######## design 1 ########
### Placement by cell class, design 1

Fill, decap, tap and diode cells in gray.
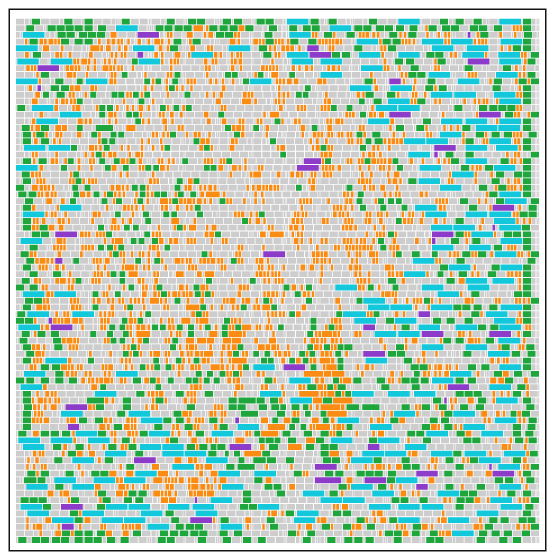
$ cat src/rtl/dmem_port_if.sv
// Lane request/response ports and data-memory command port shared by the dmem arbiter.
// The master side is the core/memory environment, the slave side is the arbiter.
interface dmem_port_if;
  logic        req0, req1;
  logic        we0, we1;
  logic [2:0]  ldfmt0, ldfmt1;
  logic [1:0]  stfmt0, stfmt1;
  logic [63:0] addr0, addr1;
  logic [63:0] wdata0, wdata1;
  logic        gnt0, gnt1;
  logic        rsp_valid0, rsp_valid1;
  logic        rsp_err0, rsp_err1;
  logic [63:0] rsp_data;
  logic        mem_read_en, mem_write_en;
  logic [63:0] mem_addr, mem_wdata;
  logic [2:0]  load_format;
  logic [1:0]  store_format;
  logic [63:0] mem_rdata;

  modport master (
    output req0, req1, we0, we1, ldfmt0, ldfmt1, stfmt0, stfmt1,
           addr0, addr1, wdata0, wdata1, mem_rdata,
    input  gnt0, gnt1, rsp_valid0, rsp_valid1, rsp_err0, rsp_err1, rsp_data,
           mem_read_en, mem_write_en, mem_addr, mem_wdata, load_format, store_format
  );

  modport slave (
    input  req0, req1, we0, we1, ldfmt0, ldfmt1, stfmt0, stfmt1,
           addr0, addr1, wdata0, wdata1, mem_rdata,
    output gnt0, gnt1, rsp_valid0, rsp_valid1, rsp_err0, rsp_err1, rsp_data,
           mem_read_en, mem_write_en, mem_addr, mem_wdata, load_format, store_format
  );
endinterface

$ cat src/rtl/dmem_port_arbiter.sv
// Two-lane arbiter for the single-ported data memory: one registered command per cycle,
// registered load return, out-of-range rejection and a saturating contention counter.
module dmem_port_arbiter #(
  parameter int unsigned ADDR_LIMIT = 32'd4096,
  parameter int unsigned CNT_W      = 32'd16
) (
  input  logic             clk,
  input  logic             rst_n,
  dmem_port_if.slave       bus,
  output logic [CNT_W-1:0] stall_cnt
);

  typedef enum logic [0:0] {
    PRI0 = 1'b0,
    PRI1 = 1'b1
  } pri_e;

  function automatic logic [3:0] access_size(input logic       we,
                                             input logic [2:0] ldfmt,
                                             input logic [1:0] stfmt);
    logic [3:0] size_s;
    if (we) begin
      case (stfmt)
        2'b00:   size_s = 4'd1;
        2'b01:   size_s = 4'd2;
        2'b10:   size_s = 4'd4;
        default: size_s = 4'd8;
      endcase
    end else begin
      case (ldfmt)
        3'b001:  size_s = 4'd2;
        3'b010:  size_s = 4'd4;
        3'b101:  size_s = 4'd8;
        default: size_s = 4'd1;
      endcase
    end
    return size_s;
  endfunction

  // 65-bit sum so an address near 2^64 cannot wrap into the legal window
  function automatic logic in_range(input logic [63:0] addr, input logic [3:0] size);
    logic [64:0] end_s;
    end_s = {1'b0, addr} + {61'd0, size};
    return (end_s <= 65'(ADDR_LIMIT));
  endfunction

  pri_e        state_q, state_d;
  logic        tie_s, gnt0_s, gnt1_s, xfer_s;
  logic        sel_we_s, sel_ok_s;
  logic [2:0]  sel_ldfmt_s;
  logic [1:0]  sel_stfmt_s;
  logic [63:0] sel_addr_s, sel_wdata_s;

  logic        rd_q, wr_q, err_q, lane_q;
  logic [63:0] addr_q, wdata_q;
  logic [2:0]  ldfmt_q;
  logic [1:0]  stfmt_q;
  logic        rsp_valid0_q, rsp_valid1_q, rsp_err0_q, rsp_err1_q;
  logic [63:0] rsp_data_q;
  logic [CNT_W-1:0] stall_q;

  assign tie_s  = bus.req0 & bus.req1;
  assign xfer_s = gnt0_s | gnt1_s;

  // Grants and priority next state; PRI1 only repays a lane 1 that lost a tie
  always_comb begin
    gnt0_s  = 1'b0;
    gnt1_s  = 1'b0;
    state_d = state_q;
    if (tie_s) begin
      if (state_q == PRI1) begin
        gnt1_s = 1'b1;
      end else begin
        gnt0_s = 1'b1;
      end
    end else begin
      gnt0_s = bus.req0;
      gnt1_s = bus.req1;
    end
    case (state_q)
      PRI0: begin
        if (gnt0_s && tie_s) state_d = PRI1;
        else                 state_d = PRI0;
      end
      PRI1: begin
        if (gnt1_s) state_d = PRI0;
        else        state_d = PRI1;
      end
      default: state_d = PRI0;
    endcase
  end

  // Winning lane's fields and their range check
  always_comb begin
    if (gnt1_s) begin
      sel_we_s    = bus.we1;
      sel_ldfmt_s = bus.ldfmt1;
      sel_stfmt_s = bus.stfmt1;
      sel_addr_s  = bus.addr1;
      sel_wdata_s = bus.wdata1;
    end else begin
      sel_we_s    = bus.we0;
      sel_ldfmt_s = bus.ldfmt0;
      sel_stfmt_s = bus.stfmt0;
      sel_addr_s  = bus.addr0;
      sel_wdata_s = bus.wdata0;
    end
    sel_ok_s = in_range(sel_addr_s, access_size(sel_we_s, sel_ldfmt_s, sel_stfmt_s));
  end

  // Priority state register
  always_ff @(posedge clk or negedge rst_n) begin
    if (!rst_n) state_q <= PRI0;
    else        state_q <= state_d;
  end

  // Memory command register; address/data/formats hold when idle
  always_ff @(posedge clk or negedge rst_n) begin
    if (!rst_n) begin
      rd_q    <= 1'b0;
      wr_q    <= 1'b0;
      err_q   <= 1'b0;
      lane_q  <= 1'b0;
      addr_q  <= 64'd0;
      wdata_q <= 64'd0;
      ldfmt_q <= 3'd0;
      stfmt_q <= 2'd0;
    end else if (xfer_s) begin
      rd_q    <= ~sel_we_s & sel_ok_s;
      wr_q    <= sel_we_s & sel_ok_s;
      err_q   <= ~sel_ok_s;
      lane_q  <= gnt1_s;
      addr_q  <= sel_addr_s;
      wdata_q <= sel_wdata_s;
      ldfmt_q <= sel_ldfmt_s;
      stfmt_q <= sel_stfmt_s;
    end else begin
      rd_q  <= 1'b0;
      wr_q  <= 1'b0;
      err_q <= 1'b0;
    end
  end

  // Response stage: load data captured one edge after the command is presented
  always_ff @(posedge clk or negedge rst_n) begin
    if (!rst_n) begin
      rsp_valid0_q <= 1'b0;
      rsp_valid1_q <= 1'b0;
      rsp_err0_q   <= 1'b0;
      rsp_err1_q   <= 1'b0;
      rsp_data_q   <= 64'd0;
    end else begin
      rsp_valid0_q <= rd_q & ~lane_q;
      rsp_valid1_q <= rd_q & lane_q;
      rsp_err0_q   <= err_q & ~lane_q;
      rsp_err1_q   <= err_q & lane_q;
      if (rd_q) rsp_data_q <= bus.mem_rdata;
      else      rsp_data_q <= rsp_data_q;
    end
  end

  // Contention counter, sticks at all-ones
  always_ff @(posedge clk or negedge rst_n) begin
    if (!rst_n) begin
      stall_q <= '0;
    end else if (tie_s && (stall_q != {CNT_W{1'b1}})) begin
      stall_q <= stall_q + {{(CNT_W-1){1'b0}}, 1'b1};
    end else begin
      stall_q <= stall_q;
    end
  end

  assign bus.gnt0         = gnt0_s;
  assign bus.gnt1         = gnt1_s;
  assign bus.mem_read_en  = rd_q;
  assign bus.mem_write_en = wr_q;
  assign bus.mem_addr     = addr_q;
  assign bus.mem_wdata    = wdata_q;
  assign bus.load_format  = ldfmt_q;
  assign bus.store_format = stfmt_q;
  assign bus.rsp_valid0   = rsp_valid0_q;
  assign bus.rsp_valid1   = rsp_valid1_q;
  assign bus.rsp_err0     = rsp_err0_q;
  assign bus.rsp_err1     = rsp_err1_q;
  assign bus.rsp_data     = rsp_data_q;
  assign stall_cnt        = stall_q;

endmodule
$ cat src/flat_wrapper.sv
// flat-port wrapper written by rule: the top's interface ports become plain ports
module dmem_port_arbiter_flat 
#(
  parameter int unsigned ADDR_LIMIT = 32'd4096,
  parameter int unsigned CNT_W      = 32'd16
)
  (clk, rst_n, stall_cnt, bus_req0, bus_req1, bus_we0, bus_we1, bus_ldfmt0, bus_ldfmt1, bus_stfmt0, bus_stfmt1, bus_addr0, bus_addr1, bus_wdata0, bus_wdata1, bus_mem_rdata, bus_gnt0, bus_gnt1, bus_rsp_valid0, bus_rsp_valid1, bus_rsp_err0, bus_rsp_err1, bus_rsp_data, bus_mem_read_en, bus_mem_write_en, bus_mem_addr, bus_mem_wdata, bus_load_format, bus_store_format);
  dmem_port_if bus_i ();
  input  logic clk;
  input  logic rst_n;
  output logic [CNT_W-1:0] stall_cnt;
  input wire logic [$bits(bus_i.req0)-1:0] bus_req0;
  input wire logic [$bits(bus_i.req1)-1:0] bus_req1;
  input wire logic [$bits(bus_i.we0)-1:0] bus_we0;
  input wire logic [$bits(bus_i.we1)-1:0] bus_we1;
  input wire logic [$bits(bus_i.ldfmt0)-1:0] bus_ldfmt0;
  input wire logic [$bits(bus_i.ldfmt1)-1:0] bus_ldfmt1;
  input wire logic [$bits(bus_i.stfmt0)-1:0] bus_stfmt0;
  input wire logic [$bits(bus_i.stfmt1)-1:0] bus_stfmt1;
  input wire logic [$bits(bus_i.addr0)-1:0] bus_addr0;
  input wire logic [$bits(bus_i.addr1)-1:0] bus_addr1;
  input wire logic [$bits(bus_i.wdata0)-1:0] bus_wdata0;
  input wire logic [$bits(bus_i.wdata1)-1:0] bus_wdata1;
  input wire logic [$bits(bus_i.mem_rdata)-1:0] bus_mem_rdata;
  output wire logic [$bits(bus_i.gnt0)-1:0] bus_gnt0;
  output wire logic [$bits(bus_i.gnt1)-1:0] bus_gnt1;
  output wire logic [$bits(bus_i.rsp_valid0)-1:0] bus_rsp_valid0;
  output wire logic [$bits(bus_i.rsp_valid1)-1:0] bus_rsp_valid1;
  output wire logic [$bits(bus_i.rsp_err0)-1:0] bus_rsp_err0;
  output wire logic [$bits(bus_i.rsp_err1)-1:0] bus_rsp_err1;
  output wire logic [$bits(bus_i.rsp_data)-1:0] bus_rsp_data;
  output wire logic [$bits(bus_i.mem_read_en)-1:0] bus_mem_read_en;
  output wire logic [$bits(bus_i.mem_write_en)-1:0] bus_mem_write_en;
  output wire logic [$bits(bus_i.mem_addr)-1:0] bus_mem_addr;
  output wire logic [$bits(bus_i.mem_wdata)-1:0] bus_mem_wdata;
  output wire logic [$bits(bus_i.load_format)-1:0] bus_load_format;
  output wire logic [$bits(bus_i.store_format)-1:0] bus_store_format;
  assign bus_i.req0 = bus_req0;
  assign bus_i.req1 = bus_req1;
  assign bus_i.we0 = bus_we0;
  assign bus_i.we1 = bus_we1;
  assign bus_i.ldfmt0 = bus_ldfmt0;
  assign bus_i.ldfmt1 = bus_ldfmt1;
  assign bus_i.stfmt0 = bus_stfmt0;
  assign bus_i.stfmt1 = bus_stfmt1;
  assign bus_i.addr0 = bus_addr0;
  assign bus_i.addr1 = bus_addr1;
  assign bus_i.wdata0 = bus_wdata0;
  assign bus_i.wdata1 = bus_wdata1;
  assign bus_i.mem_rdata = bus_mem_rdata;
  assign bus_gnt0 = bus_i.gnt0;
  assign bus_gnt1 = bus_i.gnt1;
  assign bus_rsp_valid0 = bus_i.rsp_valid0;
  assign bus_rsp_valid1 = bus_i.rsp_valid1;
  assign bus_rsp_err0 = bus_i.rsp_err0;
  assign bus_rsp_err1 = bus_i.rsp_err1;
  assign bus_rsp_data = bus_i.rsp_data;
  assign bus_mem_read_en = bus_i.mem_read_en;
  assign bus_mem_write_en = bus_i.mem_write_en;
  assign bus_mem_addr = bus_i.mem_addr;
  assign bus_mem_wdata = bus_i.mem_wdata;
  assign bus_load_format = bus_i.load_format;
  assign bus_store_format = bus_i.store_format;
  dmem_port_arbiter #(.ADDR_LIMIT(ADDR_LIMIT), .CNT_W(CNT_W)) u_core (.clk(clk), .rst_n(rst_n), .bus(bus_i), .stall_cnt(stall_cnt));
endmodule
$ cat config.mk
export PLATFORM = sky130hd
export DESIGN_NAME = dmem_port_arbiter_flat
export DESIGN_NICKNAME = d
export VERILOG_FILES = /design/src/rtl/dmem_port_if.sv /design/src/rtl/dmem_port_arbiter.sv /design/src/flat_wrapper.sv
export SDC_FILE = /design/constraint.sdc
export NUM_CORES = 1
export LEC_CHECK = 0
export ABC_AREA = 1
export CAP_MARGIN = 20
export CORE_AREA = 2 2 217 219
export DETAILED_ROUTE_END_ITERATION = 8
export DIE_AREA = 0 0 219 221
export HOLD_SLACK_MARGIN = 0.06
export PLACE_DENSITY_LB_ADDON = 0.08
export SETUP_SLACK_MARGIN = 0.5
export SLEW_MARGIN = 20
export SYNTH_ARGS = -nofsm -noshare
export SYNTH_HDL_FRONTEND = slang
export SYNTH_SLANG_ARGS = --single-unit
export TNS_END_PERCENT = 100
$ cat constraint.sdc
create_clock -name clk -period 5.4 [get_ports clk]
set_input_delay 1.62 -clock clk [delete_from_list [all_inputs] [get_ports clk]]
set_output_delay 1.62 -clock clk [all_outputs]
set_load 0.005 [all_outputs]
==> run_results.csv <==
group,metric,value,unit
status,status,"completed",
grt,grt_pass1_vias,16960,
power_and_ir_drop,p_leak,11.14,nW
final_layout,seq-cell-share,0.2345,
final_layout,clk_share,0.03781,
drt,drt_iter0_markers,1353,
yosys,synth-main-ff-cell,"dfrtp_1",
yosys,synth_top_cell_by_area,"dfrtp_1",
floorplan,die_w,219,um
drt,num_vias,17380,
sta,drv_slew,0,
grt,use_met3,0.06062,
final_layout,flops,222,
floorplan,dieHeight,221,um
yosys,synthArstFlopShare,1.000,
drt,route.detailed.drc,0,
worst_hold_path,hold_path.class,"reg -> reg",
final_layout,signal_buffers,839,
clock_tree,cts.clk_slew.worst_paths,0.06,ns
drt,wl_met2,33.88,mm
clock_tree,cts-root-buf,"clkbuf_16",
grt,antenna_found_initial,8,
setup_path,rrSetupSlack,1.41,ns
power_and_ir_drop,p_total,0.005666,W
yosys,synth-edff-count,0,
clock_tree,clkLatencyLatePin,0.57,ns
setup_path,worst_ep_required_time,5.89,ns
final_layout,comb_area_share,0.3376,
final_layout,area_growth,64.75,%
drt,dr.pass1.iters,5,
sta,setup_ws,0.6310,ns
yosys,syn-cell-area,0.01438,sq mm
final_layout,mostFrequentLayoutCells,"992 x nand2_1, 553 x clkdlybuf4s50_1, 272 x buf_4, 221 x dfrtp_1, 216 x nor2_1",
sta,finClkSkew,0.006350,ns
setup_path,path_max_fanout,110,
## Picture notes: 'Placement by cell class' of design 1
| class | color | cells | share of their area |
|---|---|---|---|
| flip-flops | cyan | 222 | 24% |
| all other logic | orange | 1,897 | 38% |
| clock drivers and dummy loads | purple | 49 | 3.9% |
| other buffers and delay cells | green | 839 | 34% |

-- logic make-up after synthesis --
kind of cell / count (synthesis) / share of synthesized area
mux: 5 / 0.003567
compound gates: 159 / 0.06621
flops: 222 / 0.3863
simple gates: 1528 / 0.4471
buf+inv: 257 / 0.07770
fa+ha+maj: 6 / 0.005743
xor+xnor: 22 / 0.01340
-- critical path: stages --
cell and delay (ns):
buf_6 0.09, buf_6 0.13, nand2_8 0.07, nand2_8 0.10, buf_8 0.14, buf_4 0.15, buf_4 0.15, buf_12 0.18
nand2_1 0.18, nand2_2 0.11, buf_12 0.15, nor2_4 0.15, nand2_1 0.12, nor2_1 0.32, nand2_1 0.11, nor2_1 0.23
buf_4 0.17, nand3b_1 0.07, nand2_1 0.17, nand3_1 0.10, nor2_1 0.13, nand3_1 0.10, nor2_2 0.13, nand2_2 0.09
nor2_1 0.10
-- report_power, final --
| group | internal [W] | switching (W) | total (W) |
|---|---|---|---|
| Clock | 0.00108 | 0.000766 | 0.00185 |
| Combinational | 0.000916 | 0.000962 | 0.00188 |
| Sequential | 0.00182 | 0.000123 | 0.00194 |
| Total | 0.00382 | 0.00185 | 0.00567 |

######## design 2 ########
**src/rtl/lut_layer_engine_pkg.sv**
```systemverilog
// Shared types and size helpers for the LUT layer engine.
// No ports: state enum plus index/address/depth derivations.
package lut_layer_pkg;

   typedef enum logic [1:0] {
      IDLE = 2'd0,
      EVAL = 2'd1,
      HOLD = 2'd2
   } state_t;

   function automatic int idx_w(input int neurons);
      return $clog2(neurons);
   endfunction

   function automatic int addr_w(input int neurons, input int in_bits);
      return idx_w(neurons) + in_bits;
   endfunction

   function automatic int depth(input int neurons, input int in_bits);
      return 1 << addr_w(neurons, in_bits);
   endfunction

endpackage

```
**src/rtl/lut_layer_engine_if.sv**
```systemverilog
// Config, input-vector and output-vector handshakes of the engine.
// master = driver side (source/sink), slave = engine side.
interface lut_layer_engine_if
   import lut_layer_pkg::*;
#(
   parameter int IN_BITS  = 8,
   parameter int OUT_BITS = 1,
   parameter int NEURONS  = 4
);
   localparam int ADDR_W = addr_w(NEURONS, IN_BITS);

   logic                         cfg_we;
   logic [ADDR_W-1:0]            cfg_addr;
   logic [OUT_BITS-1:0]          cfg_data;
   logic                         cfg_ready;
   logic                         s_valid;
   logic                         s_ready;
   logic [NEURONS*IN_BITS-1:0]   s_data;
   logic                         m_valid;
   logic                         m_ready;
   logic [NEURONS*OUT_BITS-1:0]  m_data;
   logic                         busy;

   modport master (
      output cfg_we, cfg_addr, cfg_data,
      output s_valid, s_data, m_ready,
      input  cfg_ready, s_ready, m_valid, m_data, busy
   );

   modport slave (
      input  cfg_we, cfg_addr, cfg_data,
      input  s_valid, s_data, m_ready,
      output cfg_ready, s_ready, m_valid, m_data, busy
   );

endinterface

```
**src/rtl/lut_layer_engine_ram.sv**
```systemverilog
// Shared truth-table store: one write port, one registered read port.
// Ports: clk, i_we/i_waddr/i_wdata write, i_raddr -> o_rdata (1 cycle).
module lut_table_ram #(
   parameter int DEPTH = 1024,
   parameter int WIDTH = 1,
   parameter int AW    = 10
) (
   input  logic             clk,
   input  logic             i_we,
   input  logic [AW-1:0]    i_waddr,
   input  logic [WIDTH-1:0] i_wdata,
   input  logic [AW-1:0]    i_raddr,
   output logic [WIDTH-1:0] o_rdata
);

   (* ram_style = "distributed" *)
   logic [WIDTH-1:0] r_mem [DEPTH];
   logic [WIDTH-1:0] r_q;

   always_ff @(posedge clk) begin
      if (i_we) r_mem[i_waddr] <= i_wdata;
      r_q <= r_mem[i_raddr];
   end

   assign o_rdata = r_q;

endmodule

```
**src/rtl/lut_layer_engine.sv**
```systemverilog
// Time-multiplexed LogicNets layer: one neuron per cycle from a shared LUT.
// Ports: clk, rst (sync, active-low), bus (cfg write, s_* in, m_* out, busy).
module lut_layer_engine
   import lut_layer_pkg::*;
#(
   parameter int IN_BITS  = 8,
   parameter int OUT_BITS = 1,
   parameter int NEURONS  = 4
) (
   input logic clk,
   input logic rst,
   lut_layer_engine_if.slave bus
);

   localparam int IDX_W  = idx_w(NEURONS);
   localparam int ADDR_W = addr_w(NEURONS, IN_BITS);
   localparam int DEPTH  = depth(NEURONS, IN_BITS);
   localparam int CNT_W  = $clog2(NEURONS + 1);
   localparam logic [CNT_W-1:0] LAST = CNT_W'(NEURONS);

   state_t                      r_state, w_next;
   logic [CNT_W-1:0]            r_idx;
   logic [NEURONS*IN_BITS-1:0]  r_in;
   logic [NEURONS*OUT_BITS-1:0] r_mdata;
   logic [IN_BITS-1:0]          w_slice;
   logic [ADDR_W-1:0]           w_raddr;
   logic [OUT_BITS-1:0]         w_rdata;
   logic w_we, w_accept;
   logic w_cfg_ready, w_s_ready, w_m_valid, w_busy;

   always_comb begin
      w_slice = '0;
      for (int n = 0; n < NEURONS; n++)
         if (r_idx == CNT_W'(n))
            w_slice = r_in[n*IN_BITS +: IN_BITS];
   end

   if (IDX_W == 0) begin : g_flat
      assign w_raddr = w_slice;
   end else begin : g_idx
      assign w_raddr = {r_idx[IDX_W-1:0], w_slice};
   end

   always_comb begin
      w_next      = r_state;
      w_we        = 1'b0;
      w_accept    = 1'b0;
      w_cfg_ready = 1'b0;
      w_s_ready   = 1'b0;
      w_m_valid   = 1'b0;
      w_busy      = 1'b0;
      unique case (r_state)
         IDLE: begin
            w_cfg_ready = 1'b1;
            w_s_ready   = !bus.cfg_we;
            w_we        = bus.cfg_we;
            w_accept    = bus.s_valid && !bus.cfg_we;
            if (w_accept) w_next = EVAL;
         end
         EVAL: begin
            w_busy = 1'b1;
            // idx==NEURONS is the drain cycle for the last read
            if (r_idx == LAST) w_next = HOLD;
         end
         HOLD: begin
            w_busy    = 1'b1;
            w_m_valid = 1'b1;
            if (bus.m_ready) w_next = IDLE;
         end
         default: w_next = IDLE;
      endcase
   end

   always_ff @(posedge clk) begin
      if (!rst) begin
         r_state <= IDLE;
         r_idx   <= '0;
         r_mdata <= '0;
      end else begin
         r_state <= w_next;
         if (w_accept) begin
            r_in  <= bus.s_data;
            r_idx <= '0;
         end else if (r_state == EVAL && r_idx != LAST) begin
            r_idx <= r_idx + 1'b1;
         end
         // read data lags the issuing index by one
         if (r_state == EVAL)
            for (int n = 0; n < NEURONS; n++)
               if (r_idx == CNT_W'(n + 1))
                  r_mdata[n*OUT_BITS +: OUT_BITS] <= w_rdata;
      end
   end

   lut_table_ram #(
      .DEPTH (DEPTH),
      .WIDTH (OUT_BITS),
      .AW    (ADDR_W)
   ) u_ram (
      .clk     (clk),
      .i_we    (w_we),
      .i_waddr (bus.cfg_addr),
      .i_wdata (bus.cfg_data),
      .i_raddr (w_raddr),
      .o_rdata (w_rdata)
   );

   assign bus.cfg_ready = w_cfg_ready;
   assign bus.s_ready   = w_s_ready;
   assign bus.m_valid   = w_m_valid;
   assign bus.busy      = w_busy;
   assign bus.m_data    = r_mdata;

endmodule

```
**src/flat_wrapper.sv**
```systemverilog
// flat-port wrapper written by rule: the top's interface ports become plain ports
module lut_layer_engine_flat import lut_layer_pkg::*;
#(
   parameter int IN_BITS  = 8,
   parameter int OUT_BITS = 1,
   parameter int NEURONS  = 4
)
  (clk, rst, bus_cfg_we, bus_cfg_addr, bus_cfg_data, bus_s_valid, bus_s_data, bus_m_ready, bus_cfg_ready, bus_s_ready, bus_m_valid, bus_m_data, bus_busy);
  lut_layer_engine_if #(.IN_BITS(IN_BITS), .OUT_BITS(OUT_BITS), .NEURONS(NEURONS)) bus_i ();
  input logic clk;
  input logic rst;
  input wire logic [$bits(bus_i.cfg_we)-1:0] bus_cfg_we;
  input wire logic [$bits(bus_i.cfg_addr)-1:0] bus_cfg_addr;
  input wire logic [$bits(bus_i.cfg_data)-1:0] bus_cfg_data;
  input wire logic [$bits(bus_i.s_valid)-1:0] bus_s_valid;
  input wire logic [$bits(bus_i.s_data)-1:0] bus_s_data;
  input wire logic [$bits(bus_i.m_ready)-1:0] bus_m_ready;
  output wire logic [$bits(bus_i.cfg_ready)-1:0] bus_cfg_ready;
  output wire logic [$bits(bus_i.s_ready)-1:0] bus_s_ready;
  output wire logic [$bits(bus_i.m_valid)-1:0] bus_m_valid;
  output wire logic [$bits(bus_i.m_data)-1:0] bus_m_data;
  output wire logic [$bits(bus_i.busy)-1:0] bus_busy;
  assign bus_i.cfg_we = bus_cfg_we;
  assign bus_i.cfg_addr = bus_cfg_addr;
  assign bus_i.cfg_data = bus_cfg_data;
  assign bus_i.s_valid = bus_s_valid;
  assign bus_i.s_data = bus_s_data;
  assign bus_i.m_ready = bus_m_ready;
  assign bus_cfg_ready = bus_i.cfg_ready;
  assign bus_s_ready = bus_i.s_ready;
  assign bus_m_valid = bus_i.m_valid;
  assign bus_m_data = bus_i.m_data;
  assign bus_busy = bus_i.busy;
  lut_layer_engine #(.IN_BITS(IN_BITS), .OUT_BITS(OUT_BITS), .NEURONS(NEURONS)) u_core (.clk(clk), .rst(rst), .bus(bus_i));
endmodule
```
**config.mk**
```make
export PLATFORM = sky130hd
export DESIGN_NAME = lut_layer_engine_flat
export DESIGN_NICKNAME = d
export VERILOG_FILES = /design/src/rtl/lut_layer_engine_pkg.sv /design/src/rtl/lut_layer_engine_if.sv /design/src/rtl/lut_layer_engine_ram.sv /design/src/rtl/lut_layer_engine.sv /design/src/flat_wrapper.sv
export SDC_FILE = /design/constraint.sdc
export NUM_CORES = 2
export LEC_CHECK = 0
export CORE_AREA = 2 2 421 381
export DETAILED_ROUTE_END_ITERATION = 8
export DIE_AREA = 0 0 423 383
export PLACE_DENSITY = 0.51
export SETUP_SLACK_MARGIN = 0.02
export SLEW_MARGIN = 15
export SYNTH_ARGS = -nofsm -noshare
export SYNTH_HDL_FRONTEND = slang
export SYNTH_SLANG_ARGS = --single-unit
```
**constraint.sdc**
```tcl
create_clock -name clk -period 3.4 [get_ports clk]
set_input_delay 0.34 -clock clk [delete_from_list [all_inputs] [get_ports clk]]
set_output_delay 0.34 -clock clk [all_outputs]
set_load 0.05 [all_outputs]
```
### Clock distribution, design 2

The bar under the picture is 100 um long.
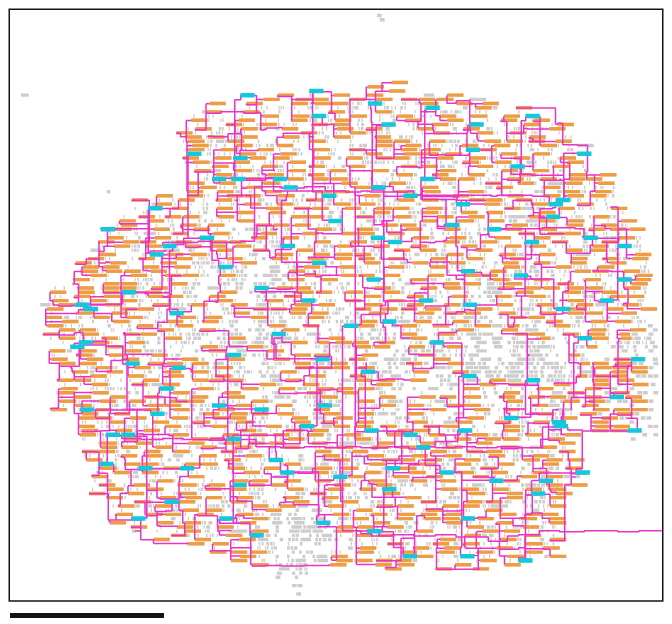
[clock wires] magenta | length: 14,400 um
[flip-flops] orange | count: 1,066
[cells driving clock nets] cyan | count: 113
routed clock nets: 114

==> run_results.csv <==
group,metric,value,unit
yosys,synth_top_cell_by_area,"edfxtp_1",
yosys,ys_area,0.04697,sq mm
setup_path,critical_path.endpoint_type,"register",
yosys,synth-edff-count,1056,
final_layout,area_growth,21.47,%
yosys,ys_sh_simple,0.2151,
power_and_ir_drop,power_frac_seq,0.428,
floorplan,dieHeight,383,um
final_layout,comb_area_share,0.2401,
final_layout,flops,1066,
final_layout,buffer_area_frac,0.08813,
grt,antenna_found_initial,6,
final_layout,fin_cells,6733,
floorplan,fp_util,0.2968,
drt,dr.pass1.iters,6,
final_layout,drive_gt1_frac,0.1508,
power_and_ir_drop,powerDensity,594.9,mW/mm^2
yosys,ys.flops,1066,
worst_hold_path,whs_path_depth,1,
power_and_ir_drop,comb_power,0.00681,W
yosys,yosys_warnings,0,
final_layout,diodes,2,
sta,grt_setup_unrepaired,"true",
clock_tree,cts_buffer_depth,3,
status,violations,"setup timing",
sta,setup-violations-final,1,
sta,setup_ws,-0.5943,ns
power_and_ir_drop,max-vdd-ir-drop,0.4027,mV
setup_path,path_max_fanout,6,
floorplan,pin_count,56,
yosys,ys_cells,4297,
power_and_ir_drop,netSwitchingFraction,0.2891,
sta,drv_slew,0,
power_and_ir_drop,maxPowerGroup,"sequential cells",
final_layout,seq-cell-share,0.5595,
yosys,ys_sh_adder,0.002131,
place,portBuffers,55,
final_layout,finish.net_count,4572,
grt,grt_pass1_vias,33290,
sta,fin_crit,3.994,ns
setup_path,endpoint,"u_core.u_ram.o_rdata",
final_layout,fillerInstances,15840,
place,dp.cells,6470,
final_layout,clk_share,0.06521,
drt,drtAntennaViolNets,0,
yosys,syn-cell-area,0.04697,sq mm
power_and_ir_drop,p_leak,18.64,nW
sta,finClkSkew,0.02381,ns
setup_path,rrSetupSlack,-0.59,ns
yosys,synthAoiAreaFrac,0.04747,
setup_path,timing.rr.start,"u_core.r_idx[0]",
floorplan,num_rows,139,
yosys,synthArstFlopShare,0,
clock_tree,clkLatencyLatePin,0.76,ns
yosys,logic_family,"simple AND/OR/NAND/NOR gates",
yosys,ys_sh_mux,0.01801,
place,hpwl,100.2,mm
drt,route.detailed.drc,0,
setup_path,worstReg2RegEnd,"u_core.u_ram.o_rdata",
yosys,floorplan.nets,4353,
status,status,"finished, violations left",
## metal layers
layer,global-route usage,up-vias,routed length (um)
li1,-,15440,-
met5,0,-,27
met4,0.05687,4,4624
met3,0.03642,264,15380
met2,0.3303,1664,79400
met1,0.3079,18350,77220
## critical path: cells and delay by family (launching register included)
family                     cells  cell delay, ns
buffers and inverters          6            1.01
DFF                            1            0.37
AOI/OAI and AO/OA              5            1.17
adders and majority gates      1            0.21
and+or+nand+nor                6            1.16
## flip-flops by register name, indices dropped and copies added (netlist names)
name	cells
u_core.r_idx	3
u_core.u_ram.o_rdata	1
u_core.bus.m_data	4
u_core.r_state	2
u_core.u_ram.r_mem	1024
u_core.r_in	32
## placed cells by master (no fill, tap or decap), types with 25 or more instances in the layout
master	instances
edfxtp_1	1056
nor2_1	1050
nand2_1	902
buf_4	315
nand3_1	314
clkbuf_16	113
buf_12	86
a31oi_1	78
mux2i_1	69
and3_1	65
a32oi_1	58
clkdlybuf4s50_1	54
nand2_2	33
nand4_1	32
a21oi_1	26
clkbuf_1	25
clkinv_1	25

######## design 3 ########
$ cat src/rtl/rf_pkg.sv
// rf_pkg: register-file geometry shared by the bank arbiter, register file and operand collectors.
package rf_pkg;
  localparam int NUM_BANKS = 4;
  localparam int BANK_W = $clog2(NUM_BANKS);
  localparam int ADDR_W = 3;
  localparam int DATA_W = 256;
  localparam int OCID_W = 4;
  typedef logic [BANK_W-1:0] bank_t;
endpackage

$ cat src/rtl/rf_rr_pick.sv
// rf_rr_pick: round-robin selector, first set request at or after ptr scanning upward modulo N.
// Ports: req (request vector), ptr (scan start), gnt (one-hot winner, zero if no request), idx (winner index).
module rf_rr_pick #(
  parameter int N = 4,
  localparam int W = N > 1 ? $clog2(N) : 1
) (
  input  logic [N-1:0] req,
  input  logic [W-1:0] ptr,
  output logic [N-1:0] gnt,
  output logic [W-1:0] idx
);
  always_comb begin
    idx = '0;
    for (int k = N - 1; k >= 0; k--)
      if (req[(int'(ptr) + k) % N]) idx = W'((int'(ptr) + k) % N);
    gnt = (|req) ? N'(1) << idx : '0;
  end
endmodule

$ cat src/rtl/rf_bank_arbiter.sv
// rf_bank_arbiter: per-bank scheduler granting one access per bank per cycle, writeback first with a read starvation guard.
// Ports: oc_req_* (collector read requests, slice i per collector) / oc_req_ready (combinational grant);
//        wb_* (writeback request) / wb_ready (combinational grant);
//        rf_addr/rf_wr/rf_wdata/rf_ocid (registered bank commands, one cycle after grant);
//        resp_valid/resp_ocid (read data owner, aligned with bank DataOut two cycles after grant).
module rf_bank_arbiter
  import rf_pkg::*;
#(
  parameter int NUM_OC = 4,
  parameter int STARVE_LIMIT = 3
) (
  input  logic                        clk,
  input  logic                        rst,
  input  logic [NUM_OC-1:0]           oc_req_valid,
  input  logic [NUM_OC*BANK_W-1:0]    oc_req_bank,
  input  logic [NUM_OC*ADDR_W-1:0]    oc_req_addr,
  output logic [NUM_OC-1:0]           oc_req_ready,
  input  logic                        wb_valid,
  input  bank_t                       wb_bank,
  input  logic [ADDR_W-1:0]           wb_addr,
  input  logic [DATA_W-1:0]           wb_data,
  output logic                        wb_ready,
  output logic [NUM_BANKS*ADDR_W-1:0] rf_addr,
  output logic [NUM_BANKS-1:0]        rf_wr,
  output logic [NUM_BANKS*DATA_W-1:0] rf_wdata,
  output logic [NUM_BANKS*OCID_W-1:0] rf_ocid,
  output logic [NUM_BANKS-1:0]        resp_valid,
  output logic [NUM_BANKS*OCID_W-1:0] resp_ocid
);
  localparam int OC_W = NUM_OC > 1 ? $clog2(NUM_OC) : 1;
  localparam int SC_W = $clog2(STARVE_LIMIT + 1);
  logic [NUM_BANKS-1:0][NUM_OC-1:0] rreq, gnt;
  logic [NUM_BANKS-1:0][OC_W-1:0]   win, rr_ptr;
  logic [NUM_BANKS-1:0][SC_W-1:0]   starve_cnt;
  logic [NUM_BANKS-1:0]             pend, wwin, rwin, rd1;
  for (genvar b = 0; b < NUM_BANKS; b++) begin : g_bank
    for (genvar i = 0; i < NUM_OC; i++) begin : g_oc
      assign rreq[b][i] = oc_req_valid[i] && oc_req_bank[i*BANK_W +: BANK_W] == BANK_W'(b);
    end
    assign pend[b] = |rreq[b];
    rf_rr_pick #(.N(NUM_OC)) u_pick (
      .req(rreq[b]),
      .ptr(rr_ptr[b]),
      .gnt(gnt[b]),
      .idx(win[b])
    );
    // A saturated starvation counter hands the bank to the pending read for one cycle.
    assign wwin[b] = !rst && wb_valid && wb_bank == BANK_W'(b) &&
                     !(pend[b] && starve_cnt[b] == SC_W'(STARVE_LIMIT));
    assign rwin[b] = !rst && pend[b] && !wwin[b];
  end
  always_comb begin
    oc_req_ready = '0;
    for (int b = 0; b < NUM_BANKS; b++) oc_req_ready |= rwin[b] ? gnt[b] : '0;
  end
  assign wb_ready = |wwin;
  // rd1 tracks which stage-1 commands are reads, so only reads reach the response stage.
  always_ff @(posedge clk) begin
    if (rst) begin
      rf_addr    <= '0;
      rf_wr      <= '0;
      rf_wdata   <= '0;
      rf_ocid    <= '0;
      resp_valid <= '0;
      resp_ocid  <= '0;
      rd1        <= '0;
      rr_ptr     <= '0;
      starve_cnt <= '0;
    end else begin
      for (int b = 0; b < NUM_BANKS; b++) begin
        rf_wr[b]      <= wwin[b];
        rd1[b]        <= rwin[b];
        resp_valid[b] <= rd1[b];
        if (rd1[b]) resp_ocid[b*OCID_W +: OCID_W] <= rf_ocid[b*OCID_W +: OCID_W];
        if (wwin[b]) begin
          rf_addr[b*ADDR_W +: ADDR_W]  <= wb_addr;
          rf_wdata[b*DATA_W +: DATA_W] <= wb_data;
        end else if (rwin[b]) begin
          rf_addr[b*ADDR_W +: ADDR_W] <= oc_req_addr[win[b]*ADDR_W +: ADDR_W];
          rf_ocid[b*OCID_W +: OCID_W] <= OCID_W'(win[b]);
          rr_ptr[b]                   <= OC_W'((int'(win[b]) + 1) % NUM_OC);
        end
        starve_cnt[b] <= (rwin[b] || !pend[b]) ? '0 :
                         (starve_cnt[b] == SC_W'(STARVE_LIMIT)) ? starve_cnt[b] : starve_cnt[b] + 1'b1;
      end
    end
  end
endmodule

$ cat config.mk
export PLATFORM = sky130hd
export DESIGN_NAME = rf_bank_arbiter
export DESIGN_NICKNAME = d
export VERILOG_FILES = /design/src/rtl/rf_pkg.sv /design/src/rtl/rf_rr_pick.sv /design/src/rtl/rf_bank_arbiter.sv
export SDC_FILE = /design/constraint.sdc
export NUM_CORES = 2
export LEC_CHECK = 0
export CAP_MARGIN = 10
export CORE_AREA = 2 2 535 537
export DETAILED_ROUTE_END_ITERATION = 7
export DIE_AREA = 0 0 537 539
export PLACE_DENSITY = 0.3
export SLEW_MARGIN = 15
export SYNTH_ARGS = -nofsm -noshare
export SYNTH_HDL_FRONTEND = slang
export SYNTH_SLANG_ARGS = --single-unit
export TNS_END_PERCENT = 30
$ cat constraint.sdc
create_clock -name clk -period 4.5 [get_ports clk]
set_input_delay 0.9 -clock clk [delete_from_list [all_inputs] [get_ports clk]]
set_output_delay 0.9 -clock clk [all_outputs]
set_load 0.05 [all_outputs]
### Wiring by layer, design 3

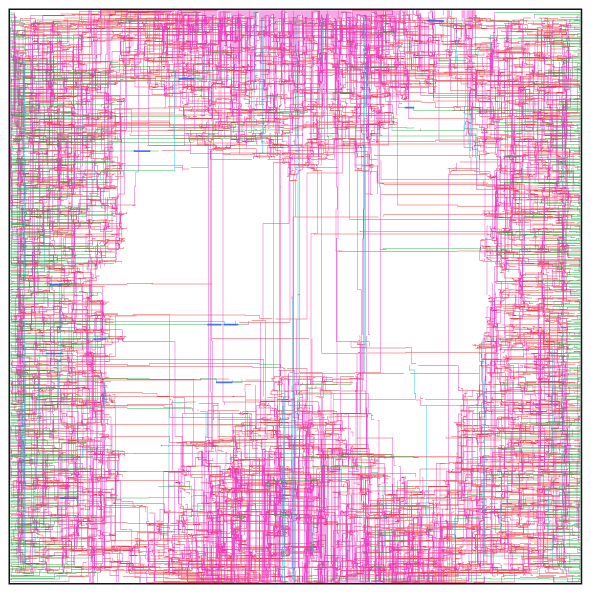
| layer | color | wire length |
|---|---|---|
| met3 | green | 27.9 mm |
| met5 | blue | 135 um |
| met4 | cyan | 5,660 um |
| met1 | red | 99.7 mm |
| met2 | magenta | 114 mm |

==> run_results.csv <==
group,metric,value,unit
setup_path,worstReg2RegEnd,"rf_wdata[668]",
drt,wl_per_cell,24.82,um
final_layout,area_growth,59.59,%
yosys,ys_cells,4830,
yosys,yosys_warnings,0,
final_layout,flops,1080,
setup_path,arrival,3.46,ns
final_layout,comb_area_share,0.2453,
run,tool_warnings,55,
clock_tree,cts-root-buf,"clkbuf_16",
grt,grt_max_degree,184,
final_layout,register_area,0.02162,sq mm
power_and_ir_drop,maxPowerGroup,"clock",
yosys,syn-cell-area,0.03835,sq mm
clock_tree,cts_sinks,1080,
setup_path,crit_type,"in -> out",
status,status,"completed",
final_layout,seq-cell-share,0.3533,
clock_tree,hold_buffers,0,
power_and_ir_drop,p_switching,0.006985,W
final_layout,finish.net_count,6379,
sta,fin_crit,4.364,ns
grt,grt_pass1_vias,37110,
yosys,synthTopCellsByArea,"dfxtp_1 56%, nand2_1 20%, a21oi_1 13%",
sta,clock.fmax,0.2292,GHz
worst_hold_path,hold_path.class,"reg -> reg",
setup_path,path_delay_family,"AND-OR/OR-AND gates",
power_and_ir_drop,clockPowerShare,0.485,
setup_path,r2r_cells,7,
drt,totalWireLength,247.6,mm
final_layout,buffer_area_frac,0.2428,
yosys,avgSynthCellArea,7.940,sq um
yosys,most_common_cell,"nand2_1",
power_and_ir_drop,comb_power,0.00281,W
place,hpwl,182.0,mm
floorplan,fp.coreArea,0.2840,sq mm
setup_path,timing.rr.start,"starve_cnt[4]",
grt,antenna_found_initial,48,
floorplan,chip_area,0.2894,sq mm
place,gp_congestion,0.8364,
yosys,synth_top_area_share,0.5638,
-- cell families (layout without fill, tap and decap cells) --
family | Yosys count | after routing | share of synthesized area
mux | 35 | 35 | 0.009136
buf+inv | 392 | 1739 | 0.04724
flops | 1080 | 1080 | 0.5638
xor+xnor | 5 | 5 | 0.001142
simple gates | 2182 | 2182 | 0.2206
fa+ha+maj | 8 | 8 | 0.002610
compound gates | 1127 | 1127 | 0.1554
other cells | 1 | 37 | 0.00009779
-- per-stage QoR --
step | instances | worst slack [ns] | util | area (sq um) | hold WS, ns
after floorplan | 4845 | 0.8006 | - | 38410 | 0.3962
after global placement | 9691 | 0.2155 | 0.1983 | 56310 | 0.4093
after detailed placement | 9691 | 0.2097 | 0.1983 | 56310 | 0.4141
after CTS | 9954 | 0.2133 | 0.2153 | 61150 | 0.4222
after global routing | 9957 | 0.1491 | 0.2154 | 61160 | 0.4477
final | 9975 | 0.1362 | 0.2155 | 61200 | 0.4215
-- routing by layer --
layer,global-route usage,share of wire,vias up
li1,-,-,18220
met1,0.1921,0.40,18410
met2,0.2684,0.46,1328
met3,0.07590,0.11,262
met4,0.03672,0.023,22
met5,0,0.00055,-

######## design 4 ########
`config.mk`:
```
export PLATFORM = sky130hd
export DESIGN_NAME = vga_fb_arbiter
export DESIGN_NICKNAME = d
export VERILOG_FILES = /design/src/rtl/fb_arb_pkg.sv /design/src/rtl/fb_prefetch_fifo.sv /design/src/rtl/vga_fb_arbiter.sv
export SDC_FILE = /design/constraint.sdc
export NUM_CORES = 1
export LEC_CHECK = 0
export CAP_MARGIN = 20
export CORE_MARGIN = 2
export CORE_UTILIZATION = 54
export DETAILED_ROUTE_END_ITERATION = 10
export HOLD_SLACK_MARGIN = 0.1
export PLACE_DENSITY = 0.95
export SYNTH_ARGS = -nofsm -noshare
export SYNTH_HDL_FRONTEND = slang
export SYNTH_SLANG_ARGS = --single-unit
```
`constraint.sdc`:
```
create_clock -name i_CLK -period 3.4 [get_ports i_CLK]
set_input_delay 0.51 -clock i_CLK [delete_from_list [all_inputs] [get_ports i_CLK]]
set_output_delay 0.51 -clock i_CLK [all_outputs]
set_load 0.02 [all_outputs]
```
`src/rtl/fb_arb_pkg.sv`:
```
// Shared types and constants for the VGA framebuffer arbiter slice.
package fb_arb_pkg;

  typedef enum logic [1:0] {
    S_FLUSH = 2'd0,
    S_FILL  = 2'd1,
    S_RUN   = 2'd2
  } state_t;

  typedef logic [7:0] rgb332_t;

  function automatic int unsigned fb_last_addr(input int unsigned h_res,
                                               input int unsigned v_res);
    return h_res * v_res - 1;
  endfunction

  localparam int unsigned FB_LAST_ADDR = fb_last_addr(320, 240);

endpackage

```
`src/rtl/fb_prefetch_fifo.sv`:
```
// Scanout prefetch FIFO: push/pop/flush, occupancy count, head pixel (0 when empty).
module fb_prefetch_fifo
  import fb_arb_pkg::*;
#(
  parameter int unsigned DEPTH = 4
) (
  input  logic                   clk,
  input  logic                   rst_n,
  input  logic                   flush,
  input  logic                   push,
  input  logic                   pop,
  input  logic [7:0]             wdata,
  output logic [7:0]             rdata,
  output logic [$clog2(DEPTH):0] occ
);

  localparam int unsigned AW = $clog2(DEPTH);
  localparam int unsigned OW = AW + 1;

  rgb332_t       mem [DEPTH];
  logic [AW-1:0] wr_ptr;
  logic [AW-1:0] rd_ptr;
  logic          empty;
  logic          push_ok;
  logic          pop_ok;

  assign empty   = (occ == '0);
  assign push_ok = push && !flush;
  assign pop_ok  = pop && !flush && !empty;
  assign rdata   = empty ? '0 : mem[rd_ptr];

  always_ff @(posedge clk or negedge rst_n) begin
    if (!rst_n) begin
      wr_ptr <= '0;
      rd_ptr <= '0;
      occ    <= '0;
    end else if (flush) begin
      wr_ptr <= '0;
      rd_ptr <= '0;
      occ    <= '0;
    end else begin
      if (push_ok) wr_ptr <= wr_ptr + AW'(1);
      if (pop_ok)  rd_ptr <= rd_ptr + AW'(1);
      case ({push_ok, pop_ok})
        2'b10:   occ <= occ + OW'(1);
        2'b01:   occ <= occ - OW'(1);
        default: occ <= occ;
      endcase
    end
  end

  // Storage needs no reset: the head is masked to 0 whenever occ is 0.
  always_ff @(posedge clk) begin
    if (push_ok) mem[wr_ptr] <= wdata;
  end

endmodule

```
`src/rtl/vga_fb_arbiter.sv`:
```
// Single-port framebuffer arbiter: VGA scanout prefetch vs. game writer.
// FB_VBLANK_WRITE_EN adds i_VBLANK and restricts write grants to vertical blanking.
module vga_fb_arbiter
  import fb_arb_pkg::*;
#(
  parameter int unsigned H_RES      = 320,
  parameter int unsigned V_RES      = 240,
  parameter int unsigned ADDR_W     = 17,
  parameter int unsigned FIFO_DEPTH = 4,
  parameter int unsigned LOW_WATER  = 2,
  parameter int unsigned WAIT_MAX   = 8
) (
  input  logic              i_CLK,
  input  logic              i_RESET_n,
  input  logic              i_FRAME_START,
  input  logic              i_PIX_POP,
  output logic [7:0]        o_PIX_RGB,
  output logic              o_PIX_VALID,
  output logic              o_UNDERFLOW,
  input  logic              i_WR_REQ,
  input  logic [ADDR_W-1:0] i_WR_ADDR,
  input  logic [7:0]        i_WR_DATA,
  output logic              o_WR_ACK,
  output logic [ADDR_W-1:0] o_MEM_ADDR,
  output logic              o_MEM_WE,
  output logic [7:0]        o_MEM_WDATA,
`ifdef FB_VBLANK_WRITE_EN
  input  logic              i_VBLANK,
`endif
  input  logic [7:0]        i_MEM_RDATA
);

  localparam int unsigned          OCC_W     = $clog2(FIFO_DEPTH) + 1;
  localparam int unsigned          WAIT_W    = $clog2(WAIT_MAX + 1);
  localparam logic [ADDR_W-1:0]    LAST_ADDR = ADDR_W'(fb_last_addr(H_RES, V_RES));

  state_t            state;
  state_t            state_nxt;
  logic [ADDR_W-1:0] rd_ptr;
  logic              inflight;
  logic [WAIT_W-1:0] wait_cnt;
  logic [OCC_W-1:0]  occ;
  logic              wr_allowed;
  logic              credit;
  logic              rd_en;
  logic              starved;
  logic              wr_grant;
  logic              rd_issue;
  logic              push;
  logic              flush;
  logic              pop_req;

`ifdef FB_VBLANK_WRITE_EN
  assign wr_allowed = i_VBLANK;
`else
  assign wr_allowed = 1'b1;
`endif

  always_comb begin
    credit   = (32'(occ) + 32'(inflight)) < FIFO_DEPTH;
    // A frame restart suppresses reads in its own cycle so nothing is issued at a stale pointer.
    rd_en    = (state != S_FLUSH) && !i_FRAME_START && credit;
    starved  = (wait_cnt >= WAIT_W'(WAIT_MAX)) && (32'(occ) >= LOW_WATER);
    wr_grant = i_WR_REQ && wr_allowed && (!rd_en || starved);
    rd_issue = rd_en && !wr_grant;
    flush    = (state == S_FLUSH) || i_FRAME_START;
    push     = inflight && !flush;
    pop_req  = i_PIX_POP && !i_FRAME_START;
  end

  always_comb begin
    o_WR_ACK    = wr_grant;
    o_MEM_WE    = wr_grant;
    o_MEM_WDATA = wr_grant ? i_WR_DATA : '0;
    o_MEM_ADDR  = wr_grant ? i_WR_ADDR : (rd_issue ? rd_ptr : '0);
    o_UNDERFLOW = pop_req && !o_PIX_VALID;
  end

  assign o_PIX_VALID = (occ != '0);

  fb_prefetch_fifo #(
    .DEPTH (FIFO_DEPTH)
  ) u_fifo (
    .clk   (i_CLK),
    .rst_n (i_RESET_n),
    .flush (flush),
    .push  (push),
    .pop   (pop_req),
    .wdata (i_MEM_RDATA),
    .rdata (o_PIX_RGB),
    .occ   (occ)
  );

  always_comb begin
    state_nxt = state;
    if (i_FRAME_START) begin
      state_nxt = S_FLUSH;
    end else begin
      case (state)
        S_FLUSH: if (!inflight) state_nxt = S_FILL;
        S_FILL:  if (occ == OCC_W'(FIFO_DEPTH)) state_nxt = S_RUN;
        S_RUN:   state_nxt = S_RUN;
        default: state_nxt = S_FLUSH;
      endcase
    end
  end

  always_ff @(posedge i_CLK or negedge i_RESET_n) begin
    if (!i_RESET_n) begin
      state    <= S_FLUSH;
      rd_ptr   <= '0;
      inflight <= 1'b0;
      wait_cnt <= '0;
    end else begin
      state    <= state_nxt;
      inflight <= rd_issue;
      if (flush)
        rd_ptr <= '0;
      else if (rd_issue)
        rd_ptr <= (rd_ptr == LAST_ADDR) ? '0 : rd_ptr + ADDR_W'(1);
      if (!i_WR_REQ || wr_grant)
        wait_cnt <= '0;
      else if (wr_allowed && (wait_cnt < WAIT_W'(WAIT_MAX)))
        wait_cnt <= wait_cnt + WAIT_W'(1);
    end
  end

endmodule
```
### Clock distribution, design 4

The bar under the picture is 20 um long.
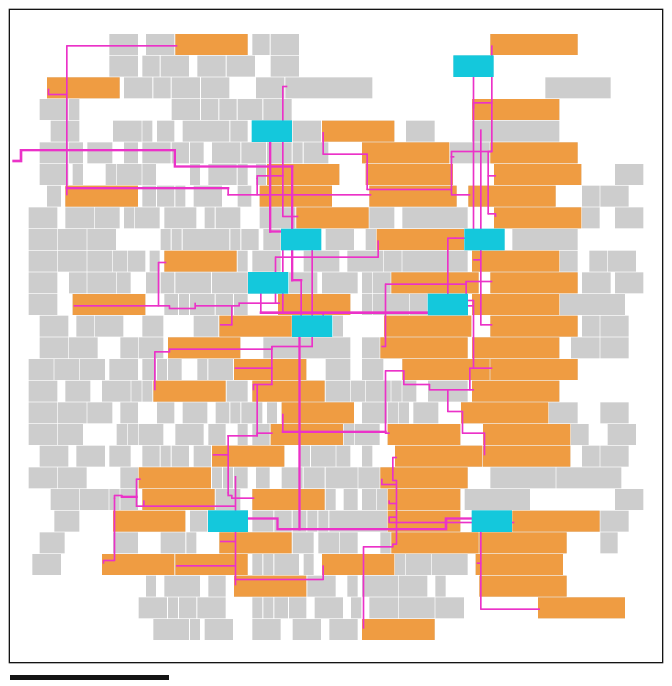
[clock wires] magenta | length: 767 um
[cells driving clock nets] cyan | count: 9
[flip-flops] orange | count: 63
routed clock nets: 10

### Placement by cell class, design 4

Fill, decap, tap and diode cells in gray.
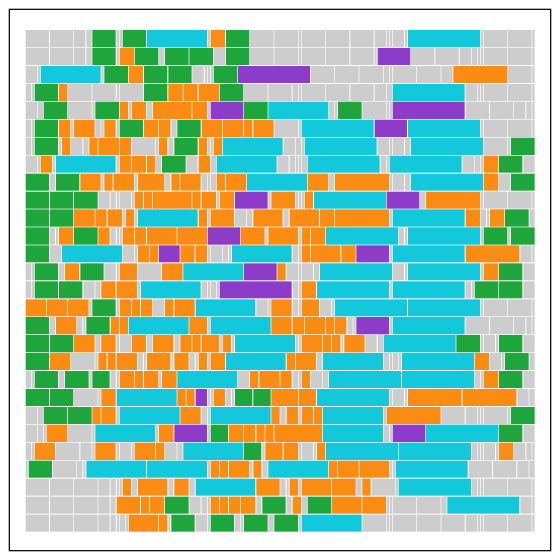
| class | color | cells | share of their area |
|---|---|---|---|
| other buffers and delay cells | green | 79 | 18% |
| clock drivers and dummy loads | purple | 16 | 6.0% |
| all other logic | orange | 201 | 34% |
| flip-flops | cyan | 63 | 41% |

==> run_results.csv <==
group,metric,value,unit
status,status,"completed",
worst_hold_path,hold_path.class,"reg -> reg",
floorplan,num_rows,28,
worst_hold_path,whs_path_depth,2,
final_layout,comb_area_share,0.3261,
final_layout,finish.net_count,403,
setup_path,arrival,2.58,ns
sta,drv_slew,0,
drt,totalWireLength,7.378,mm
final_layout,diodes,0,
floorplan,chip_area,0.006700,sq mm
yosys,logic_family,"simple AND/OR/NAND/NOR gates",
floorplan,pin_count,75,
clock_tree,cts-root-buf,"clkbuf_8",
final_layout,top_regs,"u_fifo.mem (32), rd_ptr (17), wait_cnt (4)",
yosys,synth_cells,279,
clock_tree,cts.clk_slew.worst_paths,0.07,ns
place,gp_congestion,0.8424,
sta,max_slew_margin,0.5991,
final_layout,comb_area,0.001408,sq mm
setup_path,slowest_stage,"clkdlybuf4s50_1",
clock_tree,hold_buffers,0,
yosys,ys_sh_mux,0.07683,
grt,grt_max_degree,32,
setup_path,crit_top_cell,"clkdlybuf4s50_1",
setup_path,worst-path-stages,7,
setup_path,critPathLaunch,"i_FRAME_START",
clock_tree,clkLatencyLatePin,0.34,ns
floorplan,fp_util,0.5561,
setup_path,worstReg2RegEnd,"u_fifo.occ[2]",
final_layout,layout_top_cell,"clkdlybuf4s50_1",
final_layout,fin_cells,434,
worst_hold_path,timing.hold.worst_endpoint,"state[1]",
sta,worst_pin_slew,0.5965,ns
clock_tree,htreeDepth,3,
grt,antenna_found_initial,0,
setup_path,timing.rr.start,"u_fifo.occ[1]",
yosys,floorplan.nets,328,
run,maxCapViolations,0,
power_and_ir_drop,powerDensity,533.1,mW/mm^2
power_and_ir_drop,power_clock,0.000816,W
setup_path,rrSetupSlack,0.85,ns
final_layout,top_register,"u_fifo.mem",
grt,grt_pass1_vias,2587,
yosys,avgSynthCellArea,11.73,sq um
sta,finalSetupTns,0,ns
synthesized netlist by cell type (2+ instances only):
library cell	n
a21oi_1	7
a22o_1	17
a31oi_1	8
and2_1	16
and3_1	6
buf_1	2
buf_2	7
buf_6	2
clkbuf_1	3
dfrtp_1	31
edfxtp_1	32
ha_1	10
inv_1	10
mux2i_1	6
mux4_2	8
nand2_1	24
nand2_2	2
nand3_1	8
nand4_1	6
nor2_1	23
nor2b_1	2
nor3b_1	2
o21ai_1	7
o32ai_1	3
or3_1	2
xnor2_1	6
xor2_1	5
layer usage:
metal | track usage | share of wire | vias up | wire, um
li1 | - | - | 1175 | -
met1 | 0.2813 | 0.39 | 1235 | 2876
met2 | 0.4049 | 0.51 | 132 | 3781
met3 | 0.06703 | 0.077 | 18 | 569
met4 | 0.1117 | 0.020 | 0 | 151
met5 | 0 | 0 | - | 0
per-stage QoR:
step           power, W  hold slack [ns]
5_1_grt        0.002405           0.5564
3_5_place_dp   0.001491           0.5178
4_1_cts        0.002313           0.5310
6_report       0.002301           0.5342
2_1_floorplan  0.001268           0.2144
3_3_place_gp   0.001466           0.5056

######## design 5 ########
### Wiring by layer, design 5

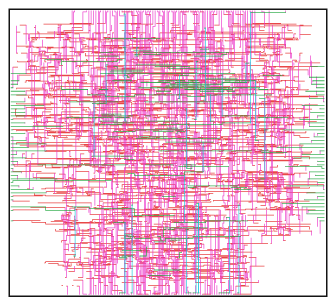
### Clock distribution, design 5

The bar under the picture is 20 um long.
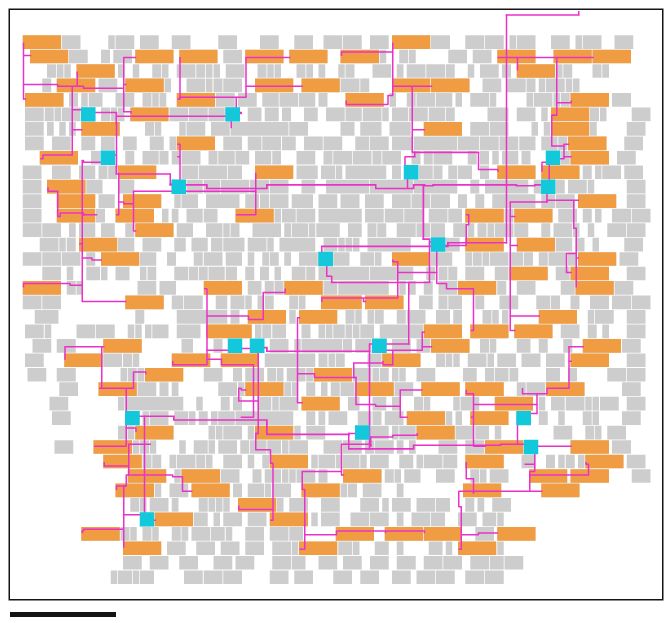
`config.mk`:
```
export PLATFORM = sky130hd
export DESIGN_NAME = memaccess
export DESIGN_NICKNAME = d
export VERILOG_FILES = /design/src/rtl/memaccess.sv
export SDC_FILE = /design/constraint.sdc
export NUM_CORES = 1
export LEC_CHECK = 0
export ABC_CLOCK_PERIOD_IN_PS = 1950
export CAP_MARGIN = 0
export CORE_ASPECT_RATIO = 0.9
export CORE_MARGIN = 2
export CORE_UTILIZATION = 45
export CTS_BUF_LIST = sky130_fd_sc_hd__clkbuf_4
export DETAILED_ROUTE_END_ITERATION = 10
export GPL_TIMING_DRIVEN = 0
export PLACE_DENSITY = 0.83
export SYNTH_ARGS = -nofsm -noshare
export SYNTH_HDL_FRONTEND = slang
export SYNTH_SLANG_ARGS = --single-unit
```
`constraint.sdc`:
```
create_clock -name clk -period 1.95 [get_ports clk]
set_clock_uncertainty 0.1 [all_clocks]
set_input_delay 0.2925 -clock clk [delete_from_list [all_inputs] [get_ports clk]]
set_output_delay 0.2925 -clock clk [all_outputs]
set_load 0.005 [all_outputs]
```
`src/rtl/memaccess.sv`:
```
// Data-memory access stage: loads/stores over a req/ack port, final RF write.
// Optional WAIT watchdog enabled by defining MEMACCESS_TIMEOUT_EN.
module memaccess #(
    parameter int TIMEOUT_CYCLES = 16
) (
    input  logic        clk,
    input  logic        reset,
    input  logic        inValid,
    input  logic [11:0] code,
    input  logic [4:0]  rd,
    input  logic        writeEnabled,
    input  logic [31:0] address,
    input  logic [31:0] storeData,
    output logic        stall,
    output logic        memReq,
    output logic        memWe,
    output logic [31:0] memAddr,
    output logic [3:0]  memByteEn,
    output logic [31:0] memWdata,
    input  logic        memAck,
    input  logic [31:0] memRdata,
    output logic        regWe,
    output logic [4:0]  regAddr,
    output logic [31:0] regData,
    output logic        fault
);
    typedef enum logic {IDLE, WAIT} state_t;

    localparam logic [6:0] OP_LOAD  = 7'b0000011;
    localparam logic [6:0] OP_STORE = 7'b0100011;

    state_t      state, state_n;
    logic [4:0]  rd_q, rd_n;
    logic [2:0]  f3_q, f3_n;
    logic [1:0]  off_q, off_n;
    logic        we_q, we_n;
    logic        st_q, st_n;

    logic        mem_req_n, mem_we_n;
    logic [31:0] mem_addr_n, mem_wdata_n;
    logic [3:0]  mem_be_n;
    logic        reg_we_n, fault_n;
    logic [4:0]  reg_addr_n;
    logic [31:0] reg_data_n;

    logic [6:0]  opcode;
    logic [2:0]  f3;
    logic        is_load, is_store, is_mem;
    logic        width_ok, align_ok, access_ok;
    logic [3:0]  be;
    logic [31:0] wdata;
    logic [31:0] shifted, load_val;
    logic        timeout_hit;
    logic        unused_code;

    assign unused_code = ^code[11:10];

`ifdef MEMACCESS_TIMEOUT_EN
    localparam int CW = $clog2(TIMEOUT_CYCLES) + 1;
    logic [CW-1:0] cnt_q, cnt_n;
    assign timeout_hit = (cnt_q == CW'(TIMEOUT_CYCLES - 1));
`else
    localparam int unused_timeout = TIMEOUT_CYCLES;
    assign timeout_hit = 1'b0;
`endif

    assign opcode   = code[9:3];
    assign f3       = code[2:0];
    assign is_load  = (opcode == OP_LOAD);
    assign is_store = (opcode == OP_STORE);
    assign is_mem   = is_load | is_store;
    assign stall    = (state == WAIT);

    // Width legality and natural alignment of the incoming access
    always_comb begin
        width_ok = 1'b0;
        if (is_load)
            width_ok = (f3 == 3'd0) || (f3 == 3'd1) || (f3 == 3'd2)
                    || (f3 == 3'd4) || (f3 == 3'd5);
        else if (is_store)
            width_ok = (f3 == 3'd0) || (f3 == 3'd1) || (f3 == 3'd2);
        unique case (f3[1:0])
            2'd0:    align_ok = 1'b1;
            2'd1:    align_ok = ~address[0];
            2'd2:    align_ok = (address[1:0] == 2'b00);
            default: align_ok = 1'b0;
        endcase
        access_ok = width_ok & align_ok;
    end

    // Byte lanes and lane-replicated store data
    always_comb begin
        unique case (f3[1:0])
            2'd0: begin
                be    = 4'b0001 << address[1:0];
                wdata = {4{storeData[7:0]}};
            end
            2'd1: begin
                be    = 4'b0011 << address[1:0];
                wdata = {2{storeData[15:0]}};
            end
            default: begin
                be    = 4'b1111;
                wdata = storeData;
            end
        endcase
    end

    assign shifted = memRdata >> {off_q, 3'b000};

    // Extend the selected lane of the returned word
    always_comb begin
        unique case (f3_q)
            3'd0:    load_val = {{24{shifted[7]}}, shifted[7:0]};
            3'd1:    load_val = {{16{shifted[15]}}, shifted[15:0]};
            3'd4:    load_val = {24'd0, shifted[7:0]};
            3'd5:    load_val = {16'd0, shifted[15:0]};
            default: load_val = shifted;
        endcase
    end

    // Next-state and next-output logic
    always_comb begin
        state_n     = state;
        rd_n        = rd_q;
        f3_n        = f3_q;
        off_n       = off_q;
        we_n        = we_q;
        st_n        = st_q;
        mem_req_n   = memReq;
        mem_we_n    = memWe;
        mem_addr_n  = memAddr;
        mem_be_n    = memByteEn;
        mem_wdata_n = memWdata;
        reg_we_n    = 1'b0;
        reg_addr_n  = regAddr;
        reg_data_n  = regData;
        fault_n     = 1'b0;
`ifdef MEMACCESS_TIMEOUT_EN
        cnt_n       = cnt_q;
`endif
        unique case (state)
            IDLE: begin
                if (inValid) begin
                    unique case (1'b1)
                        !is_mem: begin
                            reg_we_n   = writeEnabled;
                            reg_addr_n = rd;
                            reg_data_n = address;
                        end
                        is_mem && !access_ok: begin
                            fault_n = 1'b1;
                        end
                        is_mem && access_ok: begin
                            rd_n        = rd;
                            f3_n        = f3;
                            off_n       = address[1:0];
                            we_n        = writeEnabled;
                            st_n        = is_store;
                            mem_req_n   = 1'b1;
                            mem_we_n    = is_store;
                            mem_addr_n  = {address[31:2], 2'b00};
                            mem_be_n    = be;
                            mem_wdata_n = wdata;
                            state_n     = WAIT;
`ifdef MEMACCESS_TIMEOUT_EN
                            cnt_n       = '0;
`endif
                        end
                    endcase
                end
            end
            WAIT: begin
                if (memAck) begin
                    state_n   = IDLE;
                    mem_req_n = 1'b0;
                    mem_we_n  = 1'b0;
                    if (!st_q) begin
                        reg_we_n   = we_q;
                        reg_addr_n = rd_q;
                        reg_data_n = load_val;
                    end
                end else if (timeout_hit) begin
                    state_n   = IDLE;
                    mem_req_n = 1'b0;
                    mem_we_n  = 1'b0;
                    fault_n   = 1'b1;
                end else begin
`ifdef MEMACCESS_TIMEOUT_EN
                    cnt_n = cnt_q + 1'b1;
`endif
                end
            end
            default: state_n = IDLE;
        endcase
    end

    // State and registered outputs
    always_ff @(posedge clk) begin
        if (reset) begin
            state     <= IDLE;
            rd_q      <= '0;
            f3_q      <= '0;
            off_q     <= '0;
            we_q      <= 1'b0;
            st_q      <= 1'b0;
            memReq    <= 1'b0;
            memWe     <= 1'b0;
            memAddr   <= '0;
            memByteEn <= '0;
            memWdata  <= '0;
            regWe     <= 1'b0;
            regAddr   <= '0;
            regData   <= '0;
            fault     <= 1'b0;
`ifdef MEMACCESS_TIMEOUT_EN
            cnt_q     <= '0;
`endif
        end else begin
            state     <= state_n;
            rd_q      <= rd_n;
            f3_q      <= f3_n;
            off_q     <= off_n;
            we_q      <= we_n;
            st_q      <= st_n;
            memReq    <= mem_req_n;
            memWe     <= mem_we_n;
            memAddr   <= mem_addr_n;
            memByteEn <= mem_be_n;
            memWdata  <= mem_wdata_n;
            regWe     <= reg_we_n;
            regAddr   <= reg_addr_n;
            regData   <= reg_data_n;
            fault     <= fault_n;
`ifdef MEMACCESS_TIMEOUT_EN
            cnt_q     <= cnt_n;
`endif
        end
    end
endmodule

```
==> run_results.csv <==
group,metric,value,unit
run,tool_warnings,30,
final_layout,comb_area_share,0.3637,
run,maxCapViolations,0,
final_layout,signal_buffers,285,
clock_tree,clkLatencyLatePin,0.56,ns
final_layout,register_area,0.002407,sq mm
yosys,ys_sh_mux,0.1146,
sta,finalSetupTns,0,ns
yosys,ys_sh_simple,0.1759,
place,place_area,0.008104,sq mm
sta,worst_pin_slew,0.7330,ns
worst_hold_path,hold_path_startpoint,"address[1]",
power_and_ir_drop,p_leak,2.863,nW
clock_tree,cts_sinks,120,
power_and_ir_drop,netSwitchingFraction,0.2548,
drt,via_per_inst,5.685,
drt,dr.pass1.iters,6,
setup_path,timing.rr.start,"off_q[0]",
drt,wl_per_cell,19.26,um
power_and_ir_drop,power_clock,0.00185,W
yosys,synth_seq_share,0.4216,
setup_path,crit_path_cell_trace,"buf_6 > mux2i_4 > a221oi_4 > buf_4 > buf_4 > a221oi_1 > o2bb2ai_1",
power_and_ir_drop,maxPowerGroup,"sequential cells",
yosys,logic_family,"AND-OR/OR-AND gates",
sta,drv_slew,0,
sta,setup_ws,0.04168,ns
setup_path,crit_top_cell,"buf_4",
final_layout,seq-cell-share,0.2810,
final_layout,finish.utilization,0.7011,
status,status,"completed",
setup_path,worst_ep_required_time,2.30,ns
drt,drtAntennaViolNets,0,
sta,setup-violations-final,0,
final_layout,finish.net_count,1022,
setup_path,rrSetupSlack,0.04,ns
final_layout,area_growth,50.35,%
floorplan,pin_count,228,
grt,grt_usage,0.2971,
power_and_ir_drop,combPwrFrac,0.148,
final_layout,fillerInstances,974,
place,hpwl,15.37,mm
final_layout,inv_count,4,
clock_tree,hold_buffers,2,
worst_hold_path,whs_path_depth,3,
clock_tree,post-cts-setup-buffers,0,
final_layout,comb_area,0.003115,sq mm
power_and_ir_drop,p_total,0.005152,W
clock_tree,htreeDepth,4,
floorplan,chip_area,0.01358,sq mm
About 'Wiring by layer' of design 5:
| layer | color | wire length |
|---|---|---|
| met4 | cyan | 560 um |
| met3 | green | 1,830 um |
| met2 | magenta | 9,420 um |
| met1 | red | 8,920 um |

About 'Clock distribution' of design 5:
[flip-flops] orange | count: 120
[cells driving clock nets] cyan | count: 17
[clock wires] magenta | length: 1,510 um
routed clock nets: 18
flops lie: widely spread

[critical path, delay by kind of cell (launching register included)]
| kind | cells | cell delay [ns] |
|---|---|---|
| flops | 1 | 0.34 |
| buf+inv | 3 | 0.49 |
| mux | 1 | 0.32 |
| compound gates | 3 | 0.54 |
[layer usage]
metal  track usage  up-vias
met5             0        -
met2        0.4474      321
met1        0.4118     2857
li1              -     2890
met3       0.07716       49
met4       0.09885        0
[cells by family (layout without fill, tap and decap cells)]
kind of cell | Yosys count | count (layout)
and+or+nand+nor | 224 | 224
AOI/OAI and AO/OA | 196 | 196
DFF | 120 | 120
buffers and inverters | 64 | 320
muxes | 54 | 54
other | 1 | 2
[cells in the mapped netlist (2+ instances only)]
library cell  count
o211ai_1          8
nand2_1         135
clkbuf_1         35
a21oi_1          66
a311oi_1         22
buf_2            14
mux4_2            8
nor3b_1           2
a22oi_1           7
inv_1             2
o2bb2ai_1         8
mux2_2            7
nand3_1           3
a21o_1            2
dfxtp_1         120
nand3b_1         10
a221oi_1          9
nor2_1           27
mux2i_1          38
nand2b_1          3
a21boi_0          9
o21ai_0          31
a211oi_1         22
nor3_1           33
buf_4             9

######## design 6 ########
### Placement by cell class, design 6

Fill, decap, tap and diode cells in gray.
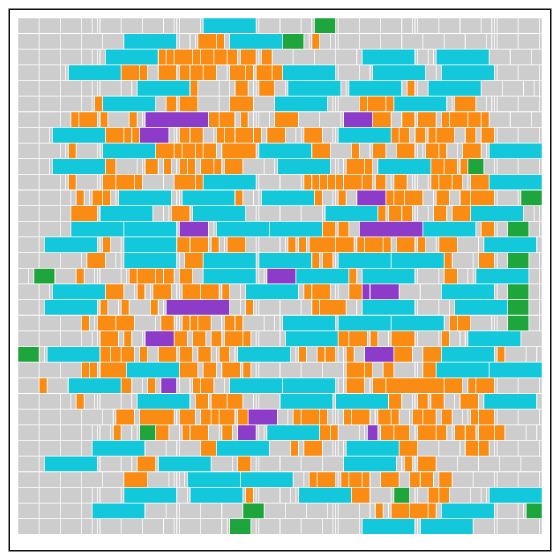
[src/rtl/button_conditioner_if.sv]
// button_conditioner_if: raw button pins in, conditioned press pulses and debounced levels out.
interface button_conditioner_if #(
    parameter int N_BTN = 4
);
    logic [N_BTN-1:0] btn;
    logic [N_BTN-1:0] pulse;
    logic [N_BTN-1:0] level;
    modport master (output btn, input pulse, level);
    modport slave (input btn, output pulse, level);
endinterface

[src/rtl/button_conditioner.sv]
// button_conditioner: sync, debounce and one-hot press pulses for lock buttons.
// Define BTN_AUTOREPEAT_EN to add hold-to-repeat pulses.
module button_conditioner #(
    parameter int N_BTN           = 4,
    parameter int DEBOUNCE_CYCLES = 250000,
    parameter bit BTN_ACTIVE_LOW  = 1'b1,
    parameter int REPEAT_DELAY    = 25000000,
    parameter int REPEAT_PERIOD   = 5000000
) (
    input logic                 clk_i,
    input logic                 rst_ni,
    button_conditioner_if.slave btn_if
);
    localparam int CW = $clog2(DEBOUNCE_CYCLES + 1);
    localparam logic [CW-1:0] CNT_LAST = CW'(DEBOUNCE_CYCLES - 1);

    if (DEBOUNCE_CYCLES < 2 || REPEAT_DELAY < 1 || REPEAT_PERIOD < 1) begin : g_bad_cfg
        $error("button_conditioner: invalid parameter set");
    end

    logic [N_BTN-1:0]         raw, sync1_q, sync2_q, stable_q, stable_d, level_q, pulse_q;
    logic [N_BTN-1:0]         press_req, req, pulse_d;
    logic [N_BTN-1:0][CW-1:0] cnt_q, cnt_d;

    assign raw = BTN_ACTIVE_LOW ? ~btn_if.btn : btn_if.btn;

    always_ff @(posedge clk_i or negedge rst_ni) begin
        if (!rst_ni) begin
            sync1_q  <= '0;
            sync2_q  <= '0;
            stable_q <= '0;
            cnt_q    <= '0;
            level_q  <= '0;
            pulse_q  <= '0;
        end else begin
            sync1_q  <= raw;
            sync2_q  <= sync1_q;
            stable_q <= stable_d;
            cnt_q    <= cnt_d;
            level_q  <= stable_q;
            pulse_q  <= pulse_d;
        end
    end

    // Counter only runs while the synchronised input disagrees with stable.
    always_comb begin
        stable_d = stable_q;
        cnt_d    = '0;
        for (int i = 0; i < N_BTN; i++) begin
            if (sync2_q[i] != stable_q[i]) begin
                if (cnt_q[i] == CNT_LAST) stable_d[i] = ~stable_q[i];
                else cnt_d[i] = cnt_q[i] + CW'(1);
            end
        end
    end

    // level_q lags stable_q by one cycle, so this marks the 0->1 transition.
    assign press_req = stable_q & ~level_q;

`ifdef BTN_AUTOREPEAT_EN
    localparam int REP_MAX = (REPEAT_DELAY > REPEAT_PERIOD) ? REPEAT_DELAY : REPEAT_PERIOD;
    localparam int HW = $clog2(REP_MAX + 1);

    logic [N_BTN-1:0][HW-1:0] hold_q, hold_d, lim;
    logic [N_BTN-1:0]         rep_q, rep_d, rep_req;

    // Requests persist while the hold count sits at its limit, so a repeat lost to arbitration retries.
    always_comb begin
        lim     = '0;
        rep_req = '0;
        for (int i = 0; i < N_BTN; i++) begin
            lim[i]     = rep_q[i] ? HW'(REPEAT_PERIOD - 1) : HW'(REPEAT_DELAY - 1);
            rep_req[i] = stable_q[i] & level_q[i] & (hold_q[i] >= lim[i]);
        end
    end

    always_comb begin
        hold_d = '0;
        rep_d  = '0;
        for (int i = 0; i < N_BTN; i++) begin
            hold_d[i] = (!stable_q[i] || press_req[i] || pulse_d[i]) ? '0 :
                        (hold_q[i] < lim[i]) ? hold_q[i] + HW'(1) : hold_q[i];
            rep_d[i]  = stable_q[i] & (rep_q[i] | (pulse_d[i] & level_q[i]));
        end
    end

    always_ff @(posedge clk_i or negedge rst_ni) begin
        if (!rst_ni) begin
            hold_q <= '0;
            rep_q  <= '0;
        end else begin
            hold_q <= hold_d;
            rep_q  <= rep_d;
        end
    end

    assign req = press_req | rep_req;
`else
    assign req = press_req;
`endif

    // Lowest set bit wins; losing requests are dropped.
    assign pulse_d = req & (~req + N_BTN'(1));

    assign btn_if.pulse = pulse_q;
    assign btn_if.level = level_q;
endmodule
[src/flat_wrapper.sv]
// flat-port wrapper written by rule: the top's interface ports become plain ports
module button_conditioner_flat 
#(
    parameter int N_BTN           = 4,
    parameter int DEBOUNCE_CYCLES = 250000,
    parameter bit BTN_ACTIVE_LOW  = 1'b1,
    parameter int REPEAT_DELAY    = 25000000,
    parameter int REPEAT_PERIOD   = 5000000
)
  (clk_i, rst_ni, btn_if_btn, btn_if_pulse, btn_if_level);
  button_conditioner_if #(.N_BTN(N_BTN)) btn_if_i ();
  input logic clk_i;
  input logic rst_ni;
  input wire logic [$bits(btn_if_i.btn)-1:0] btn_if_btn;
  output wire logic [$bits(btn_if_i.pulse)-1:0] btn_if_pulse;
  output wire logic [$bits(btn_if_i.level)-1:0] btn_if_level;
  assign btn_if_i.btn = btn_if_btn;
  assign btn_if_pulse = btn_if_i.pulse;
  assign btn_if_level = btn_if_i.level;
  button_conditioner #(.N_BTN(N_BTN), .DEBOUNCE_CYCLES(DEBOUNCE_CYCLES), .BTN_ACTIVE_LOW(BTN_ACTIVE_LOW), .REPEAT_DELAY(REPEAT_DELAY), .REPEAT_PERIOD(REPEAT_PERIOD)) u_core (.clk_i(clk_i), .rst_ni(rst_ni), .btn_if(btn_if_i));
endmodule
[config.mk]
export PLATFORM = sky130hd
export DESIGN_NAME = button_conditioner_flat
export DESIGN_NICKNAME = d
export VERILOG_FILES = /design/src/rtl/button_conditioner_if.sv /design/src/rtl/button_conditioner.sv /design/src/flat_wrapper.sv
export SDC_FILE = /design/constraint.sdc
export NUM_CORES = 1
export LEC_CHECK = 0
export ABC_AREA = 0
export CAP_MARGIN = 20
export CORE_MARGIN = 1
export CORE_UTILIZATION = 50
export DETAILED_ROUTE_END_ITERATION = 8
export MAX_ROUTING_LAYER = met4
export PLACE_DENSITY_LB_ADDON = 0.3
export SYNTH_ARGS = -nofsm -noshare
export SYNTH_HDL_FRONTEND = slang
export SYNTH_SLANG_ARGS = --single-unit
[constraint.sdc]
create_clock -name clk_i -period 5.8 [get_ports clk_i]
set_input_delay 1.16 -clock clk_i [delete_from_list [all_inputs] [get_ports clk_i]]
set_output_delay 1.16 -clock clk_i [all_outputs]
set_load 0.01 [all_outputs]
==> run_results.csv <==
group,metric,value,unit
status,status,"completed",
yosys,synth_cell_types,37,
yosys,synthAoiAreaFrac,0.04123,
setup_path,timing.rr.start,"u_core.cnt_q[11]",
grt,antenna_found_initial,0,
yosys,ys_sh_simple,0.2459,
final_layout,largestClassByArea,"registers",
sta,hold_violations,0,
setup_path,rrSetupSlack,3.60,ns
grt,overflow,0,
worst_hold_path,hold_path.class,"reg -> reg",
yosys,most_common_cell,"dfrtp_1",
yosys,ys_cells,406,
yosys,synth_seq_share,0.5458,
final_layout,comb_area,0.001823,sq mm
drt,drtAntennaViolNets,0,
final_layout,buffer_area_frac,0.03188,
yosys,synthTopCellsByArea,"dfrtp_1 55%, xnor2_1 8.7%, nor2_1 6.9%",
final_layout,largest_reg_flops,72,
clock_tree,clkLatencyLatePin,0.36,ns
worst_hold_path,whs_path_depth,0,
yosys,syn-cell-area,0.004218,sq mm
final_layout,drive_gt1_frac,0.06928,
sta,grt_setup_unrepaired,"false",
yosys,ys_sh_mux,0.01068,
floorplan,num_rows,33,
setup_path,cpPeakStageDelay,0.56,ns
sta,finClkSkew,0.01316,ns
drt,wl_per_cell,13.86,um
clock_tree,htreeDepth,3,
final_layout,layout_top_cell,"dfrtp_1",
clock_tree,post_cts_resized,0,
final_layout,inv_count,17,
worst_hold_path,timing.hold.worst_endpoint,"u_core.sync2_q[2]",
worst_hold_path,hold_path_startpoint,"u_core.sync1_q[2]",
floorplan,tap_cells,105,
sta,finalSetupTns,0,ns
run,maxCapViolations,0,
sta,drv_slew,0,
setup_path,crit_path_cell_trace,"clkdlybuf4s50_1",
floorplan,pin_count,14,
final_layout,top_register,"u_core.cnt_q",
yosys,floorplan.nets,416,
setup_path,slowest_stage,"clkdlybuf4s50_1",
setup_path,arrival,1.33,ns
yosys,ys.flops,92,
yosys,synth-main-ff-cell,"dfrtp_1",
final_layout,area_growth,11.66,%
clock_tree,cts_buffers,9,
sta,max_slew_margin,0.3394,
clock_tree,cts_sinks,92,
setup_path,critPathLaunch,"u_core.btn_if.level[3]",
setup_path,crit_buf_inv,1,
power_and_ir_drop,clockPowerShare,0.423,
clock_tree,post-cts-setup-buffers,0,
final_layout,seq-cell-share,0.4888,
yosys,synth_top_cell_by_area,"dfrtp_1",
final_layout,diodes,0,
drt,drt_iter0_markers,90,
yosys,ys_sh_adder,0.01187,
floorplan,die_w,93.85,um
final_layout,finish.net_count,438,
run,tool_warnings,26,
setup_path,critical_path.endpoint_type,"output pin",
## Picture notes: 'Placement by cell class' of design 6
| class | color | cells | share of their area |
|---|---|---|---|
| flip-flops | cyan | 92 | 50% |
| clock drivers and dummy loads | purple | 16 | 5.2% |
| other buffers and delay cells | green | 16 | 3.3% |
| all other logic | orange | 309 | 41% |

metal layers:
| metal | vias up | routed length (um) | GRT usage |
|---|---|---|---|
| li1 | 1459 | - | - |
| met2 | 47 | 3570 | 0.3181 |
| met3 | 5 | 225 | 0.05583 |
| met5 | - | 0 | - |
| met1 | 1466 | 3607 | 0.2475 |
| met4 | 0 | 55 | 0.05128 |
metrics by stage:
| step | instance area [sq um] | setup WS (ns) | power (W) | std cells | utilization |
|---|---|---|---|---|---|
| 2_1_floorplan | 4218 | 3.809 | 0.0006905 | 406 | - |
| 3_3_place_gp | 4463 | 3.533 | 0.0007109 | 521 | 0.5459 |
| 3_5_place_dp | 4463 | 3.526 | 0.0007125 | 521 | 0.5459 |
| 4_1_cts | 4702 | 3.299 | 0.001222 | 537 | 0.5751 |
| 5_1_grt | 4710 | 3.257 | 0.001265 | 538 | 0.5761 |
| 6_report | 4710 | 3.314 | 0.001211 | 538 | 0.5761 |
power by group through the flow:
stage               registers [W]  clock network (W)  logic [W]
floorplan                0.000670                  0  0.0000206
global placement         0.000671                  0  0.0000396
detailed placement       0.000672                  0  0.0000410
CTS                      0.000659           0.000522  0.0000412
global route             0.000661           0.000557  0.0000467
finish                   0.000659           0.000512  0.0000398

######## design 7 ########
--- src/rtl/fetch_unit.sv ---
// Instruction-fetch stage: owns the PC, fetches one word per request over a
// req/ack memory handshake and presents the decoded fields to the controller.
module fetch_unit #(
  parameter int              XLEN     = 32,
  parameter logic [XLEN-1:0] RESET_PC = '0,
  parameter int              pcmux_N  = 2,
  localparam int             SELW     = (pcmux_N > 1) ? $clog2(pcmux_N) : 1
) (
  input  logic            clk,
  input  logic            rst,
  input  logic            instrre,
  input  logic            pcnextctl,
  input  logic [SELW-1:0] pcmuxctl,
  input  logic [XLEN-1:0] pctarget,
  output logic            imem_req,
  output logic [XLEN-1:0] imem_addr,
  input  logic            imem_ack,
  input  logic [XLEN-1:0] imem_rdata,
  output logic [31:0]     instr,
  output logic [6:0]      opcode,
  output logic [2:0]      func3,
  output logic [1:0]      func7b50,
  output logic [XLEN-1:0] pc,
  output logic [XLEN-1:0] pcplus4,
  output logic            instr_valid,
  output logic            misalign_err
);

  localparam logic [31:0] NOP = 32'h0000_0013;

  localparam logic [1:0] S_IDLE = 2'd0;
  localparam logic [1:0] S_REQ  = 2'd1;
  localparam logic [1:0] S_HOLD = 2'd2;

  logic [1:0]      state;
  logic [XLEN-1:0] pc_next;
  logic            target_bad;

  assign pcplus4  = pc + XLEN'(4);
  assign opcode   = instr[6:0];
  assign func3    = instr[14:12];
  assign func7b50 = {instr[30], instr[25]};

  always_comb begin
    // NOTE: defaults first so every path assigns both signals and no latch is inferred.
    pc_next    = pc;
    target_bad = 1'b0;
    if (pcnextctl) begin
      if (pcmuxctl == SELW'(0)) begin
        pc_next = pcplus4;
      end else if (pcmuxctl == SELW'(1)) begin
        if (pctarget[1:0] != 2'b00) target_bad = 1'b1;
        else                        pc_next    = pctarget;
      end
    end
  end

  // PC updates are independent of the fetch FSM; the request address is
  // captured at launch, so redirects during REQ never disturb it.
  always_ff @(posedge clk or posedge rst) begin
    if (rst) begin
      pc           <= RESET_PC;
      misalign_err <= 1'b0;
    end else begin
      // NOTE: non-blocking so every register here samples pre-edge values.
      pc           <= pc_next;
      misalign_err <= target_bad;
    end
  end

  always_ff @(posedge clk or posedge rst) begin
    if (rst) begin
      state       <= S_IDLE;
      imem_req    <= 1'b0;
      imem_addr   <= RESET_PC;
      instr       <= NOP;
      instr_valid <= 1'b0;
    end else begin
      case (state)
        S_IDLE, S_HOLD: begin
          if (instrre) begin
            imem_addr   <= pc;
            imem_req    <= 1'b1;
            instr_valid <= 1'b0;
            state       <= S_REQ;
          end
        end
        S_REQ: begin
          if (imem_ack) begin
            instr       <= imem_rdata[31:0];
            imem_req    <= 1'b0;
            instr_valid <= 1'b1;
            state       <= S_HOLD;
          end
        end
        default: begin
          imem_req    <= 1'b0;
          instr_valid <= 1'b0;
          state       <= S_IDLE;
        end
      endcase
    end
  end

endmodule

--- config.mk ---
export PLATFORM = sky130hd
export DESIGN_NAME = fetch_unit
export DESIGN_NICKNAME = d
export VERILOG_FILES = /design/src/rtl/fetch_unit.sv
export SDC_FILE = /design/constraint.sdc
export NUM_CORES = 1
export LEC_CHECK = 0
export CORE_MARGIN = 4
export CORE_UTILIZATION = 42
export DETAILED_ROUTE_END_ITERATION = 12
export HOLD_SLACK_MARGIN = 0.03
export PLACE_DENSITY_LB_ADDON = 0.25
export SLEW_MARGIN = 15
export SYNTH_ARGS = -nofsm -noshare
export SYNTH_HDL_FRONTEND = slang
export SYNTH_SLANG_ARGS = --single-unit
export TNS_END_PERCENT = 1
--- constraint.sdc ---
create_clock -name clk -period 3.5 [get_ports clk]
set_clock_uncertainty 0.1 [all_clocks]
set_input_delay 0.525 -clock clk [delete_from_list [all_inputs] [get_ports clk]]
set_output_delay 0.525 -clock clk [all_outputs]
set_load 0.005 [all_outputs]
==> run_results.csv <==
group,metric,value,unit
status,status,"completed",
clock_tree,clkLatencyLatePin,0.33,ns
sta,max_slew_margin,0.3665,
setup_path,arrival,2.69,ns
setup_path,worstReg2RegEnd,"pc[20]",
final_layout,drive_gt1_frac,0.1608,
yosys,ys_sh_simple,0.1332,
clock_tree,cts.clk_slew.worst_paths,0.07,ns
power_and_ir_drop,powerDensity,655.9,mW/mm^2
run,maxCapViolations,0,
clock_tree,post_cts_resized,0,
worst_hold_path,whs_path_depth,2,
yosys,yosys_warnings,0,
grt,grt_usage,0.2052,
clock_tree,post-cts-setup-buffers,0,
drt,num_vias,4008,
clock_tree,cts-root-buf,"clkbuf_16",
grt,gr-usage-met1,0.2664,
drt,drt-met1-wl,5.788,mm
floorplan,fp.coreArea,0.01103,sq mm
yosys,ys_area,0.004827,sq mm
yosys,synth-main-ff-cell,"dfrtp_1",
## final cells by class
| type | instances | area [sq um] | area share |
|---|---|---|---|
| timing repair buffer | 220 | 2195 | 0.3005 |
| inverter | 9 | 36.28 | 0.004968 |
| sequential | 100 | 2506 | 0.3432 |
| clock buffer | 11 | 252.7 | 0.03461 |
| multi-input combinational | 278 | 2066 | 0.2829 |
| tap | 140 | 175.2 | 0.02398 |
| clock inverter | 4 | 72.57 | 0.009937 |
## critical path: stages, from the launching register on
cell and delay, ns:
dfrtp_1 0.47, ha_1 0.37, nand2_1 0.15, nor4_4 0.28, buf_4 0.20, nand4_1 0.17, xnor2_1 0.19, clkdlybuf4s50_1 0.52
## stage by stage
step	worst slack, ns	std cells	util	hold WS (ns)
5_1_grt	-0.0004989	762	0.6621	0.4132
3_3_place_gp	0.5929	746	0.6319	0.3662
3_5_place_dp	0.5302	746	0.6319	0.3739
4_1_cts	0.1254	761	0.6614	0.3885
2_1_floorplan	0.2612	431	-	0.3733
6_report	0.1849	762	0.6621	0.3843
## power by group
group / internal (W) / switching [W]
Combinational: 0.00127 / 0.000583
Sequential: 0.00154 / 0.000310
Clock: 0.000661 / 0.000419
### Placement by cell class, design 7

Fill, decap, tap and diode cells in gray.
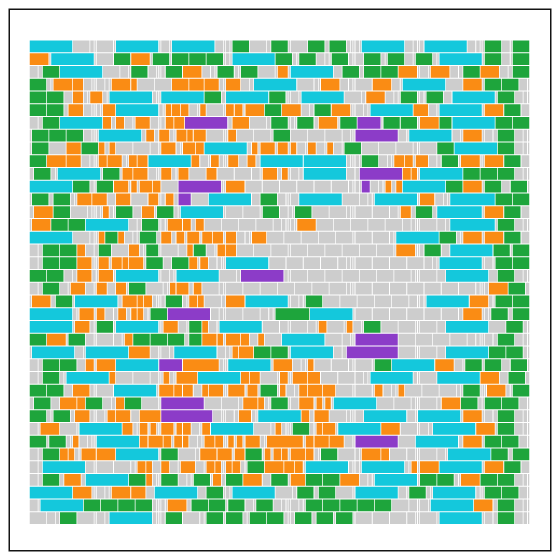
| class | color | cells | share of their area |
|---|---|---|---|
| other buffers and delay cells | green | 220 | 31% |
| flip-flops | cyan | 100 | 35% |
| clock drivers and dummy loads | purple | 15 | 4.6% |
| all other logic | orange | 287 | 29% |

### Wiring by layer, design 7

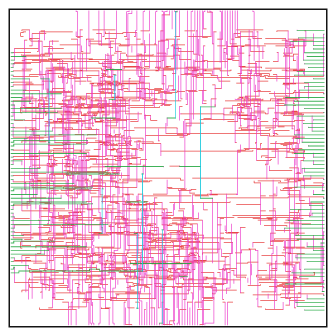
| layer | color | wire length |
|---|---|---|
| met3 | green | 1,270 um |
| met4 | cyan | 217 um |
| met1 | red | 5,790 um |
| met2 | magenta | 6,520 um |



==> layout pictures side by side <==
Cell placement.
(a)
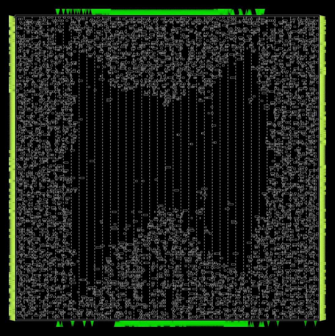
(b)
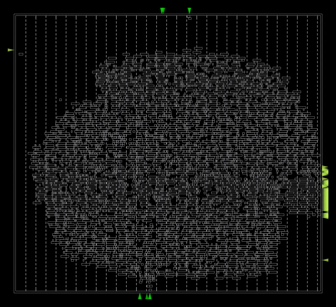
(c)
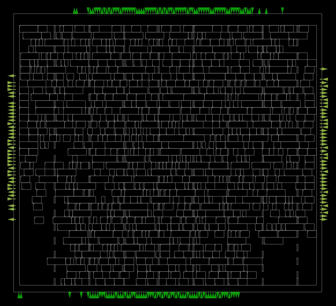
(d)
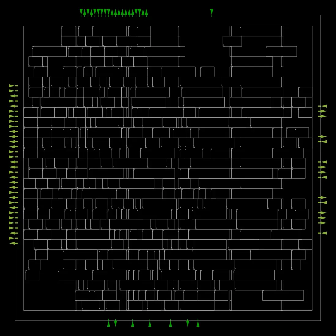
(e)
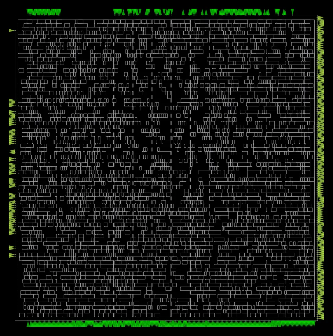
(f)
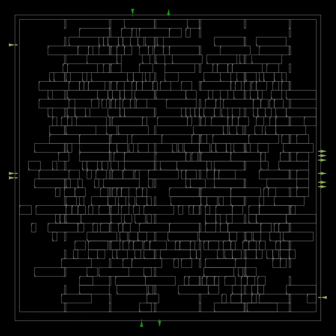
- most cells: (a)
- lowest utilization: (a)
(d) is design 4.
(b) is design 2.
(c) is design 5.
(a) is design 3.
(e) is design 1.
(f) is design 6.


==> screenshots <==
Pin map.
Pins as bars across the die edge, other pins in gray.
image #1
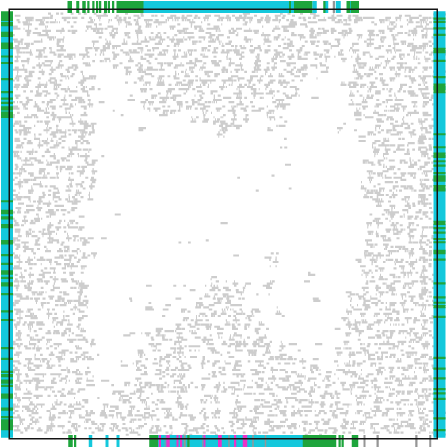
image #2
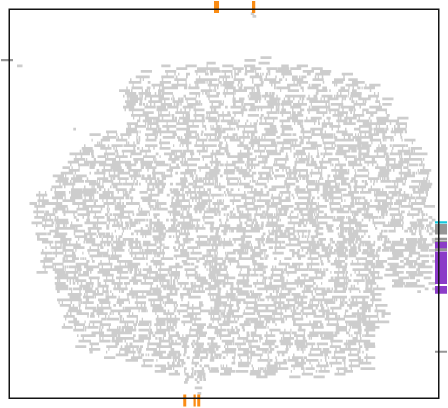
image #3
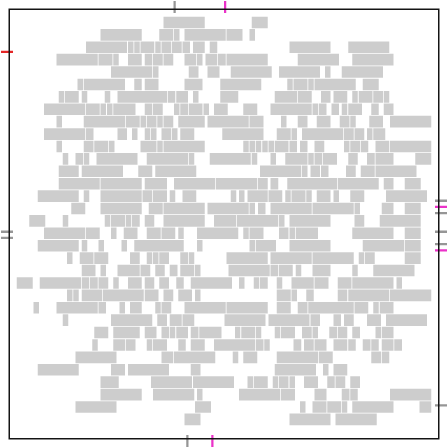
image #4
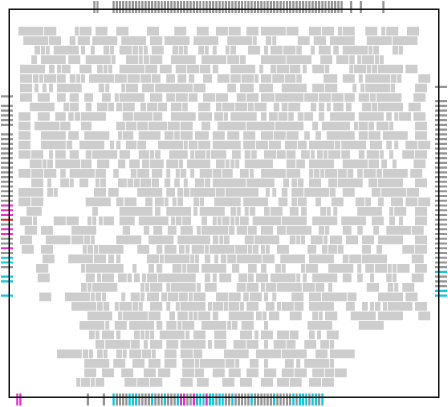
image #5
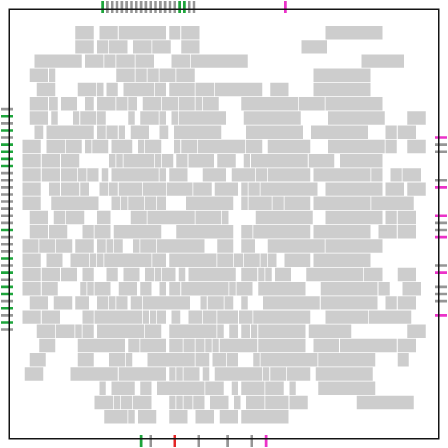
image #6
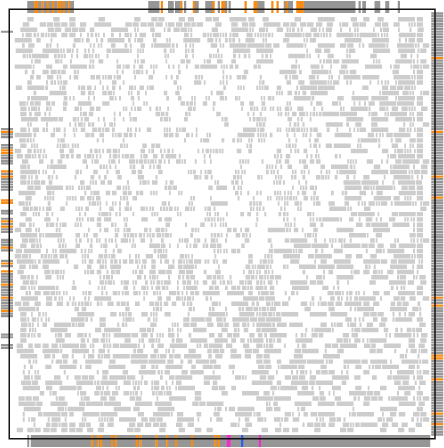
image #6 -> design 1
image #3 -> design 6
image #4 -> design 5
image #5 -> design 4
image #2 -> design 2
image #1 -> design 3
The one with the most pins is image #1.
The one with the fewest pins is image #3.

Power is estimated from default activity; no workload was simulated.
